# ---- safe_lock_ctrl ----
Fig. 1: safe_lock_ctrl, sequential cells colored by netlist name
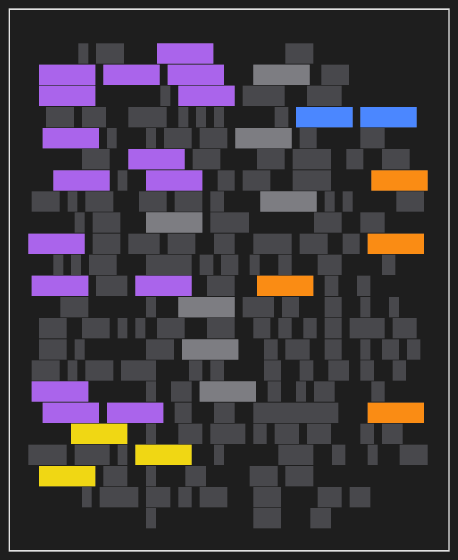

<file path="src/rtl/safe_lock_pkg.sv">
// Shared types and width helpers for the safe lock controller.
// Optional code change support is enabled by SAFE_LOCK_CODE_CHANGE_EN.
package safe_lock_pkg;

  typedef enum logic [2:0] {
    IDLE,
    ENTRY,
    CHECK,
    OPEN,
    ERROR,
    LOCKOUT,
    PROG
  } state_t;

  localparam int KEY_W_D       = 4;
  localparam int CODE_LEN_D    = 4;
  localparam int MAX_TRIES_D   = 3;
  localparam int LOCK_CYCLES_D = 10;
  localparam int OPEN_CYCLES_D = 8;
  localparam int ERR_CYCLES_D  = 2;

  function automatic int max3(
    input int a,
    input int b,
    input int c
  );
    int m;
    m = (a > b) ? a : b;
    return (m > c) ? m : c;
  endfunction

  localparam int CODE_W = KEY_W_D * CODE_LEN_D;
  localparam int CNT_W  = $clog2(CODE_LEN_D + 1);
  localparam int TMR_W  = $clog2(max3(LOCK_CYCLES_D,
                                      OPEN_CYCLES_D,
                                      ERR_CYCLES_D) + 1);

endpackage

</file>
<file path="src/rtl/safe_lock_timer.sv">
// Loadable down-counter shared by the timed lock states.
// Holds at zero; load wins over decrement.
module safe_lock_timer #(
  parameter int W = 4
) (
  input  logic         clk,
  input  logic         rst,
  input  logic         load,
  input  logic [W-1:0] load_val,
  input  logic         en,
  output logic [W-1:0] value,
  output logic         zero
);

  always_ff @(posedge clk) begin
    if (rst) begin
      value <= '0;
    end else if (load) begin
      value <= load_val;
    end else if (en && value != '0) begin
      value <= value - W'(1);
    end
  end

  assign zero = (value == '0);

endmodule

</file>
<file path="src/rtl/safe_lock_ctrl.sv">
// Multi-digit safe lock: keypad entry, compare, open/error/lockout.
// Define SAFE_LOCK_CODE_CHANGE_EN to add set_code and the PROG state.
module safe_lock_ctrl
  import safe_lock_pkg::*;
#(
  parameter int KEY_W       = KEY_W_D,
  parameter int CODE_LEN    = CODE_LEN_D,
  parameter logic [KEY_W*CODE_LEN-1:0] DEFAULT_CODE = 16'h0505,
  parameter int MAX_TRIES   = MAX_TRIES_D,
  parameter int LOCK_CYCLES = LOCK_CYCLES_D,
  parameter int OPEN_CYCLES = OPEN_CYCLES_D,
  parameter int ERR_CYCLES  = ERR_CYCLES_D
) (
  input  logic             clk,
  input  logic             rst,
  input  logic             key_valid,
  input  logic [KEY_W-1:0] key,
  input  logic             enter,
  input  logic             clear,
  input  logic             relock,
`ifdef SAFE_LOCK_CODE_CHANGE_EN
  input  logic             set_code,
`endif
  output logic             led_green,
  output logic             led_red,
  output logic             led_lock,
  output logic [$clog2(MAX_TRIES+1)-1:0] tries_left,
  output logic             busy
);

  localparam int CW  = KEY_W * CODE_LEN;
  localparam int NW  = $clog2(CODE_LEN + 1);
  localparam int TRW = $clog2(MAX_TRIES + 1);
  localparam int TW  = $clog2(max3(LOCK_CYCLES,
                                   OPEN_CYCLES,
                                   ERR_CYCLES) + 1);

  state_t state, state_d;

  logic [CW-1:0]  buf_q;
  logic [CW-1:0]  code;
  logic [NW-1:0]  cnt;
  logic [TRW-1:0] tries_d;
  logic           shift;
  logic           cnt_clr;
  logic           full;
  logic           match;
  logic           ld;
  logic [TW-1:0]  ld_val;
  logic           tmr_en;
  logic [TW-1:0]  tmr_val;
  logic           tmr_zero;
  logic           unused_tmr;

  assign full  = (cnt == NW'(CODE_LEN));
  assign match = full && (buf_q == code);

  assign tmr_en = (state == OPEN) ||
                  (state == ERROR) ||
                  (state == LOCKOUT);

  assign unused_tmr = ^tmr_val;

  safe_lock_timer #(
    .W(TW)
  ) u_timer (
    .clk      (clk),
    .rst      (rst),
    .load     (ld),
    .load_val (ld_val),
    .en       (tmr_en),
    .value    (tmr_val),
    .zero     (tmr_zero)
  );

`ifdef SAFE_LOCK_CODE_CHANGE_EN
  logic code_we;

  always_ff @(posedge clk) begin
    if (rst) begin
      code <= DEFAULT_CODE;
    end else if (code_we) begin
      code <= buf_q;
    end
  end
`else
  assign code = DEFAULT_CODE;
`endif

  always_ff @(posedge clk) begin
    if (rst) begin
      state <= IDLE;
    end else begin
      state <= state_d;
    end
  end

  always_comb begin
    state_d = state;
    shift   = 1'b0;
    cnt_clr = 1'b0;
    tries_d = tries_left;
    ld      = 1'b0;
    ld_val  = '0;
`ifdef SAFE_LOCK_CODE_CHANGE_EN
    code_we = 1'b0;
`endif
    unique case (state)
      IDLE: begin
        if (clear) begin
          cnt_clr = 1'b1;
        end else if (enter) begin
          state_d = CHECK;
        end else if (key_valid) begin
          shift   = 1'b1;
          state_d = ENTRY;
        end
      end
      ENTRY: begin
        if (clear) begin
          cnt_clr = 1'b1;
          state_d = IDLE;
        end else if (enter) begin
          state_d = CHECK;
        end else if (key_valid) begin
          shift = 1'b1;
        end
      end
      CHECK: begin
        cnt_clr = 1'b1;
        ld      = 1'b1;
        if (match) begin
          tries_d = TRW'(MAX_TRIES);
          state_d = OPEN;
          ld_val  = TW'(OPEN_CYCLES - 1);
        end else begin
          tries_d = tries_left - TRW'(1);
          if (tries_d == '0) begin
            state_d = LOCKOUT;
            ld_val  = TW'(LOCK_CYCLES - 1);
          end else begin
            state_d = ERROR;
            ld_val  = TW'(ERR_CYCLES - 1);
          end
        end
      end
      OPEN: begin
        if (relock) begin
          state_d = IDLE;
`ifdef SAFE_LOCK_CODE_CHANGE_EN
        end else if (set_code) begin
          state_d = PROG;
`endif
        end else if (tmr_zero) begin
          state_d = IDLE;
        end
      end
      ERROR: begin
        if (tmr_zero) begin
          state_d = IDLE;
        end
      end
      LOCKOUT: begin
        if (tmr_zero) begin
          state_d = IDLE;
          tries_d = TRW'(MAX_TRIES);
        end
      end
      PROG: begin
`ifdef SAFE_LOCK_CODE_CHANGE_EN
        if (clear) begin
          cnt_clr = 1'b1;
          state_d = IDLE;
        end else if (enter) begin
          cnt_clr = 1'b1;
          if (full) begin
            code_we = 1'b1;
            state_d = IDLE;
          end else begin
            ld      = 1'b1;
            ld_val  = TW'(ERR_CYCLES - 1);
            state_d = ERROR;
          end
        end else if (key_valid) begin
          shift = 1'b1;
        end
`else
        state_d = IDLE;
`endif
      end
      default: state_d = IDLE;
    endcase
  end

  // Digits past CODE_LEN are dropped, so the first digit ends in the MSBs.
  always_ff @(posedge clk) begin
    if (rst) begin
      buf_q <= '0;
      cnt   <= '0;
    end else if (cnt_clr) begin
      cnt <= '0;
    end else if (shift && !full) begin
      buf_q <= (buf_q << KEY_W) | CW'(key);
      cnt   <= cnt + NW'(1);
    end
  end

  always_ff @(posedge clk) begin
    if (rst) begin
      tries_left <= TRW'(MAX_TRIES);
      led_green  <= 1'b0;
      led_red    <= 1'b0;
      led_lock   <= 1'b0;
      busy       <= 1'b0;
    end else begin
      tries_left <= tries_d;
      led_green  <= (state_d == OPEN) || (state_d == PROG);
      led_red    <= (state_d == ERROR);
      led_lock   <= (state_d == LOCKOUT);
      busy       <= (state_d == CHECK) || (state_d == OPEN) ||
                    (state_d == ERROR) || (state_d == LOCKOUT);
    end
  end

endmodule

</file>
<file path="config.mk">
export PLATFORM = sky130hd
export DESIGN_NAME = safe_lock_ctrl
export DESIGN_NICKNAME = d
export VERILOG_FILES = /design/src/rtl/safe_lock_pkg.sv /design/src/rtl/safe_lock_timer.sv /design/src/rtl/safe_lock_ctrl.sv
export SDC_FILE = /design/constraint.sdc
export NUM_CORES = 1
export LEC_CHECK = 0
export CAP_MARGIN = 20
export CELL_PAD_IN_SITES_DETAIL_PLACEMENT = 1
export CELL_PAD_IN_SITES_GLOBAL_PLACEMENT = 1
export CORE_ASPECT_RATIO = 1.25
export CORE_MARGIN = 2
export CORE_UTILIZATION = 45
export DETAILED_ROUTE_END_ITERATION = 7
export PLACE_DENSITY = 0.87
export SLEW_MARGIN = 20
export SYNTH_ARGS = -nofsm -noshare
export SYNTH_HDL_FRONTEND = slang
export SYNTH_SLANG_ARGS = --single-unit
</file>
<file path="constraint.sdc">
create_clock -name clk -period 4 [get_ports clk]
set_input_delay 0.6 -clock clk [delete_from_list [all_inputs] [get_ports clk]]
set_output_delay 0.6 -clock clk [all_outputs]
set_load 0.1 [all_outputs]
</file>
# ---- main ----
--- src/rtl/main.sv ---
// Registered modular add/subtract of 4-bit operands, modulus m (2..15).
// Ports: clk, rst (async high), s (0 add/1 sub), x3..x0, y3..y0 in,
// z3..z0 registered result; err range flag with MAIN_RANGE_CHECK_EN.
module main #(
  parameter logic [3:0] m = 4'b1010
) (
  input  logic clk,
  input  logic rst,
  input  logic s,
  input  logic x3,
  input  logic x2,
  input  logic x1,
  input  logic x0,
  input  logic y3,
  input  logic y2,
  input  logic y1,
  input  logic y0,
`ifdef MAIN_RANGE_CHECK_EN
  output logic err,
`endif
  output logic z3,
  output logic z2,
  output logic z1,
  output logic z0
);

  logic [3:0] x;
  logic [3:0] y;
  logic [4:0] sum;
  logic [4:0] sum_c;
  logic [4:0] dif;
  logic [4:0] dif_c;
  logic [3:0] add_z;
  logic [3:0] sub_z;
  logic [3:0] z_d;

  assign x = {x3, x2, x1, x0};
  assign y = {y3, y2, y1, y0};

  assign sum   = {1'b0, x} + {1'b0, y};
  assign sum_c = sum - {1'b0, m};
  assign add_z = (sum >= {1'b0, m}) ? sum_c[3:0] : sum[3:0];

  // dif spans -15..15, so bit 4 is the sign
  assign dif   = {1'b0, x} - {1'b0, y};
  assign dif_c = dif + {1'b0, m};
  assign sub_z = dif[4] ? dif_c[3:0] : dif[3:0];

  always_comb begin
    z_d = add_z;
    unique case (1'b1)
      s:       z_d = sub_z;
      default: z_d = add_z;
    endcase
  end

  always_ff @(posedge clk or posedge rst) begin
    if (rst) begin
      {z3, z2, z1, z0} <= 4'd0;
    end else begin
      {z3, z2, z1, z0} <= z_d;
    end
  end

`ifdef MAIN_RANGE_CHECK_EN
  always_ff @(posedge clk or posedge rst) begin
    if (rst) begin
      err <= 1'b0;
    end else begin
      err <= (x >= m) || (y >= m);
    end
  end
`endif

endmodule

--- config.mk ---
export PLATFORM = sky130hd
export DESIGN_NAME = main
export DESIGN_NICKNAME = d
export VERILOG_FILES = /design/src/rtl/main.sv
export SDC_FILE = /design/constraint.sdc
export NUM_CORES = 1
export LEC_CHECK = 0
export CAP_MARGIN = 20
export CORE_AREA = 2 2 39 41
export DETAILED_ROUTE_END_ITERATION = 16
export DIE_AREA = 0 0 41 43
export PLACE_DENSITY_LB_ADDON = 0.3
export SYNTH_ARGS = -nofsm -noshare
export SYNTH_HDL_FRONTEND = slang
export SYNTH_SLANG_ARGS = --single-unit
--- constraint.sdc ---
create_clock -name clk -period 0.8 [get_ports clk]
set_input_delay 0.08 -clock clk [delete_from_list [all_inputs] [get_ports clk]]
set_output_delay 0.08 -clock clk [all_outputs]
set_load 0.01 [all_outputs]
# ---- dcache_wb_buffer ----
[src/rtl/dcache_wb_buffer_pkg.sv]
// ============================================================================
// dcache_wb_buffer_pkg : shared helpers for the dcache write-back buffer
// Revision : 1.0
// ============================================================================
`default_nettype none

package dcache_wb_buffer_pkg;

  function automatic bit is_pow2(input int v);
    return (v >= 2) && ((v & (v - 1)) == 0);
  endfunction

  // One extra wrap bit lets full and empty be told apart with equal low bits.
  function automatic int ptr_width(input int d);
    return $clog2(d) + 1;
  endfunction

endpackage

`default_nettype wire

[src/rtl/dcache_wb_buffer_match.sv]
// ============================================================================
// dcache_wb_buffer_match : depth-way line address compare, youngest-match pick
// Revision : 1.0
// ============================================================================
`default_nettype none

module dcache_wb_buffer_match #(
  parameter int depth           = 4,
  parameter int line_addr_width = 13
) (
  input  logic [depth-1:0]                      valid_i,
  input  logic [depth-1:0][line_addr_width-1:0] tags_i,
  input  logic [line_addr_width-1:0]            addr_i,
  input  logic [$clog2(depth)-1:0]              head_idx_i,
  input  logic                                  exclude_head_i,
  output logic [depth-1:0]                      match_o,
  output logic                                  hit_o,
  output logic [$clog2(depth)-1:0]              idx_o
);

  localparam int IDX_W = $clog2(depth);

  logic [IDX_W-1:0] scan_idx;

  always_comb begin
    match_o = '0;
    for (int i = 0; i < depth; i++) begin
      match_o[i] = valid_i[i] && (tags_i[i] == addr_i) &&
                   !(exclude_head_i && (IDX_W'(i) == head_idx_i));
    end
    hit_o = |match_o;

    // Walk from head towards the tail so the last hit is the youngest entry.
    idx_o    = head_idx_i;
    scan_idx = head_idx_i;
    for (int k = 0; k < depth; k++) begin
      scan_idx = head_idx_i + IDX_W'(k);
      if (match_o[scan_idx]) idx_o = scan_idx;
    end
  end

endmodule

`default_nettype wire

[src/rtl/dcache_wb_buffer.sv]
// ============================================================================
// dcache_wb_buffer : coalescing write-back FIFO between dcache eject and memory
// Revision : 1.0
// ============================================================================
`default_nettype none

module dcache_wb_buffer
  import dcache_wb_buffer_pkg::*;
#(
  parameter int addr_width      = 16,
  parameter int line_width      = 64,
  parameter int line_addr_width = addr_width - $clog2(line_width / 8),
  parameter int depth           = 4
) (
  input  logic                       clk_i,
  input  logic                       rst_ni,
  input  logic                       ejected_valid_i,
  input  logic [line_addr_width-1:0] ejected_addr_i,
  input  logic [line_width-1:0]      ejected_i,
  output logic                       full_o,
  output logic                       overflow_o,
  output logic                       empty_o,
  output logic [$clog2(depth):0]     count_o,
  output logic                       mem_valid_o,
  input  logic                       mem_ready_i,
  output logic [line_addr_width-1:0] mem_addr_o,
  output logic [line_width-1:0]      mem_data_o,
  input  logic                       snoop_valid_i,
  input  logic [line_addr_width-1:0] snoop_addr_i,
  output logic                       snoop_valid_o,
  output logic                       snoop_hit_o,
  output logic [line_width-1:0]      snoop_data_o
);

  localparam int PTR_W = ptr_width(depth);
  localparam int IDX_W = PTR_W - 1;

  generate
    if (line_width % 64 != 0) begin : g_bad_line_width
      $error("dcache_wb_buffer: line_width must be a multiple of 64");
    end
    if (!is_pow2(depth)) begin : g_bad_depth
      $error("dcache_wb_buffer: depth must be a power of two >= 2");
    end
  endgenerate

  typedef struct packed {
    logic                       valid;
    logic [line_addr_width-1:0] tag;
    logic [line_width-1:0]      data;
  } entry_t;

  entry_t [depth-1:0]      ent_q, ent_d;
  logic [PTR_W-1:0]        rd_ptr_q, rd_ptr_d, wr_ptr_q, wr_ptr_d;
  logic                    overflow_q, overflow_d;
  logic                    snoop_valid_q, snoop_valid_d;
  logic                    snoop_hit_q, snoop_hit_d;
  logic [line_width-1:0]   snoop_data_q, snoop_data_d;

  logic [depth-1:0]                      ent_valid;
  logic [depth-1:0][line_addr_width-1:0] ent_tags;
  logic [IDX_W-1:0]                      rd_idx, wr_idx;
  logic                                  full, empty, pop;
  logic [depth-1:0]                      co_match, sn_match;
  logic                                  co_hit, sn_hit;
  logic [IDX_W-1:0]                      co_idx, sn_idx;

  generate
    for (genvar g = 0; g < depth; g++) begin : g_unpack
      assign ent_valid[g] = ent_q[g].valid;
      assign ent_tags[g]  = ent_q[g].tag;
    end
  endgenerate

  assign rd_idx = rd_ptr_q[IDX_W-1:0];
  assign wr_idx = wr_ptr_q[IDX_W-1:0];
  assign empty  = (rd_ptr_q == wr_ptr_q);
  assign full   = (rd_ptr_q[PTR_W-1] != wr_ptr_q[PTR_W-1]) && (rd_idx == wr_idx);
  assign pop    = !empty && mem_ready_i;

  // Head is excluded from coalescing because it may be mid-handshake.
  dcache_wb_buffer_match #(.depth(depth), .line_addr_width(line_addr_width)) u_coalesce_match (
    .valid_i(ent_valid), .tags_i(ent_tags), .addr_i(ejected_addr_i), .head_idx_i(rd_idx),
    .exclude_head_i(1'b1), .match_o(co_match), .hit_o(co_hit), .idx_o(co_idx)
  );

  dcache_wb_buffer_match #(.depth(depth), .line_addr_width(line_addr_width)) u_snoop_match (
    .valid_i(ent_valid), .tags_i(ent_tags), .addr_i(snoop_addr_i), .head_idx_i(rd_idx),
    .exclude_head_i(1'b0), .match_o(sn_match), .hit_o(sn_hit), .idx_o(sn_idx)
  );

  always_comb begin
    ent_d      = ent_q;
    rd_ptr_d   = rd_ptr_q;
    wr_ptr_d   = wr_ptr_q;
    overflow_d = overflow_q;

    if (pop) begin
      ent_d[rd_idx].valid = 1'b0;
      rd_ptr_d            = rd_ptr_q + PTR_W'(1);
    end

    // Full is judged on pre-pop state: no pass-through into a full buffer.
    if (ejected_valid_i) begin
      if (co_hit) begin
        ent_d[co_idx].data = ejected_i;
      end else if (!full) begin
        ent_d[wr_idx] = '{valid: 1'b1, tag: ejected_addr_i, data: ejected_i};
        wr_ptr_d      = wr_ptr_q + PTR_W'(1);
      end else begin
        overflow_d = 1'b1;
      end
    end

    snoop_valid_d = snoop_valid_i;
    snoop_hit_d   = snoop_valid_i && sn_hit;
    snoop_data_d  = snoop_hit_d ? ent_q[sn_idx].data : '0;
  end

  always_ff @(posedge clk_i or negedge rst_ni) begin
    if (!rst_ni) begin
      ent_q         <= '0;
      rd_ptr_q      <= '0;
      wr_ptr_q      <= '0;
      overflow_q    <= 1'b0;
      snoop_valid_q <= 1'b0;
      snoop_hit_q   <= 1'b0;
      snoop_data_q  <= '0;
    end else begin
      ent_q         <= ent_d;
      rd_ptr_q      <= rd_ptr_d;
      wr_ptr_q      <= wr_ptr_d;
      overflow_q    <= overflow_d;
      snoop_valid_q <= snoop_valid_d;
      snoop_hit_q   <= snoop_hit_d;
      snoop_data_q  <= snoop_data_d;
    end
  end

  assign full_o        = full;
  assign empty_o       = empty;
  assign count_o       = wr_ptr_q - rd_ptr_q;
  assign overflow_o    = overflow_q;
  assign mem_valid_o   = !empty;
  assign mem_addr_o    = ent_q[rd_idx].tag;
  assign mem_data_o    = ent_q[rd_idx].data;
  assign snoop_valid_o = snoop_valid_q;
  assign snoop_hit_o   = snoop_hit_q;
  assign snoop_data_o  = snoop_data_q;

endmodule

`default_nettype wire
[config.mk]
export PLATFORM = sky130hd
export DESIGN_NAME = dcache_wb_buffer
export DESIGN_NICKNAME = d
export VERILOG_FILES = /design/src/rtl/dcache_wb_buffer_pkg.sv /design/src/rtl/dcache_wb_buffer_match.sv /design/src/rtl/dcache_wb_buffer.sv
export SDC_FILE = /design/constraint.sdc
export NUM_CORES = 1
export LEC_CHECK = 0
export ABC_AREA = 1
export CAP_MARGIN = 20
export CORE_MARGIN = 2
export CORE_UTILIZATION = 35
export DETAILED_ROUTE_END_ITERATION = 16
export GPL_TIMING_DRIVEN = 1
export PLACE_DENSITY = 0.64
export SLEW_MARGIN = 20
export SYNTH_ARGS = -nofsm -noshare
export SYNTH_HDL_FRONTEND = slang
export SYNTH_HIERARCHICAL = 1
export SYNTH_SLANG_ARGS = --single-unit
[constraint.sdc]
create_clock -name clk_i -period 4.7 [get_ports clk_i]
set_input_delay 0.47 -clock clk_i [delete_from_list [all_inputs] [get_ports clk_i]]
set_output_delay 0.47 -clock clk_i [all_outputs]
set_load 0.1 [all_outputs]
# ---- oisc_sram_arbiter ----
===== src/rtl/oisc_sram_arbiter.sv =====
// Arbitrates the single-port OISC SRAM between the processor FSM and a host port.
// Host wins contested cycles until its burst budget runs out, then the CPU is forced a slot.
module oisc_sram_arbiter #(
  parameter int AW         = 8,
  parameter int DW         = 8,
  parameter int HOST_BURST = 4
) (
  input  logic          clk,
  input  logic          rst,
  input  logic          cpu_en,
  input  logic          cpu_we,
  input  logic [AW-1:0] cpu_addr,
  input  logic [DW-1:0] cpu_wdata,
  output logic          cpu_stall,
  output logic [DW-1:0] cpu_rdata,
  input  logic          host_req,
  input  logic          host_we,
  input  logic [AW-1:0] host_addr,
  input  logic [DW-1:0] host_wdata,
  output logic          host_gnt,
  output logic          host_rvalid,
  output logic [DW-1:0] host_rdata,
  output logic          sram_en,
  output logic          sram_we,
  output logic [AW-1:0] sram_addr,
  output logic [DW-1:0] sram_wdata,
  input  logic [DW-1:0] sram_rdata
);

  typedef enum logic [1:0] {
    OWN_NONE = 2'd0,
    OWN_CPU  = 2'd1,
    OWN_HOST = 2'd2
  } owner_e;

  localparam logic [3:0] BURST = 4'(HOST_BURST);

  owner_e     owner_q, owner_d;
  logic       rd_q, rd_d;
  logic [3:0] hcnt_q, hcnt_d;
  logic       gnt_cpu, gnt_host, contested;

  always_ff @(posedge clk or posedge rst) begin
    if (rst) begin
      owner_q <= OWN_NONE;
      rd_q    <= 1'b0;
      hcnt_q  <= 4'd0;
    end else begin
      owner_q <= owner_d;
      rd_q    <= rd_d;
      hcnt_q  <= hcnt_d;
    end
  end

  // Grant, burst counter and owner tracking; reset masks every grant combinationally.
  always_comb begin
    gnt_cpu   = 1'b0;
    gnt_host  = 1'b0;
    contested = cpu_en & host_req;
    hcnt_d    = hcnt_q;
    owner_d   = OWN_NONE;
    rd_d      = 1'b0;

    if (!rst) begin
      if (contested) begin
        if (hcnt_q < BURST) gnt_host = 1'b1;
        else                gnt_cpu  = 1'b1;
      end else if (cpu_en) begin
        gnt_cpu = 1'b1;
      end else if (host_req) begin
        gnt_host = 1'b1;
      end
    end

    if (!host_req) begin
      hcnt_d = 4'd0;
    end else if (contested && gnt_host) begin
      hcnt_d = (hcnt_q >= BURST) ? BURST : hcnt_q + 4'd1;
    end else if (contested && gnt_cpu) begin
      hcnt_d = 4'd0;
    end

    if (gnt_host) begin
      owner_d = OWN_HOST;
      rd_d    = ~host_we;
    end else if (gnt_cpu) begin
      owner_d = OWN_CPU;
      rd_d    = ~cpu_we;
    end
  end

  // With no host grant the CPU fields sit on the bus so an idle SRAM sees stable inputs.
  always_comb begin
    sram_en    = gnt_cpu | gnt_host;
    sram_we    = 1'b0;
    sram_addr  = cpu_addr;
    sram_wdata = cpu_wdata;
    if (gnt_host) begin
      sram_we    = host_we;
      sram_addr  = host_addr;
      sram_wdata = host_wdata;
    end else if (gnt_cpu) begin
      sram_we = cpu_we;
    end
  end

  assign cpu_stall   = cpu_en & ~gnt_cpu;
  assign host_gnt    = gnt_host;
  assign host_rvalid = (owner_q == OWN_HOST) && rd_q && !rst;
  assign host_rdata  = sram_rdata;
  assign cpu_rdata   = sram_rdata;

endmodule


===== config.mk =====
export PLATFORM = sky130hd
export DESIGN_NAME = oisc_sram_arbiter
export DESIGN_NICKNAME = d
export VERILOG_FILES = /design/src/rtl/oisc_sram_arbiter.sv
export SDC_FILE = /design/constraint.sdc
export NUM_CORES = 1
export LEC_CHECK = 0
export ABC_AREA = 0
export ABC_CLOCK_PERIOD_IN_PS = 2700
export CAP_MARGIN = 5
export CORE_MARGIN = 5
export CORE_UTILIZATION = 40
export DETAILED_ROUTE_END_ITERATION = 10
export DONT_BUFFER_PORTS = 1
export MAX_ROUTING_LAYER = met4
export SETUP_SLACK_MARGIN = 0.1
export SLEW_MARGIN = 40
export SYNTH_ARGS = -nofsm -noshare
export SYNTH_HDL_FRONTEND = slang
export SYNTH_SLANG_ARGS = --single-unit

===== constraint.sdc =====
create_clock -name clk -period 2.7 [get_ports clk]
set_input_delay 0.405 -clock clk [delete_from_list [all_inputs] [get_ports clk]]
set_output_delay 0.405 -clock clk [all_outputs]
set_load 0.005 [all_outputs]

Fig. 2: oisc_sram_arbiter, gate-type map
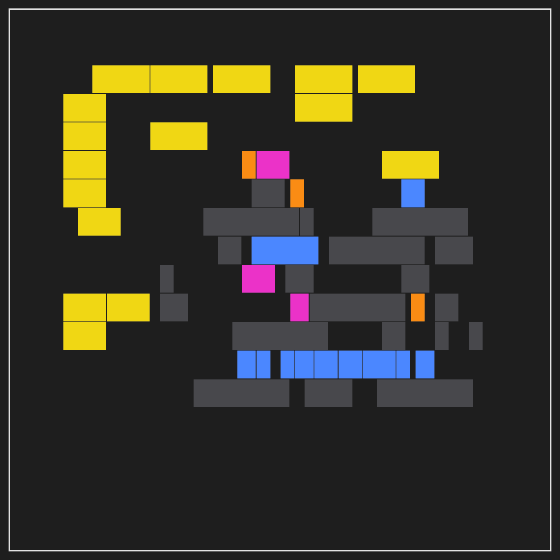
- mux cells: yellow (cells 16)
- nand cells: blue (cells 11)
- inv cells: orange (cells 3)
- aoi and oai cells: magenta (cells 3)
Cell Count, Final, Fillers Out: 70
Comb/total area: 0.6096

==> flow_metrics.env, oisc_sram_arbiter <==
# physical design summary
export IMPL_status="finished clean"
export IMPL_layout_nets=101
export IMPL_top_regs="hcnt_q: 4 flops, owner_q: 2 flops, rd_q: 1 flops"
export IMPL_cts_tree="built"
export IMPL_period_used=0.7049
export IMPL_use_met3=0.04665
export IMPL_cts_buffers_inserted=3
export IMPL_pre_cts_ws_ns=0.9024
export IMPL_ys_sh_xor=0
export IMPL_grt_overflow_total=0
export IMPL_use_met2=0.1504
export IMPL_period_needed_ns=1.903
export IMPL_drcViolationCount=0
export IMPL_r2r_end="rd_q$_DFF_PP0_"
-- oisc_sram_arbiter: cells in the final DEF (no fill, tap or decap) --
cell type,synthesis,final
a21oi_1,1,1
a22o_1,1,1
and3_1,1,1
clkbuf_1,0,1
clkbuf_4,0,3
dfrtp_1,7,7
ha_1,1,1
inv_1,2,2
inv_2,1,1
mux2_2,8,8
mux2_4,8,8
nand2_1,3,3
nand2b_1,1,1
nand3_1,3,3
nand3_4,1,1
nand4_1,2,2
nand4b_1,1,1
nor2_1,3,3
nor2b_1,2,2
nor4bb_1,1,1
o21ai_2,1,1
o2bb2ai_1,1,1
-- oisc_sram_arbiter: synthesized netlist by cell type (all sizes together) --
cell / n
ha: 1
nand3: 4
nand4: 2
a21oi: 1
a22o: 1
nor2: 3
dfrtp: 7
o2bb2ai: 1
mux2: 16
nand2b: 1
o21ai: 1
buf: 18
and3: 1
nand2: 3
nand4b: 1
nor2b: 2
nor4bb: 1
inv: 3
-- oisc_sram_arbiter: final cells by class --
class	count	area [um^2]
clock buffers	4	26.28
fillers	172	1090
inverters	3	11.26
multi-input cells	39	365.4
flip-flops and latches	7	175.2
well taps	17	21.27
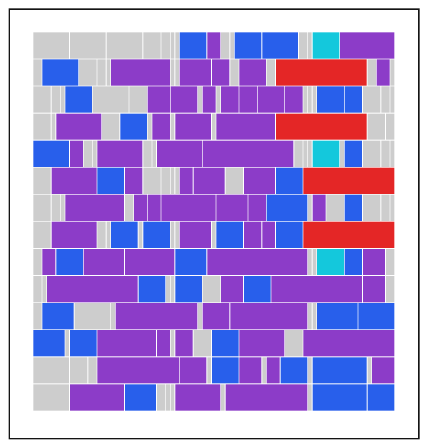
Fig. 3. Placed cells, one color a class (main).
Fill, decap, tap and diode cells in gray.
- sequential cells: red (cells 4)
- remaining buffers and delay cells: blue (cells 36)
- clock-net drivers: cyan (cells 3)
- remaining logic cells: purple (cells 63)
Std-Cell Rows: 14
sequential share of cell area: 0.09112

==> flow_metrics.env, main <==
# physical design summary
export IMPL_cpPeakStageDelay_ns=0.59
export IMPL_synthFlopType="dfrtp_1"
export IMPL_setup_tns_final_ns=-2.903
export IMPL_num_antenna_cells=0
export IMPL_cts_root_buf="clkbuf_4"
export IMPL_cts_max_path_buffers=2
export IMPL_violations="negative setup slack"
export IMPL_grt_overflow_total=0
export IMPL_n_all_inverters=12
export IMPL_h_tree_depth=1
export IMPL_layout_setup_ws_ns=-1.025
export IMPL_top_area_frac=0.2123
export IMPL_crit_family="adder cells"
export IMPL_setup_viol_count_final=3
export IMPL_io_pins=15
export IMPL_status="complete, but fails checks"
export IMPL_grt_max_degree=8
export IMPL_yosysUniqueCellTypes=30
export IMPL_place_congestion=0.9440
export IMPL_buf_share=0.2711
export IMPL_timing_slew_headroom=0.8195
export IMPL_wl_per_cell_um=15.17
export IMPL_cts_resized=44
export IMPL_rsz0062_at_grt="yes"
export IMPL_grt_pass1_wl_mm=2.753
## main: layout by cell type (no fill, tap or decap), drive strengths merged, types with 3 or more instances in the layout
master and instances:
a21oi 5, nand3 3, xor2 3, dlygate4sd2 4
ha 10, buf 28, dfrtp 4, nand2 3
clkbuf 3, clkdlybuf4s50 4, inv 12, nor3 4
## main: per-layer routing
metal / GRT usage / share of wire / up-vias
met3: 0.02094 / 0.042 / 4
met5: 0 / 0 / -
met4: 0.1400 / 0.022 / 0
met1: 0.2305 / 0.35 / 314
li1: - / - / 317
met2: 0.4125 / 0.59 / 20
## main: through the flow
step | utilization | instances | setup slack, ns
floorplan | - | 68 | -1.064
global placement | 0.6772 | 116 | -1.643
detailed placement | 0.6772 | 116 | -1.716
CTS | 0.7387 | 121 | -0.9938
global route | 0.7939 | 122 | -1.105
finish | 0.7939 | 122 | -1.025
## main: path summary, 6_finish.rpt
path                                 to  slack [ns]  depth (start not counted)
min in group clk           z0$_DFF_PP0_        0.24                          4
setup / recovery           z2$_DFF_PP0_       -1.02                         10
max in group asynchronous  z1$_DFF_PP0_        0.60                          2
hold / removal             z3$_DFF_PP0_        0.06                          2
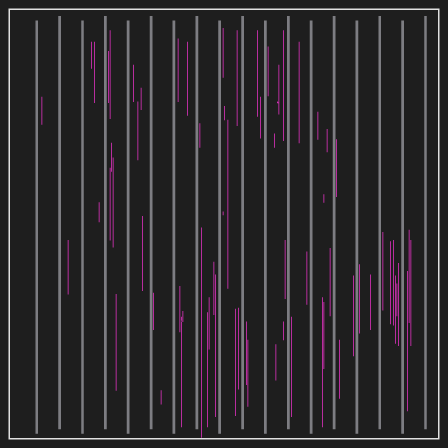
Fig. 4. M4 wires (dcache_wb_buffer).
Supply wires on this layer in gray.
- wire length on this layer: 2680 um
- longest straight run: 124 um
- main direction: vertical
- share of all routed wire: 3.1%
routed wire length: 85.60 mm
via count: 22.43k

==> flow_metrics.env, dcache_wb_buffer <==
# physical design summary
export IMPL_clk_latency_ns=0.60
export IMPL_cts_resized=0
export IMPL_status="finished clean"
export IMPL_drive_above_1_share=0.08056
export IMPL_dpl_instance_area_um2=24980
export IMPL_largest_register_ffs=312
export IMPL_start_kind="flop"
export IMPL_grt_max_degree=138
export IMPL_final_common_cell="nand2_1"
export IMPL_fp_utilization=0.3544
export IMPL_wl_per_cell_um=20.20
export IMPL_place_inst=4151
export IMPL_hold_ws_ns=0.4161
export IMPL_die_x_um=254.0
export IMPL_timing_slew_headroom=0.2948
export IMPL_antenna_found_initial=3
export IMPL_rsz0062_at_grt="no"
export IMPL_setup_tns_final_ns=0
export IMPL_use_met1=0.3503
export IMPL_r2r_setup_slack_ns=0.96
export IMPL_cp_num_buf_inv=4
export IMPL_drtPass1Iterations=6
## dcache_wb_buffer: final timing paths
| path | end | startpoint |
|---|---|---|
| max in group asynchronous | snoop_data_o[52]$_DFF_PN0_ | rst_ni |
| worst min register to register | ent_q[120]$_DFFE_PN0P_ | ent_q[120]$_DFFE_PN0P_ |
| worst min-delay path | snoop_valid_o$_DFF_PN0_ | snoop_valid_i |
| min in group asynchronous | snoop_data_o[11]$_DFF_PN0_ | rst_ni |
| worst max-delay path | mem_data_o[26] | rd_ptr_q[0]$_DFFE_PN0N_ |
| worst max register to register | ent_q[216]$_DFFE_PN0P_ | rd_ptr_q[0]$_DFFE_PN0N_ |
## dcache_wb_buffer: area by class of cell
type	instances	area, um^2	share of cell area
multi-input combinational	2481	10870	0.4080
sequential	385	9642	0.3620
timing repair buffer	290	2836	0.1065
clock buffer	61	1277	0.04797
tap	837	1047	0.03932
inverter	159	601.8	0.02260
clock inverter	25	361.6	0.01358
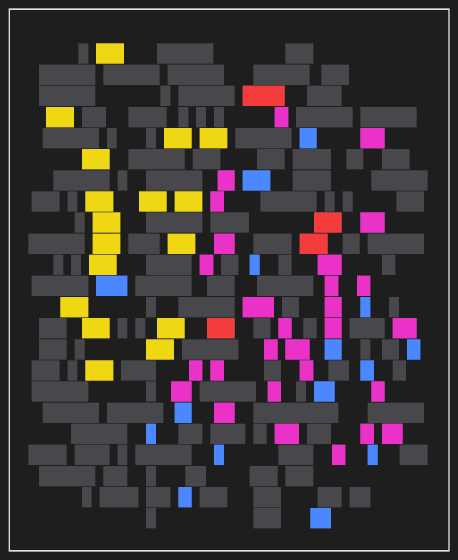
Fig. 5. Gate-type map (safe_lock_ctrl).
- non-inverting ao/oa cells: red (cells 4)
- aoi and oai cells: magenta (cells 28)
- mux cells: yellow (cells 17)
- nand cells: blue (cells 15)
Cell Count, Final, Fillers Out: 214
Comb/total area: 0.4542

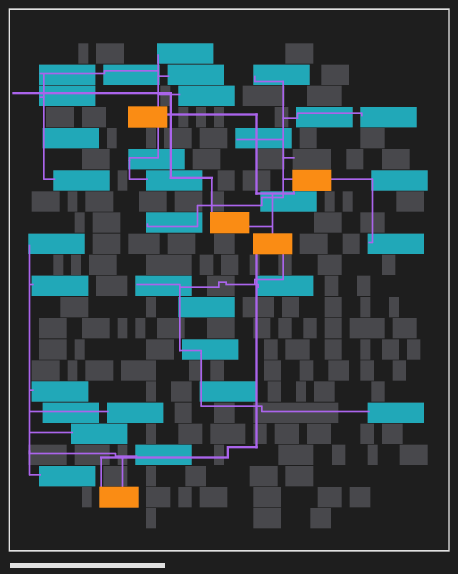
Fig. 6. Clock wires, drivers and flops (safe_lock_ctrl).
Scale bar: 20 um.
- clock-net drivers: orange (count 5)
- flip-flops: cyan (count 32)
- clock wires: purple (length 413 um)
- flops lie: all over the die
Worst Skew: 0.004837 ns

About Fig. 1:
- tries_left: blue (sequential cells 2)
- u_timer.value: orange (sequential cells 4; where east)
- buf_q: purple (sequential cells 16)
- cnt: yellow (sequential cells 3)
- not colored: 7
Register Area: 640.6 um^2
sequential share of cell area: 0.3524
Core Util, Final: 0.5591

==> flow_metrics.env, safe_lock_ctrl <==
# physical design summary
export IMPL_holdPathStages=2
export IMPL_num_antenna_cells=0
export IMPL_logic_area_um2=825.8
export IMPL_status="finished clean"
export IMPL_antenna_found_initial=0
export IMPL_viasPerCell=5.780
export IMPL_hp_class="reg -> reg"
export IMPL_ys_top_cells_by_count="32 x dfxtp_1, 20 x nor2_1, 17 x mux2i_1"
export IMPL_syn_avg_cell_area_um2=9.546
export IMPL_drcViolationCount=0
export IMPL_topCellsByArea="dfxtp_1 41%, mux2i_1 11%, nor2_1 4.9%"
export IMPL_startpoint="tries_left[0]$_SDFFE_PP1P_"
export IMPL_critical_path_required_ns=3.40
export IMPL_use_met1=0.2211
export IMPL_clock_buffers=7
==> safe_lock_ctrl: metrics by stage <==
stage / utilization / std cells / setup WS [ns] / hold slack [ns]
after CTS: 0.5606 / 214 / 1.565 / 0.5093
after global placement: 0.5217 / 206 / 1.572 / 0.4821
after detailed placement: 0.5217 / 206 / 1.525 / 0.4946
after global routing: 0.5591 / 214 / 1.547 / 0.5324
final: 0.5591 / 214 / 1.581 / 0.4991
after floorplan: - / 162 / 2.164 / 0.4566
==> safe_lock_ctrl: logic make-up (layout without fill, tap and decap cells) <==
group / Yosys count / after routing / share of synthesized area
xor gates and xnor gates: 3 / 3 / 0.01699
DFF: 32 / 32 / 0.4142
and+or+nand+nor: 58 / 58 / 0.2274
AOI/OAI and AO/OA: 32 / 32 / 0.1473
muxes: 17 / 17 / 0.1100
adders and majority gates: 4 / 4 / 0.03236
buffers and inverters: 16 / 31 / 0.05178
==> safe_lock_ctrl: worst min-delay path, cell delays in order (launching register included) <==
cell and delay, ns:
dfxtp_1 0.33, mux2i_1 0.07, nor2_1 0.07

==> gallery <==
Cells by drive strength.
panel A
Scale bar: 20 um.
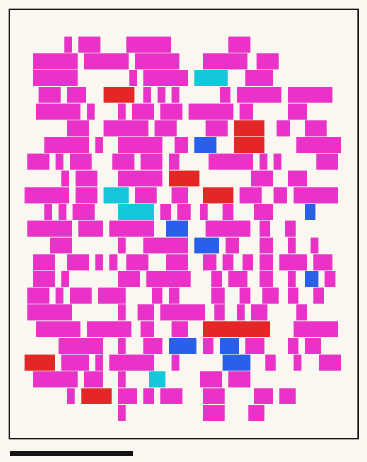
panel B
Scale bar: 10 um.
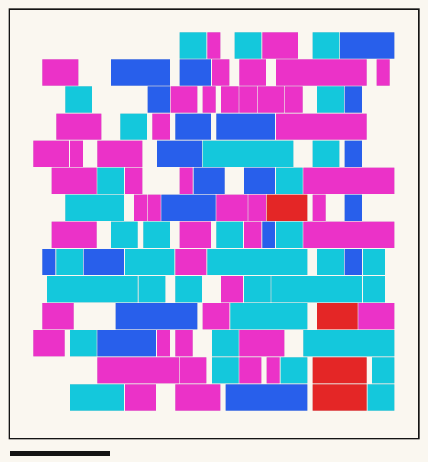
panel C
Scale bar: 100 um.
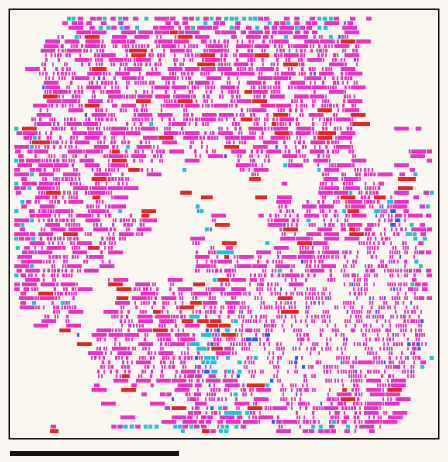
panel D
Scale bar: 20 um.
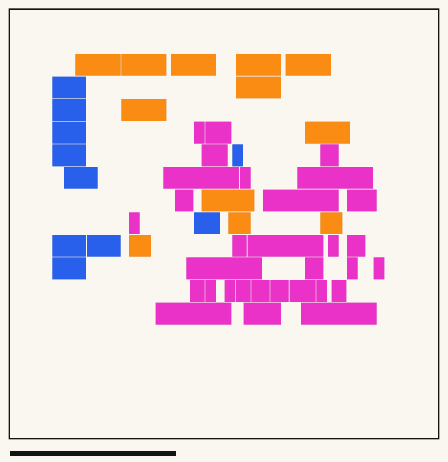
The one with the most cells is panel C.
The one with the fewest cells is panel D.
oisc_sram_arbiter -> panel D
main -> panel B
safe_lock_ctrl -> panel A
dcache_wb_buffer -> panel C

Key to panel B:
- x3 and x4: cyan (cells 35; share 33%)
- x2: blue (cells 20; share 19%)
- x1 and smaller: magenta (cells 47; share 44%)
- x6 and larger: red (cells 4; share 3.8%)


# ---- time_set_controller ----
Fig. 7: time_set_controller, the clock network
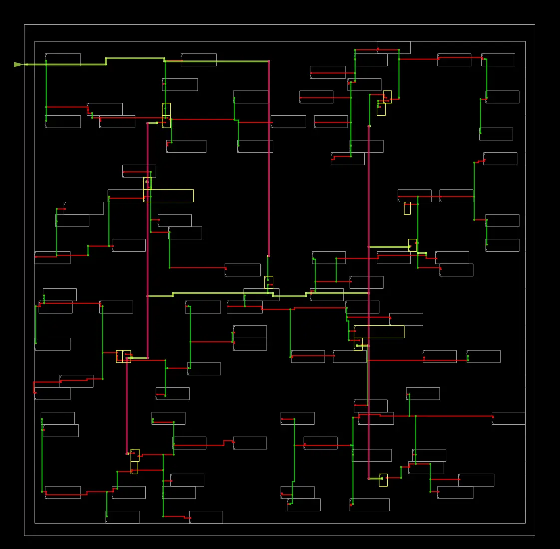

--- src/rtl/timer_pkg.sv ---
// Shared definitions for the clock set-mode controller: state encoding,
// field widths/moduli and the wrap-around increment helpers.
package timer_pkg;

  localparam int HOURS_W     = 5;
  localparam int MINUTES_W   = 6;
  localparam int MINUTES_MOD = 60;
  localparam int HOURS_MOD   = 24;

  typedef enum logic [1:0] {
    IDLE     = 2'd0,
    SET_MIN  = 2'd1,
    SET_HOUR = 2'd2,
    COMMIT   = 2'd3
  } state_t;

  // Sum is formed one bit wider than the field so 63+1 cannot silently wrap
  function automatic logic [MINUTES_W-1:0] next_minute(input logic [MINUTES_W-1:0] m);
    logic [MINUTES_W:0] sum;
    sum = {1'b0, m} + 7'd1;
    return (sum >= 7'(MINUTES_MOD)) ? '0 : sum[MINUTES_W-1:0];
  endfunction

  function automatic logic [HOURS_W-1:0] next_hour(input logic [HOURS_W-1:0] h);
    logic [HOURS_W:0] sum;
    sum = {1'b0, h} + 6'd1;
    return (sum >= 6'(HOURS_MOD)) ? '0 : sum[HOURS_W-1:0];
  endfunction

endpackage

--- src/rtl/key_edge.sv ---
// Single-key rising-edge detector. The previous-level register resets to 1
// so a key already held when reset releases never produces an edge.
module key_edge (
  input  logic clk,
  input  logic reset,
  input  logic key,
  output logic key_rise
);

  logic prev_reg;

  // Track the key level from the previous cycle
  always_ff @(posedge clk) begin
    if (!reset) prev_reg <= 1'b1;
    else        prev_reg <= key;
  end

  assign key_rise = key && !prev_reg;

endmodule

--- src/rtl/time_set_controller.sv ---
// Set-mode sequencer: edits a shadow copy of the time (minutes, then hours)
// and hands it to the timekeeper with a one-cycle load pulse. Abandons the
// edit on inactivity timeout or power loss.
module time_set_controller
  import timer_pkg::*;
#(
  parameter logic [31:0] IDLE_TIMEOUT = 32'd1000,
  parameter logic [31:0] BLINK_HALF   = 32'd50
) (
  input  logic                 clk,
  input  logic                 reset,
  input  logic                 power_state,
  input  logic                 set_key,
  input  logic                 select_key,
  input  logic                 increase_key,
  input  logic [HOURS_W-1:0]   cur_hours,
  input  logic [MINUTES_W-1:0] cur_minutes,
  output logic                 set_mode,
  output logic                 set_select,
  output logic [HOURS_W-1:0]   edit_hours,
  output logic [MINUTES_W-1:0] edit_minutes,
  output logic                 load,
  output logic                 blank_hours,
  output logic                 blank_minutes
);

  // bit 0 = set, bit 1 = select, bit 2 = increase (highest priority first)
  logic [2:0] key_level;
  logic [2:0] key_rise;

  assign key_level = {increase_key, select_key, set_key};

  genvar gi;
  generate
    for (gi = 0; gi < 3; gi++) begin : g_key
      key_edge u_key_edge (
        .clk      (clk),
        .reset    (reset),
        .key      (key_level[gi]),
        .key_rise (key_rise[gi])
      );
    end
  endgenerate

  logic set_rise, sel_rise, inc_rise, in_set;

  assign set_rise = key_rise[0];
  assign sel_rise = key_rise[1] && !key_rise[0];
  assign inc_rise = key_rise[2] && !key_rise[1] && !key_rise[0];

  state_t                state_reg, state_next;
  logic [HOURS_W-1:0]    edit_hours_reg, edit_hours_next;
  logic [MINUTES_W-1:0]  edit_minutes_reg, edit_minutes_next;
  logic                  set_select_reg, set_select_next;
  logic                  load_reg, load_next;
  logic [31:0]           idle_cnt_reg, idle_cnt_next;
  logic [31:0]           blink_cnt_reg, blink_cnt_next;
  logic                  phase_reg, phase_next;
  logic                  set_mode_reg, blank_hours_reg, blank_minutes_reg;

  assign in_set = (state_reg == SET_MIN) || (state_reg == SET_HOUR);

  // Next-state, edit, timeout and blink logic
  always_comb begin
    state_next        = state_reg;
    edit_hours_next   = edit_hours_reg;
    edit_minutes_next = edit_minutes_reg;
    set_select_next   = set_select_reg;
    load_next         = 1'b0;
    idle_cnt_next     = 32'd0;
    blink_cnt_next    = 32'd0;
    phase_next        = 1'b0;

    if (in_set) begin
      idle_cnt_next = (key_rise != 3'b000) ? 32'd0 : idle_cnt_reg + 32'd1;
      if (blink_cnt_reg == BLINK_HALF - 32'd1) begin
        blink_cnt_next = 32'd0;
        phase_next     = !phase_reg;
      end else begin
        blink_cnt_next = blink_cnt_reg + 32'd1;
        phase_next     = phase_reg;
      end
    end

    if (!power_state) begin
      // Power loss abandons any edit; no load is issued
      state_next = IDLE;
    end else begin
      case (state_reg)
        IDLE: begin
          if (set_rise) begin
            edit_hours_next   = cur_hours;
            edit_minutes_next = cur_minutes;
            set_select_next   = 1'b0;
            state_next        = SET_MIN;
          end
        end
        SET_MIN, SET_HOUR: begin
          if (set_rise) begin
            state_next = COMMIT;
            load_next  = 1'b1;
          end else if (sel_rise) begin
            state_next      = (state_reg == SET_MIN) ? SET_HOUR : SET_MIN;
            set_select_next = (state_reg == SET_MIN);
            blink_cnt_next  = 32'd0;
            phase_next      = 1'b0;
          end else if (inc_rise) begin
            if (state_reg == SET_MIN) edit_minutes_next = next_minute(edit_minutes_reg);
            else                      edit_hours_next   = next_hour(edit_hours_reg);
          end else if (idle_cnt_reg == IDLE_TIMEOUT - 32'd1) begin
            state_next = IDLE;
          end
        end
        COMMIT:  state_next = IDLE;
        default: state_next = IDLE;
      endcase
    end
  end

  // State and registered outputs; blanks derived from next state/phase so they align with set_mode
  always_ff @(posedge clk) begin
    if (!reset) begin
      state_reg         <= IDLE;
      edit_hours_reg    <= '0;
      edit_minutes_reg  <= '0;
      set_select_reg    <= 1'b0;
      load_reg          <= 1'b0;
      idle_cnt_reg      <= 32'd0;
      blink_cnt_reg     <= 32'd0;
      phase_reg         <= 1'b0;
      set_mode_reg      <= 1'b0;
      blank_hours_reg   <= 1'b0;
      blank_minutes_reg <= 1'b0;
    end else begin
      state_reg         <= state_next;
      edit_hours_reg    <= edit_hours_next;
      edit_minutes_reg  <= edit_minutes_next;
      set_select_reg    <= set_select_next;
      load_reg          <= load_next;
      idle_cnt_reg      <= idle_cnt_next;
      blink_cnt_reg     <= blink_cnt_next;
      phase_reg         <= phase_next;
      set_mode_reg      <= (state_next != IDLE);
      blank_hours_reg   <= (state_next == SET_HOUR) && phase_next;
      blank_minutes_reg <= (state_next == SET_MIN) && phase_next;
    end
  end

  assign set_mode      = set_mode_reg;
  assign set_select    = set_select_reg;
  assign edit_hours    = edit_hours_reg;
  assign edit_minutes  = edit_minutes_reg;
  assign load          = load_reg;
  assign blank_hours   = blank_hours_reg;
  assign blank_minutes = blank_minutes_reg;

endmodule

--- config.mk ---
export PLATFORM = sky130hd
export DESIGN_NAME = time_set_controller
export DESIGN_NICKNAME = d
export VERILOG_FILES = /design/src/rtl/timer_pkg.sv /design/src/rtl/key_edge.sv /design/src/rtl/time_set_controller.sv
export SDC_FILE = /design/constraint.sdc
export NUM_CORES = 1
export LEC_CHECK = 0
export ABC_AREA = 1
export CAP_MARGIN = 20
export CELL_PAD_IN_SITES_DETAIL_PLACEMENT = 0
export CELL_PAD_IN_SITES_GLOBAL_PLACEMENT = 1
export CORE_MARGIN = 2
export CORE_UTILIZATION = 40
export CTS_BUF_LIST = sky130_fd_sc_hd__clkbuf_2
export CTS_CLUSTER_DIAMETER = 40
export DETAILED_ROUTE_END_ITERATION = 10
export GPL_ROUTABILITY_DRIVEN = 0
export PLACE_DENSITY_LB_ADDON = 0.1
export SYNTH_ARGS = -nofsm -noshare
export SYNTH_HDL_FRONTEND = slang
export SYNTH_SLANG_ARGS = --single-unit
--- constraint.sdc ---
create_clock -name clk -period 1.7 [get_ports clk]
set_input_delay 0.51 -clock clk [delete_from_list [all_inputs] [get_ports clk]]
set_output_delay 0.51 -clock clk [all_outputs]
set_load 0.02 [all_outputs]
# ---- multicycle_ctrl_flat ----
==> src/rtl/cpu16_pkg.sv <==
`default_nettype none
// ============================================================================
//  Module   : cpu16_pkg
//  Purpose  : Shared encodings for the 16-bit multicycle CPU control path:
//             opcodes, ALU operations, PC source selects and FSM states.
//  Revision : 1.0  initial release
// ============================================================================
package cpu16_pkg;

    // Instruction opcodes, IR[15:12]
    localparam logic [3:0] OP_RTYPE = 4'b0000;
    localparam logic [3:0] OP_ADDI  = 4'b0001;
    localparam logic [3:0] OP_LW    = 4'b0010;
    localparam logic [3:0] OP_SW    = 4'b0011;
    localparam logic [3:0] OP_BEQ   = 4'b0100;
    localparam logic [3:0] OP_J     = 4'b0101;
    localparam logic [3:0] OP_HALT  = 4'b1111;

    // ALU operation selects
    localparam logic [2:0] ALU_ADD  = 3'd0;
    localparam logic [2:0] ALU_SUB  = 3'd1;
    localparam logic [2:0] ALU_AND  = 3'd2;
    localparam logic [2:0] ALU_OR   = 3'd3;
    localparam logic [2:0] ALU_SLT  = 3'd4;

    // PC source selects
    localparam int         PC_SRC_W      = 2;
    localparam logic [1:0] PC_SRC_INC    = 2'd0;
    localparam logic [1:0] PC_SRC_BRANCH = 2'd1;
    localparam logic [1:0] PC_SRC_JUMP   = 2'd2;

    // Control FSM states
    typedef enum logic [2:0] {
        ST_FETCH  = 3'd0,
        ST_DECODE = 3'd1,
        ST_EXEC   = 3'd2,
        ST_MEM    = 3'd3,
        ST_WB     = 3'd4,
        ST_HALT   = 3'd5,
        ST_ERR    = 3'd6
    } state_t;

endpackage
`default_nettype wire

==> src/rtl/multicycle_ctrl_if.sv <==
`default_nettype none
// ============================================================================
//  Module   : multicycle_ctrl_if
//  Purpose  : Bundle between the control FSM (master) and the datapath /
//             memory side (slave): IR fields, flags, handshake and controls.
//  Revision : 1.0  initial release
// ============================================================================
interface multicycle_ctrl_if
    import cpu16_pkg::*;
#(
    parameter int OPC_W   = 4,
    parameter int ALUOP_W = 3
);
    logic [OPC_W-1:0]    opcode;
    logic [2:0]          funct;
    logic                zero;
    logic                mem_ready;
    logic                mem_req;
    logic                mem_we;
    logic                iord;
    logic                ir_we;
    logic                pc_we;
    logic [PC_SRC_W-1:0] pc_src;
    logic                alu_src_b;
    logic [ALUOP_W-1:0]  alu_op;
    logic                reg_we;
    logic                wb_sel;
    logic                halted;
    logic                fault;

    modport master (
        input  opcode, funct, zero, mem_ready,
        output mem_req, mem_we, iord, ir_we, pc_we, pc_src,
               alu_src_b, alu_op, reg_we, wb_sel, halted, fault
    );

    modport slave (
        output opcode, funct, zero, mem_ready,
        input  mem_req, mem_we, iord, ir_we, pc_we, pc_src,
               alu_src_b, alu_op, reg_we, wb_sel, halted, fault
    );
endinterface
`default_nettype wire

==> src/rtl/mem_watchdog.sv <==
`default_nettype none
// ============================================================================
//  Module   : mem_watchdog
//  Purpose  : Counts wait cycles of an outstanding memory access and flags
//             expiry when the limit is reached with the memory still not ready.
//  Revision : 1.0  initial release
// ============================================================================
module mem_watchdog #(
    parameter int TIMEOUT = 15
) (
    input  wire logic clk,
    input  wire logic rst_n,
    input  wire logic clear,
    input  wire logic busy,
    input  wire logic ready,
    output logic      expire
);
    logic [7:0] r_count;

    // Wait-cycle counter: cleared between accesses, advances on each unanswered request cycle
    always_ff @(posedge clk or negedge rst_n) begin
        if (!rst_n) begin
            r_count <= '0;
        end else if (clear) begin
            r_count <= '0;
        end else if (busy && !ready) begin
            r_count <= r_count + 8'd1;
        end
    end

    // A ready arriving on the limit cycle still wins
    assign expire = busy && !ready && (r_count == 8'(TIMEOUT));

endmodule
`default_nettype wire

==> src/rtl/multicycle_ctrl.sv <==
`default_nettype none
// ============================================================================
//  Module   : multicycle_ctrl
//  Purpose  : Multicycle control FSM for the 16-bit CPU: fetch, decode,
//             execute, memory and write-back sequencing with a memory
//             req/ready handshake and a timeout watchdog.
//  Revision : 1.0  initial release
// ============================================================================
module multicycle_ctrl #(
    parameter int OPC_W   = 4,
    parameter int ALUOP_W = 3,
    parameter int TIMEOUT = 15
) (
    input  wire logic          clk,
    input  wire logic          rst_n,
    multicycle_ctrl_if.master  bus
);
    import cpu16_pkg::*;

    state_t r_state;
    state_t w_next;
    logic   w_busy;
    logic   w_wd_clear;
    logic   w_expire;
    logic   w_is_lw;
    logic   w_is_sw;

    assign w_is_lw    = (bus.opcode == OPC_W'(OP_LW));
    assign w_is_sw    = (bus.opcode == OPC_W'(OP_SW));
    // Only FETCH and MEM hold a memory request; reset removes it immediately
    assign w_busy     = rst_n && ((r_state == ST_FETCH) || (r_state == ST_MEM));
    // Clearing on completion makes a back-to-back access (MEM -> FETCH) start from zero
    assign w_wd_clear = !w_busy || bus.mem_ready;

    mem_watchdog #(
        .TIMEOUT (TIMEOUT)
    ) u_watchdog (
        .clk    (clk),
        .rst_n  (rst_n),
        .clear  (w_wd_clear),
        .busy   (w_busy),
        .ready  (bus.mem_ready),
        .expire (w_expire)
    );

    // State register
    always_ff @(posedge clk or negedge rst_n) begin
        if (!rst_n) begin
            r_state <= ST_FETCH;
        end else begin
            r_state <= w_next;
        end
    end

    // Next-state and control decode; everything forced low while reset is asserted
    always_comb begin
        w_next        = r_state;
        bus.mem_req   = 1'b0;
        bus.mem_we    = 1'b0;
        bus.iord      = 1'b0;
        bus.ir_we     = 1'b0;
        bus.pc_we     = 1'b0;
        bus.pc_src    = PC_SRC_INC;
        bus.alu_src_b = 1'b0;
        bus.alu_op    = ALUOP_W'(ALU_ADD);
        bus.reg_we    = 1'b0;
        bus.wb_sel    = 1'b0;
        bus.halted    = 1'b0;
        bus.fault     = 1'b0;
        if (rst_n) begin
            case (r_state)
                ST_FETCH: begin
                    bus.mem_req = 1'b1;
                    if (bus.mem_ready) begin
                        bus.ir_we  = 1'b1;
                        bus.pc_we  = 1'b1;
                        bus.pc_src = PC_SRC_INC;
                        w_next     = ST_DECODE;
                    end else if (w_expire) begin
                        w_next = ST_ERR;
                    end
                end
                ST_DECODE: begin
                    case (bus.opcode)
                        OPC_W'(OP_RTYPE), OPC_W'(OP_ADDI), OPC_W'(OP_LW),
                        OPC_W'(OP_SW), OPC_W'(OP_BEQ): w_next = ST_EXEC;
                        OPC_W'(OP_J): begin
                            bus.pc_we  = 1'b1;
                            bus.pc_src = PC_SRC_JUMP;
                            w_next     = ST_FETCH;
                        end
                        OPC_W'(OP_HALT): w_next = ST_HALT;
                        default:         w_next = ST_ERR;
                    endcase
                end
                ST_EXEC: begin
                    case (bus.opcode)
                        OPC_W'(OP_RTYPE): begin
                            bus.alu_op = ALUOP_W'(bus.funct);
                            w_next     = ST_WB;
                        end
                        OPC_W'(OP_ADDI): begin
                            bus.alu_src_b = 1'b1;
                            w_next        = ST_WB;
                        end
                        OPC_W'(OP_LW), OPC_W'(OP_SW): begin
                            bus.alu_src_b = 1'b1;
                            w_next        = ST_MEM;
                        end
                        OPC_W'(OP_BEQ): begin
                            bus.alu_op = ALUOP_W'(ALU_SUB);
                            bus.pc_we  = bus.zero;
                            bus.pc_src = PC_SRC_BRANCH;
                            w_next     = ST_FETCH;
                        end
                        default: w_next = ST_ERR;
                    endcase
                end
                ST_MEM: begin
                    bus.mem_req = 1'b1;
                    bus.iord    = 1'b1;
                    bus.mem_we  = w_is_sw;
                    if (bus.mem_ready) begin
                        w_next = w_is_sw ? ST_FETCH : ST_WB;
                    end else if (w_expire) begin
                        w_next = ST_ERR;
                    end
                end
                ST_WB: begin
                    bus.reg_we = 1'b1;
                    bus.wb_sel = w_is_lw;
                    w_next     = ST_FETCH;
                end
                ST_HALT: bus.halted = 1'b1;
                ST_ERR:  bus.fault  = 1'b1;
                default: w_next = ST_ERR;
            endcase
        end
    end

endmodule
`default_nettype wire
==> src/flat_wrapper.sv <==
// flat-port wrapper written by rule: the top's interface ports become plain ports
module multicycle_ctrl_flat import cpu16_pkg::*;
#(
    parameter int OPC_W   = 4,
    parameter int ALUOP_W = 3,
    parameter int TIMEOUT = 15
)
  (clk, rst_n, bus_opcode, bus_funct, bus_zero, bus_mem_ready, bus_mem_req, bus_mem_we, bus_iord, bus_ir_we, bus_pc_we, bus_pc_src, bus_alu_src_b, bus_alu_op, bus_reg_we, bus_wb_sel, bus_halted, bus_fault);
  multicycle_ctrl_if #(.OPC_W(OPC_W), .ALUOP_W(ALUOP_W)) bus_i ();
  input  wire logic clk;
  input  wire logic rst_n;
  input wire logic [$bits(bus_i.opcode)-1:0] bus_opcode;
  input wire logic [$bits(bus_i.funct)-1:0] bus_funct;
  input wire logic [$bits(bus_i.zero)-1:0] bus_zero;
  input wire logic [$bits(bus_i.mem_ready)-1:0] bus_mem_ready;
  output wire logic [$bits(bus_i.mem_req)-1:0] bus_mem_req;
  output wire logic [$bits(bus_i.mem_we)-1:0] bus_mem_we;
  output wire logic [$bits(bus_i.iord)-1:0] bus_iord;
  output wire logic [$bits(bus_i.ir_we)-1:0] bus_ir_we;
  output wire logic [$bits(bus_i.pc_we)-1:0] bus_pc_we;
  output wire logic [$bits(bus_i.pc_src)-1:0] bus_pc_src;
  output wire logic [$bits(bus_i.alu_src_b)-1:0] bus_alu_src_b;
  output wire logic [$bits(bus_i.alu_op)-1:0] bus_alu_op;
  output wire logic [$bits(bus_i.reg_we)-1:0] bus_reg_we;
  output wire logic [$bits(bus_i.wb_sel)-1:0] bus_wb_sel;
  output wire logic [$bits(bus_i.halted)-1:0] bus_halted;
  output wire logic [$bits(bus_i.fault)-1:0] bus_fault;
  assign bus_i.opcode = bus_opcode;
  assign bus_i.funct = bus_funct;
  assign bus_i.zero = bus_zero;
  assign bus_i.mem_ready = bus_mem_ready;
  assign bus_mem_req = bus_i.mem_req;
  assign bus_mem_we = bus_i.mem_we;
  assign bus_iord = bus_i.iord;
  assign bus_ir_we = bus_i.ir_we;
  assign bus_pc_we = bus_i.pc_we;
  assign bus_pc_src = bus_i.pc_src;
  assign bus_alu_src_b = bus_i.alu_src_b;
  assign bus_alu_op = bus_i.alu_op;
  assign bus_reg_we = bus_i.reg_we;
  assign bus_wb_sel = bus_i.wb_sel;
  assign bus_halted = bus_i.halted;
  assign bus_fault = bus_i.fault;
  multicycle_ctrl #(.OPC_W(OPC_W), .ALUOP_W(ALUOP_W), .TIMEOUT(TIMEOUT)) u_core (.clk(clk), .rst_n(rst_n), .bus(bus_i));
endmodule
==> config.mk <==
export PLATFORM = sky130hd
export DESIGN_NAME = multicycle_ctrl_flat
export DESIGN_NICKNAME = d
export VERILOG_FILES = /design/src/rtl/cpu16_pkg.sv /design/src/rtl/multicycle_ctrl_if.sv /design/src/rtl/mem_watchdog.sv /design/src/rtl/multicycle_ctrl.sv /design/src/flat_wrapper.sv
export SDC_FILE = /design/constraint.sdc
export NUM_CORES = 1
export LEC_CHECK = 0
export ABC_AREA = 1
export CAP_MARGIN = 10
export CORE_MARGIN = 2
export CORE_UTILIZATION = 45
export CTS_CLUSTER_DIAMETER = 200
export CTS_CLUSTER_SIZE = 30
export DETAILED_ROUTE_END_ITERATION = 8
export HOLD_SLACK_MARGIN = 0.02
export PLACE_DENSITY = 0.78
export SYNTH_ARGS = -nofsm -noshare
export SYNTH_HDL_FRONTEND = slang
export SYNTH_SLANG_ARGS = --single-unit
==> constraint.sdc <==
create_clock -name clk -period 1.6 [get_ports clk]
set_clock_uncertainty 0.1 [all_clocks]
set_input_delay 0.24 -clock clk [delete_from_list [all_inputs] [get_ports clk]]
set_output_delay 0.24 -clock clk [all_outputs]
set_load 0.02 [all_outputs]
# ---- game_sequencer_flat ----
$ cat src/rtl/game_sequencer_if.sv
// Signal bundle between the Mastermind game sequencer and its surroundings:
// button/mode/scoring inputs plus the decoded control and status outputs.
interface game_sequencer_if;
    logic       tick;
    logic       select;
    logic       mode;
    logic       score_done;
    logic [2:0] exact;
    logic       hist_clear;
    logic       code_latch;
    logic       commit;
    logic       score_start;
    logic       guess_enable;
    logic [2:0] turn;
    logic       win;
    logic       lose;
    logic [2:0] state;

    modport master (
        output tick, select, mode, score_done, exact,
        input  hist_clear, code_latch, commit, score_start, guess_enable,
        input  turn, win, lose, state
    );

    modport slave (
        input  tick, select, mode, score_done, exact,
        output hist_clear, code_latch, commit, score_start, guess_enable,
        output turn, win, lose, state
    );
endinterface

$ cat src/rtl/game_sequencer.sv
// Moore FSM that runs one Mastermind game: clear, new code, guess/commit/score
// loop, then a held win/lose result before automatically restarting.
module game_sequencer #(
    parameter int unsigned MAX_TURNS  = 8,
    parameter int unsigned HOLD_TICKS = 4
) (
    input  logic             clk,
    input  logic             reset,
    game_sequencer_if.slave  bus
);
    typedef enum logic [2:0] {
        S_CLEAR   = 3'd0,
        S_NEWCODE = 3'd1,
        S_GUESS   = 3'd2,
        S_COMMIT  = 3'd3,
        S_SCORE   = 3'd4,
        S_CHECK   = 3'd5,
        S_WIN     = 3'd6,
        S_LOSE    = 3'd7
    } state_t;

    localparam logic [2:0] LAST_TURN = 3'(MAX_TURNS - 1);
    localparam logic [3:0] HOLD_LIM  = 4'(HOLD_TICKS);

    state_t     state_q, state_d;
    logic [2:0] turn_q, turn_d;
    logic [3:0] hold_q, hold_d;
    logic [2:0] exact_q, exact_d;
    logic       sel_q;
    logic       sel_edge;
    logic       hist_clear_q, code_latch_q, commit_q, score_start_q, win_q, lose_q;

    assign sel_edge = bus.select & ~sel_q;

    always_comb begin
        state_d = state_q;
        turn_d  = turn_q;
        hold_d  = hold_q;
        exact_d = exact_q;
        case (state_q)
            S_CLEAR: begin
                state_d = S_NEWCODE;
                turn_d  = '0;
            end
            S_NEWCODE: state_d = S_GUESS;
            S_GUESS: begin
                if (sel_edge && !bus.mode) state_d = S_COMMIT;
            end
            S_COMMIT: state_d = S_SCORE;
            S_SCORE: begin
                // score_start_q marks the first SCORE cycle, where score_done is not accepted
                if (bus.score_done && !score_start_q) begin
                    exact_d = bus.exact;
                    state_d = S_CHECK;
                end
            end
            S_CHECK: begin
                if (exact_q[2]) begin
                    state_d = S_WIN;
                    hold_d  = '0;
                end else if (turn_q == LAST_TURN) begin
                    state_d = S_LOSE;
                    hold_d  = '0;
                end else begin
                    turn_d  = turn_q + 3'd1;
                    state_d = S_GUESS;
                end
            end
            S_WIN, S_LOSE: begin
                if (sel_edge || hold_q == HOLD_LIM) state_d = S_CLEAR;
                else if (bus.tick) hold_d = hold_q + 4'd1;
            end
            default: state_d = S_CLEAR;
        endcase
    end

    // Pulse outputs are registered from the next state so they line up with state_q.
    always_ff @(posedge clk) begin
        if (reset) begin
            state_q       <= S_CLEAR;
            turn_q        <= '0;
            hold_q        <= '0;
            exact_q       <= '0;
            sel_q         <= 1'b1;
            hist_clear_q  <= 1'b1;
            code_latch_q  <= 1'b0;
            commit_q      <= 1'b0;
            score_start_q <= 1'b0;
            win_q         <= 1'b0;
            lose_q        <= 1'b0;
        end else begin
            state_q       <= state_d;
            turn_q        <= turn_d;
            hold_q        <= hold_d;
            exact_q       <= exact_d;
            sel_q         <= bus.select;
            hist_clear_q  <= (state_d == S_CLEAR);
            code_latch_q  <= (state_d == S_NEWCODE);
            commit_q      <= (state_d == S_COMMIT);
            score_start_q <= (state_d == S_SCORE) && (state_q != S_SCORE);
            win_q         <= (state_d == S_WIN);
            lose_q        <= (state_d == S_LOSE);
        end
    end

    assign bus.hist_clear   = hist_clear_q;
    assign bus.code_latch   = code_latch_q;
    assign bus.commit       = commit_q;
    assign bus.score_start  = score_start_q;
    assign bus.guess_enable = (state_q == S_GUESS) && !bus.mode;
    assign bus.turn         = turn_q;
    assign bus.win          = win_q;
    assign bus.lose         = lose_q;
    assign bus.state        = state_q;
endmodule
$ cat src/flat_wrapper.sv
// flat-port wrapper written by rule: the top's interface ports become plain ports
module game_sequencer_flat 
#(
    parameter int unsigned MAX_TURNS  = 8,
    parameter int unsigned HOLD_TICKS = 4
)
  (clk, reset, bus_tick, bus_select, bus_mode, bus_score_done, bus_exact, bus_hist_clear, bus_code_latch, bus_commit, bus_score_start, bus_guess_enable, bus_turn, bus_win, bus_lose, bus_state);
  game_sequencer_if bus_i ();
  input  logic clk;
  input  logic reset;
  input wire logic [$bits(bus_i.tick)-1:0] bus_tick;
  input wire logic [$bits(bus_i.select)-1:0] bus_select;
  input wire logic [$bits(bus_i.mode)-1:0] bus_mode;
  input wire logic [$bits(bus_i.score_done)-1:0] bus_score_done;
  input wire logic [$bits(bus_i.exact)-1:0] bus_exact;
  output wire logic [$bits(bus_i.hist_clear)-1:0] bus_hist_clear;
  output wire logic [$bits(bus_i.code_latch)-1:0] bus_code_latch;
  output wire logic [$bits(bus_i.commit)-1:0] bus_commit;
  output wire logic [$bits(bus_i.score_start)-1:0] bus_score_start;
  output wire logic [$bits(bus_i.guess_enable)-1:0] bus_guess_enable;
  output wire logic [$bits(bus_i.turn)-1:0] bus_turn;
  output wire logic [$bits(bus_i.win)-1:0] bus_win;
  output wire logic [$bits(bus_i.lose)-1:0] bus_lose;
  output wire logic [$bits(bus_i.state)-1:0] bus_state;
  assign bus_i.tick = bus_tick;
  assign bus_i.select = bus_select;
  assign bus_i.mode = bus_mode;
  assign bus_i.score_done = bus_score_done;
  assign bus_i.exact = bus_exact;
  assign bus_hist_clear = bus_i.hist_clear;
  assign bus_code_latch = bus_i.code_latch;
  assign bus_commit = bus_i.commit;
  assign bus_score_start = bus_i.score_start;
  assign bus_guess_enable = bus_i.guess_enable;
  assign bus_turn = bus_i.turn;
  assign bus_win = bus_i.win;
  assign bus_lose = bus_i.lose;
  assign bus_state = bus_i.state;
  game_sequencer #(.MAX_TURNS(MAX_TURNS), .HOLD_TICKS(HOLD_TICKS)) u_core (.clk(clk), .reset(reset), .bus(bus_i));
endmodule
$ cat config.mk
export PLATFORM = sky130hd
export DESIGN_NAME = game_sequencer_flat
export DESIGN_NICKNAME = d
export VERILOG_FILES = /design/src/rtl/game_sequencer_if.sv /design/src/rtl/game_sequencer.sv /design/src/flat_wrapper.sv
export SDC_FILE = /design/constraint.sdc
export NUM_CORES = 1
export LEC_CHECK = 0
export ABC_AREA = 1
export CAP_MARGIN = 20
export CELL_PAD_IN_SITES_DETAIL_PLACEMENT = 2
export CELL_PAD_IN_SITES_GLOBAL_PLACEMENT = 2
export CORE_MARGIN = 2
export CORE_UTILIZATION = 26
export CTS_CLUSTER_SIZE = 20
export DETAILED_ROUTE_END_ITERATION = 8
export PLACE_DENSITY = 0.85
export SYNTH_ARGS = -nofsm -noshare
export SYNTH_HDL_FRONTEND = slang
export SYNTH_SLANG_ARGS = --single-unit
$ cat constraint.sdc
create_clock -name clk -period 1.65 [get_ports clk]
set_input_delay 0.33 -clock clk [delete_from_list [all_inputs] [get_ports clk]]
set_output_delay 0.33 -clock clk [all_outputs]
set_load 0.01 [all_outputs]
# ---- serial_pattern_gen ----
`src/rtl/serial_pattern_gen.sv`:
```
// serial_pattern_gen: MSB-first serial pattern transmitter with repeat count and start/busy/done handshake; define SERIAL_PATTERN_GEN_RUN3_EN to add the run3 output
module serial_pattern_gen #(
    parameter int WIDTH = 8,
    parameter int LEN_W = 4,
    parameter int REP_W = 4
) (
    input  logic             clk,
    input  logic             reset,
    input  logic             start,
    input  logic [WIDTH-1:0] pattern,
    input  logic [LEN_W-1:0] len,
    input  logic [REP_W-1:0] reps,
    output logic             out,
    output logic             valid,
    output logic             busy,
    output logic             done,
`ifdef SERIAL_PATTERN_GEN_RUN3_EN
    output logic             run3,
`endif
    output logic [1:0]       current
);
    typedef enum logic [1:0] {IDLE = 2'b00, SHIFT = 2'b01, DONE = 2'b10} state_t;
    localparam logic [LEN_W-1:0] W_FULL = LEN_W'(WIDTH);
    state_t           r_state;
    logic [WIDTH-1:0] r_shadow;
    logic [WIDTH-1:0] r_sr;
    logic [LEN_W-1:0] r_bits;
    logic [LEN_W-1:0] r_last;
    logic [REP_W-1:0] r_rep;
    logic             r_out;
    logic             r_valid;
    logic             r_done;
    logic [LEN_W-1:0] w_len;
    logic [WIDTH-1:0] w_shadow;
    logic             w_wrap;
    logic             w_fin;
    logic             w_nb;
    assign w_len    = (len == '0 || len > W_FULL) ? W_FULL : len;
    assign w_shadow = pattern << (W_FULL - w_len);
    assign w_wrap   = r_bits == '0;
    assign w_fin    = w_wrap && r_rep == '0;
    assign w_nb     = w_wrap ? r_shadow[WIDTH-1] : r_sr[WIDTH-2];
    assign out      = r_out;
    assign valid    = r_valid;
    assign done     = r_done;
    assign busy     = r_state != IDLE;
    assign current  = r_state;
    // frame sequencer: accept in IDLE, shift and reload passes back to back in SHIFT, pulse done once
    always_ff @(posedge clk) begin
        if (!reset) begin
            r_state  <= IDLE;
            r_shadow <= '0;
            r_sr     <= '0;
            r_bits   <= '0;
            r_last   <= '0;
            r_rep    <= '0;
            r_out    <= 1'b0;
            r_valid  <= 1'b0;
            r_done   <= 1'b0;
        end else begin
            case (r_state)
                IDLE: begin
                    r_done  <= 1'b0;
                    r_out   <= start & w_shadow[WIDTH-1];
                    r_valid <= start;
                    if (start) begin
                        r_shadow <= w_shadow;
                        r_sr     <= w_shadow;
                        r_last   <= w_len - 1'b1;
                        r_bits   <= w_len - 1'b1;
                        r_rep    <= reps;
                        r_state  <= SHIFT;
                    end
                end
                SHIFT: begin
                    r_out   <= !w_fin & w_nb;
                    r_valid <= !w_fin;
                    r_done  <= w_fin;
                    r_sr    <= w_wrap ? r_shadow : r_sr << 1;
                    r_bits  <= w_wrap ? r_last : r_bits - 1'b1;
                    r_rep   <= (w_wrap && !w_fin) ? r_rep - 1'b1 : r_rep;
                    r_state <= w_fin ? DONE : SHIFT;
                end
                default: begin
                    r_out   <= 1'b0;
                    r_valid <= 1'b0;
                    r_done  <= 1'b0;
                    r_state <= IDLE;
                end
            endcase
        end
    end
`ifdef SERIAL_PATTERN_GEN_RUN3_EN
    logic [1:0] r_hist;
    logic       r_run3;
    assign run3 = r_run3;
    // track the last two sent bits; history restarts in IDLE so a run never spans frames
    always_ff @(posedge clk) begin
        if (!reset) begin
            r_hist <= '0;
            r_run3 <= 1'b0;
        end else if (r_state == IDLE) begin
            r_hist <= {1'b0, start & w_shadow[WIDTH-1]};
            r_run3 <= 1'b0;
        end else if (r_state == SHIFT && !w_fin) begin
            r_hist <= {r_hist[0], w_nb};
            r_run3 <= w_nb & r_hist[0] & r_hist[1];
        end else begin
            r_run3 <= 1'b0;
        end
    end
`endif
endmodule

```
`config.mk`:
```
export PLATFORM = sky130hd
export DESIGN_NAME = serial_pattern_gen
export DESIGN_NICKNAME = d
export VERILOG_FILES = /design/src/rtl/serial_pattern_gen.sv
export SDC_FILE = /design/constraint.sdc
export NUM_CORES = 1
export LEC_CHECK = 0
export ABC_AREA = 1
export ABC_CLOCK_PERIOD_IN_PS = 2700
export CAP_MARGIN = 20
export CORE_UTILIZATION = 54
export DETAILED_ROUTE_END_ITERATION = 8
export PLACE_DENSITY = 0.9
export SETUP_SLACK_MARGIN = 0.1
export SLEW_MARGIN = 20
export SYNTH_ARGS = -nofsm -noshare
export SYNTH_HDL_FRONTEND = slang
export SYNTH_SLANG_ARGS = --single-unit
```
`constraint.sdc`:
```
create_clock -name clk -period 2.7 [get_ports clk]
set_clock_uncertainty 0.05 [all_clocks]
set_input_delay 0.675 -clock clk [delete_from_list [all_inputs] [get_ports clk]]
set_output_delay 0.675 -clock clk [all_outputs]
set_load 0.02 [all_outputs]
```
Fig. 8: serial_pattern_gen, gate-type map
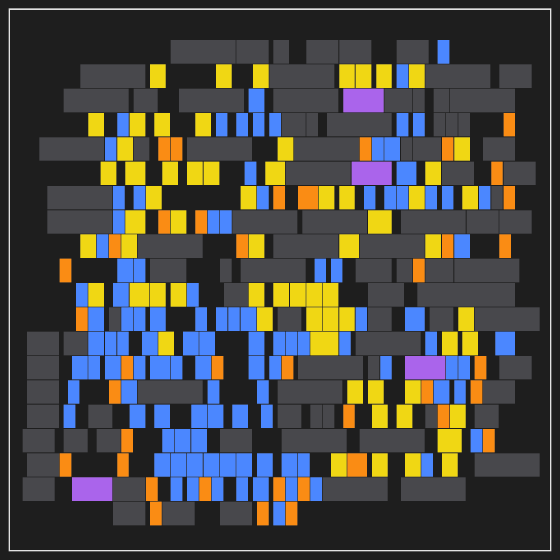
- aoi and oai cells: yellow (cells 64)
- nand cells: blue (cells 106)
- inv cells: orange (cells 39; where all over the die)
- fa/ha/maj cells: purple (cells 4)
dominant logic cell type in the layout: nand2_1
Comb/total area: 0.4472
Cell Count, Final, Fillers Out: 350

==> flow_metrics.env, serial_pattern_gen <==
# physical design summary
export IMPL_grt_usage=0.2524
export IMPL_status="finished clean"
export IMPL_pre_cts_ws_ns=0.2719
export IMPL_dr_wl_met2_mm=2.015
export IMPL_busiest_layer="met2"
export IMPL_multiInputCombCellCount=197
export IMPL_regMostFlops="r_shadow"
export IMPL_p_switching_uw=532.7
export IMPL_design_area_um2=2193
export IMPL_largest_register_ffs=8
export IMPL_antenna_found_initial=0
export IMPL_period_needed_ns=2.269
export IMPL_ys_sh_mux=0
export IMPL_cts_buffers_inserted=5
export IMPL_cts_root_buf="clkbuf_4"
export IMPL_setup_viol_count_final=0
export IMPL_fp_nets=301
export IMPL_hp_class="reg -> reg"
export IMPL_combinationalPowerShare=0.351
export IMPL_clock_sinks=32
export IMPL_use_met1=0.2992
export IMPL_synth_adder_area_share=0.02714
export IMPL_seq_cell_count=32
export IMPL_crit_type="reg -> out"
export IMPL_irDropWorstVdd_mv=0.3391
export IMPL_p_clk_frac=0.252
export IMPL_comb_power_uw=510
## serial_pattern_gen: critical path: stages, from the launching register on
cell	delay [ns]
dfxtp_1	0.50
nor2_1	0.07
inv_1	0.05
clkdlybuf4s50_1	0.59
## serial_pattern_gen: synth_stat cells
cell type | number | area (um^2)
buf_2 | 3 | 15.01
nor2_8 | 1 | 20.02
nand2_1 | 67 | 251.5
nand3_1 | 35 | 175.2
o21ai_0 | 20 | 100.1
nor3_1 | 3 | 15.01
inv_1 | 32 | 120.1
a21oi_1 | 30 | 150.1
nor2_4 | 3 | 33.78
ha_1 | 4 | 50.05
dfxtp_1 | 32 | 640.6
a21oi_2 | 1 | 8.760
nor2_1 | 13 | 48.80
inv_2 | 3 | 11.26
buf_6 | 4 | 45.04
xnor2_1 | 1 | 8.760
clkbuf_1 | 3 | 11.26
inv_4 | 2 | 12.51
o211ai_1 | 2 | 15.01
o21ai_1 | 6 | 30.03
xor2_1 | 2 | 17.52
nand2_2 | 4 | 25.02
a31oi_1 | 5 | 31.28
clkinv_1 | 2 | 7.510
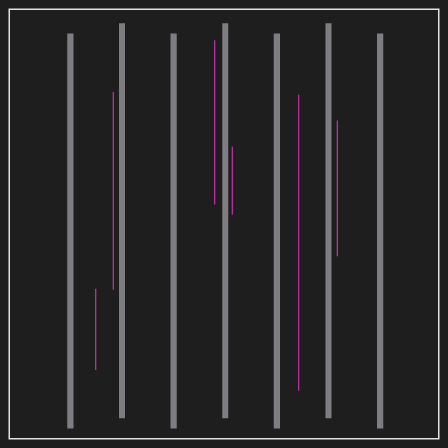
Fig. 9. M4 wires (time_set_controller).
Supply wires on this layer in gray.
- share of all routed wire: 1.9%
- main direction: vertical
- longest straight run: 77.5 um
- nets with wire on the layer: 4
- wire length on this layer: 246 um
routed wire length: 12.69 mm
via count: 4735

## Picture notes: Fig. 7
Latency at later pin: 0.59 ns
total CTS buffers: 9
Clock net power: 1210 uW
clock buffers: 10

==> flow_metrics.env, time_set_controller <==
# physical design summary
export IMPL_use_met3=0.03186
export IMPL_n_all_buffers=110
export IMPL_num_antenna_cells=0
export IMPL_synth_top_cell_by_count="nand2_1"
export IMPL_drtPass1Iterations=4
export IMPL_design_area_um2=6265
export IMPL_cp_arrival_ns=2.18
export IMPL_p_switching_uw=990.1
export IMPL_fp_nets=718
export IMPL_grt_pass1_vias=4504
export IMPL_top_power_group="sequential cells"
export IMPL_setup_viol_count_final=0
export IMPL_ys_seq_elements=86
export IMPL_dieHeight_um=112.5
export IMPL_layout_setup_ws_ns=0.02128
export IMPL_combinationalPowerShare=0.119
export IMPL_grt_max_degree=18
export IMPL_ys_seq_frac=0.3656
export IMPL_status="finished clean"
time_set_controller: worst max-delay path, stage by stage (launching register included):
cell and delay (ns):
dfxtp_2 0.40, inv_2 0.05, ha_4 0.29, inv_2 0.06, o21ai_2 0.14, nand2_2 0.10, nor3_4 0.22, inv_2 0.13
a21oi_1 0.14, a21oi_1 0.08
time_set_controller: metal layers:
metal	wire (um)	up-vias
li1	-	2477
met1	5756	2185
met2	6387	56
met3	299	17
met4	246	0
met5	0	-
time_set_controller: worst min-delay path by stage:
stage / start / end
global placement: blink_cnt_reg[0]$_SDFF_PN0_ / blink_cnt_reg[0]$_SDFF_PN0_
global route: increase_key / g_key[2].u_key_edge.prev_reg$_SDFF_PN1_
CTS: increase_key / g_key[2].u_key_edge.prev_reg$_SDFF_PN1_
floorplan: idle_cnt_reg[0]$_SDFF_PP0_ / idle_cnt_reg[0]$_SDFF_PP0_
detailed placement: blink_cnt_reg[0]$_SDFF_PN0_ / blink_cnt_reg[0]$_SDFF_PN0_
finish: increase_key / g_key[2].u_key_edge.prev_reg$_SDFF_PN1_
time_set_controller: timing repair:
action,in CTS,in global routing
endpoints found under the setup margin,34,56
hold buffers,0,0
setup buffers,11,9
pin swaps,2,22
gates resized,90,108
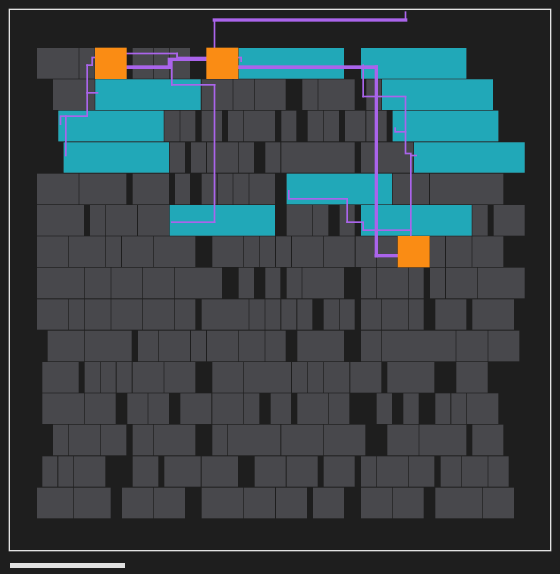
Fig. 10. Clock wires, drivers and flops (multicycle_ctrl_flat).
Scale bar: 10 um.
- flip-flops: cyan (count 11)
- clock wires: purple (length 150 um)
- clock-net drivers: orange (count 3)
- routed clock nets: 4
Clock power frac: 0.110
Latency at later pin: 0.28 ns
Clock net power: 193 uW

==> flow_metrics.env, multicycle_ctrl_flat <==
# physical design summary
export IMPL_clock_buffers=4
export IMPL_die_x_um=46.78
export IMPL_violations="negative setup slack"
export IMPL_setup_viol_count_final=15
export IMPL_cts_max_path_buffers=2
export IMPL_top_layer_used="met4"
export IMPL_grt_overflow_total=0
export IMPL_clkCellAreaFrac=0.01734
export IMPL_layout_setup_ws_ns=-0.2371
export IMPL_place_congestion=0.8775
export IMPL_timing_slew_headroom=0.7980
export IMPL_postCtsHoldBufs=0
export IMPL_design_area_um2=1515
export IMPL_status="complete, but fails checks"
export IMPL_cts_clk_slew_worst_paths_ns=0.07
export IMPL_fp_utilization=0.4768
export IMPL_p_leak_uw=0.0006905
multicycle_ctrl_flat: report_power, final:
part / switching [uW] / total, uW / internal [uW]
Combinational: 623 / 1150 / 525
Sequential: 81.6 / 412 / 331
Clock: 96.6 / 193 / 96.8
Total: 801 / 1750 / 953
multicycle_ctrl_flat: cell usage in the layout (no fill, tap or decap), types with 5 or more instances in the layout:
| cell type | instances |
|---|---|
| nor2_1 | 23 |
| buf_4 | 48 |
| nor3_2 | 5 |
| nor2_4 | 7 |
| dfrtp_1 | 8 |
| nand2_1 | 17 |
| inv_2 | 7 |
| nand3_1 | 9 |
| clkdlybuf4s50_1 | 6 |
| inv_1 | 9 |
multicycle_ctrl_flat: worst register-to-register path, cell delays in order (launching register included):
cell and delay (ns):
dfrtp_2 0.45, buf_4 0.18, nand3_4 0.10, buf_4 0.15
nand2_2 0.10, nand4_1 0.13, nand2_1 0.08, nand2_1 0.05
nand2_1 0.06, nand2_1 0.05
multicycle_ctrl_flat: sequential cells by signal (all words and copies together), names as in the netlist:
| signal | count |
|---|---|
| u_core.r_state | 3 |
| u_core.u_watchdog.r_count | 8 |
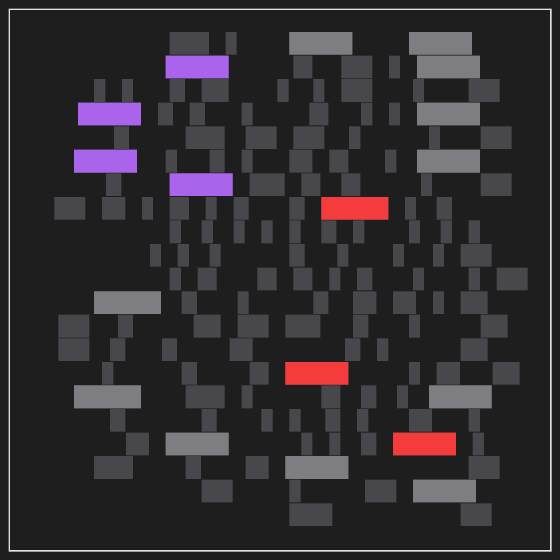
Fig. 11. Sequential cells colored by netlist name (game_sequencer_flat).
- u_core.hold_q: purple (sequential cells 4; where north-west)
- u_core.bus.state: red (sequential cells 3)
- not colored: 11
Core Util, Final: 0.3624
sequential share of cell area: 0.3034
Register Area: 364.1 um^2

==> flow_metrics.env, game_sequencer_flat <==
# physical design summary
export IMPL_status="finished clean"
export IMPL_via_count=915
export IMPL_holdPathStages=2
export IMPL_dpl_hpwl_mm=2.174
export IMPL_grt_pass1_wl_mm=4.650
export IMPL_cts_root_buf="clkbuf_4"
export IMPL_chipArea_um2=3885
export IMPL_nWellTaps=46
export IMPL_detail_route_antenna_nets=0
export IMPL_cts_resized=5
export IMPL_yosys_stat_area_um2=884.6
export IMPL_powerDensity_nw_per_um2=948.5
export IMPL_worstHoldStart="u_core.hold_q[1]$_SDFFE_PP0P_"
export IMPL_num_antenna_cells=0
export IMPL_hp_class="reg -> reg"
export IMPL_crit_path_end="bus_guess_enable"
export IMPL_cts_buffers_inserted=3
game_sequencer_flat: state kept, by name, summed over array words and instances, names as in the netlist:
name / flops
u_core.exact_q: 1
u_core.bus.score_start: 1
u_core.bus.win: 1
u_core.bus.hist_clear: 1
u_core.bus.turn: 3
u_core.sel_q: 1
u_core.bus.lose: 1
u_core.bus.code_latch: 1
u_core.bus.state: 3
u_core.hold_q: 4
u_core.bus.commit: 1
game_sequencer_flat: cell usage in the layout (no fill, tap or decap), drive strengths merged:
| cell type | n |
|---|---|
| clkinv | 1 |
| o21a | 1 |
| buf | 5 |
| ha | 4 |
| dlygate4sd2 | 4 |
| nand3 | 15 |
| dfxtp | 18 |
| o21ai | 7 |
| clkbuf | 4 |
| a21oi | 5 |
| a31oi | 2 |
| nor2 | 20 |
| inv | 19 |
| nand2 | 23 |
| xnor2 | 1 |
| nand4 | 3 |
| nor3 | 1 |
| clkdlybuf4s50 | 15 |
game_sequencer_flat: report_power, final:
group | internal [uW] | switching [uW] | total [uW]
clock network | 135 | 149 | 284
registers | 480 | 25.9 | 506
logic | 155 | 193 | 348
total | 771 | 368 | 1140


==> gallery <==
Cells by drive strength.
image #1
Scale bar: 20 um.
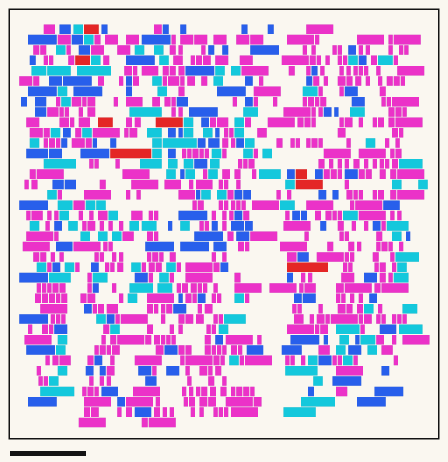
image #2
Scale bar: 20 um.
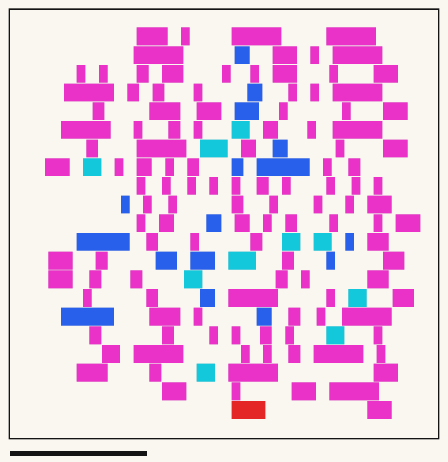
image #3
Scale bar: 10 um.
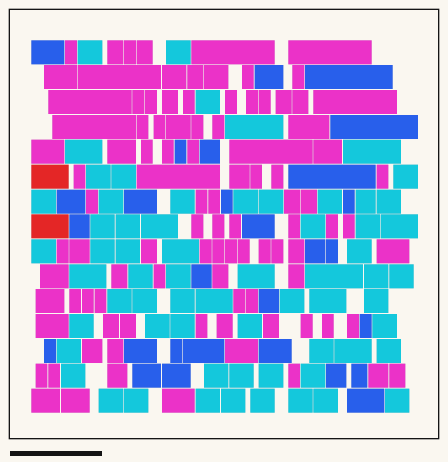
image #4
Scale bar: 20 um.
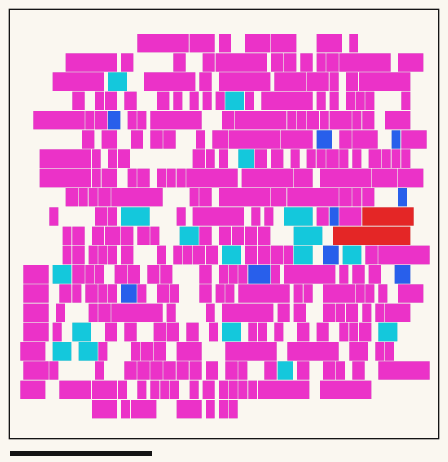
- multicycle_ctrl_flat = image #3
- game_sequencer_flat = image #2
- time_set_controller = image #1
- serial_pattern_gen = image #4


## Gallery

Sequential cells colored by netlist name.
(a)
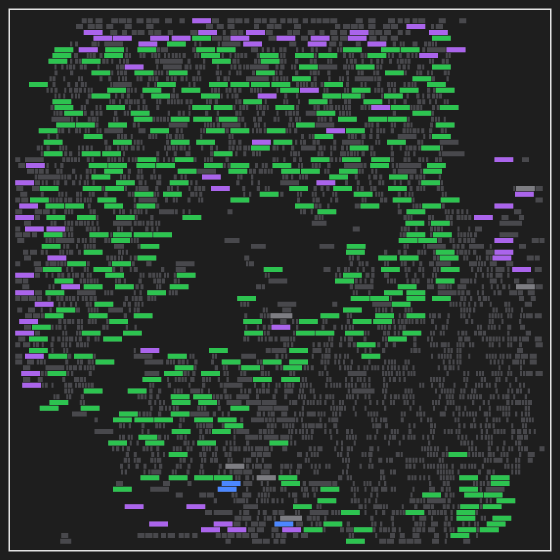
(b)
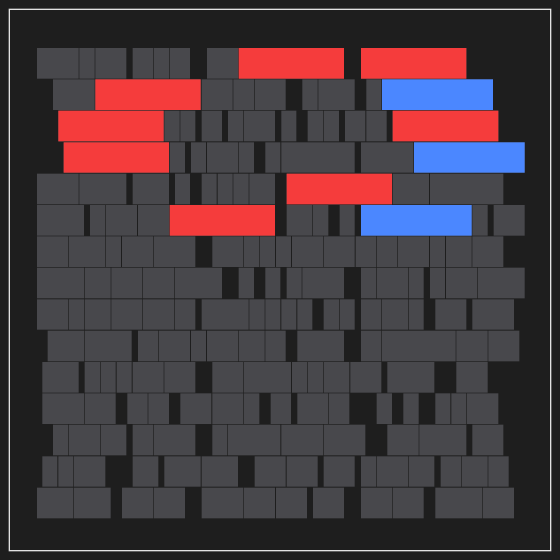
(c)
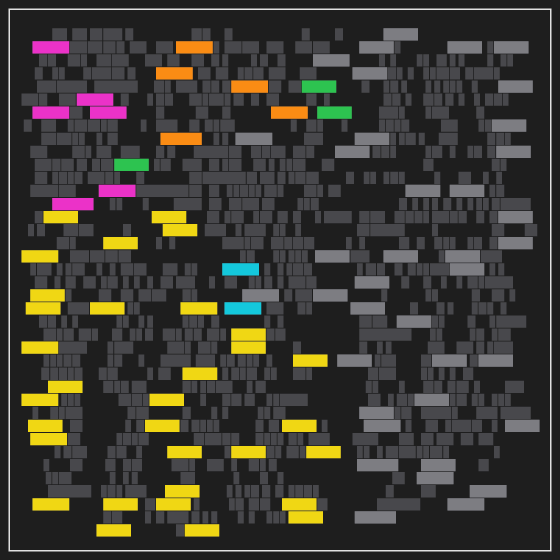
(d)
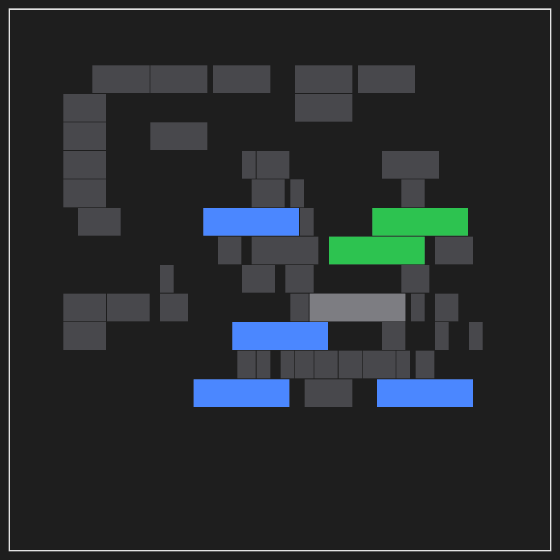
(e)
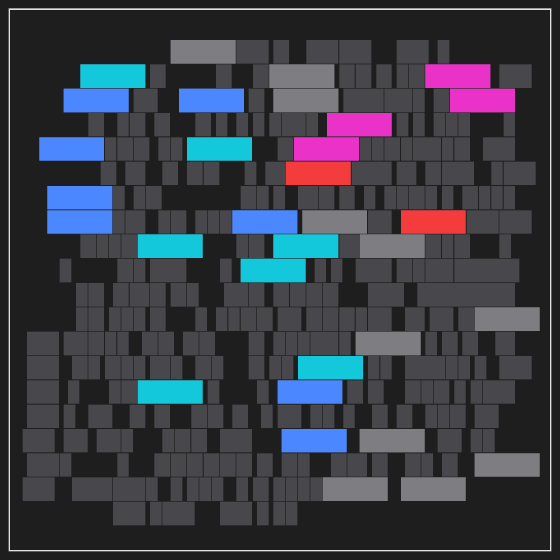
(d): oisc_sram_arbiter
(e): serial_pattern_gen
(a): dcache_wb_buffer
(b): multicycle_ctrl_flat
(c): time_set_controller
- fewest sequential cells: (d)
- fewest cells: (d)

No activity file was given, so power comes from the tool's default toggle rates.
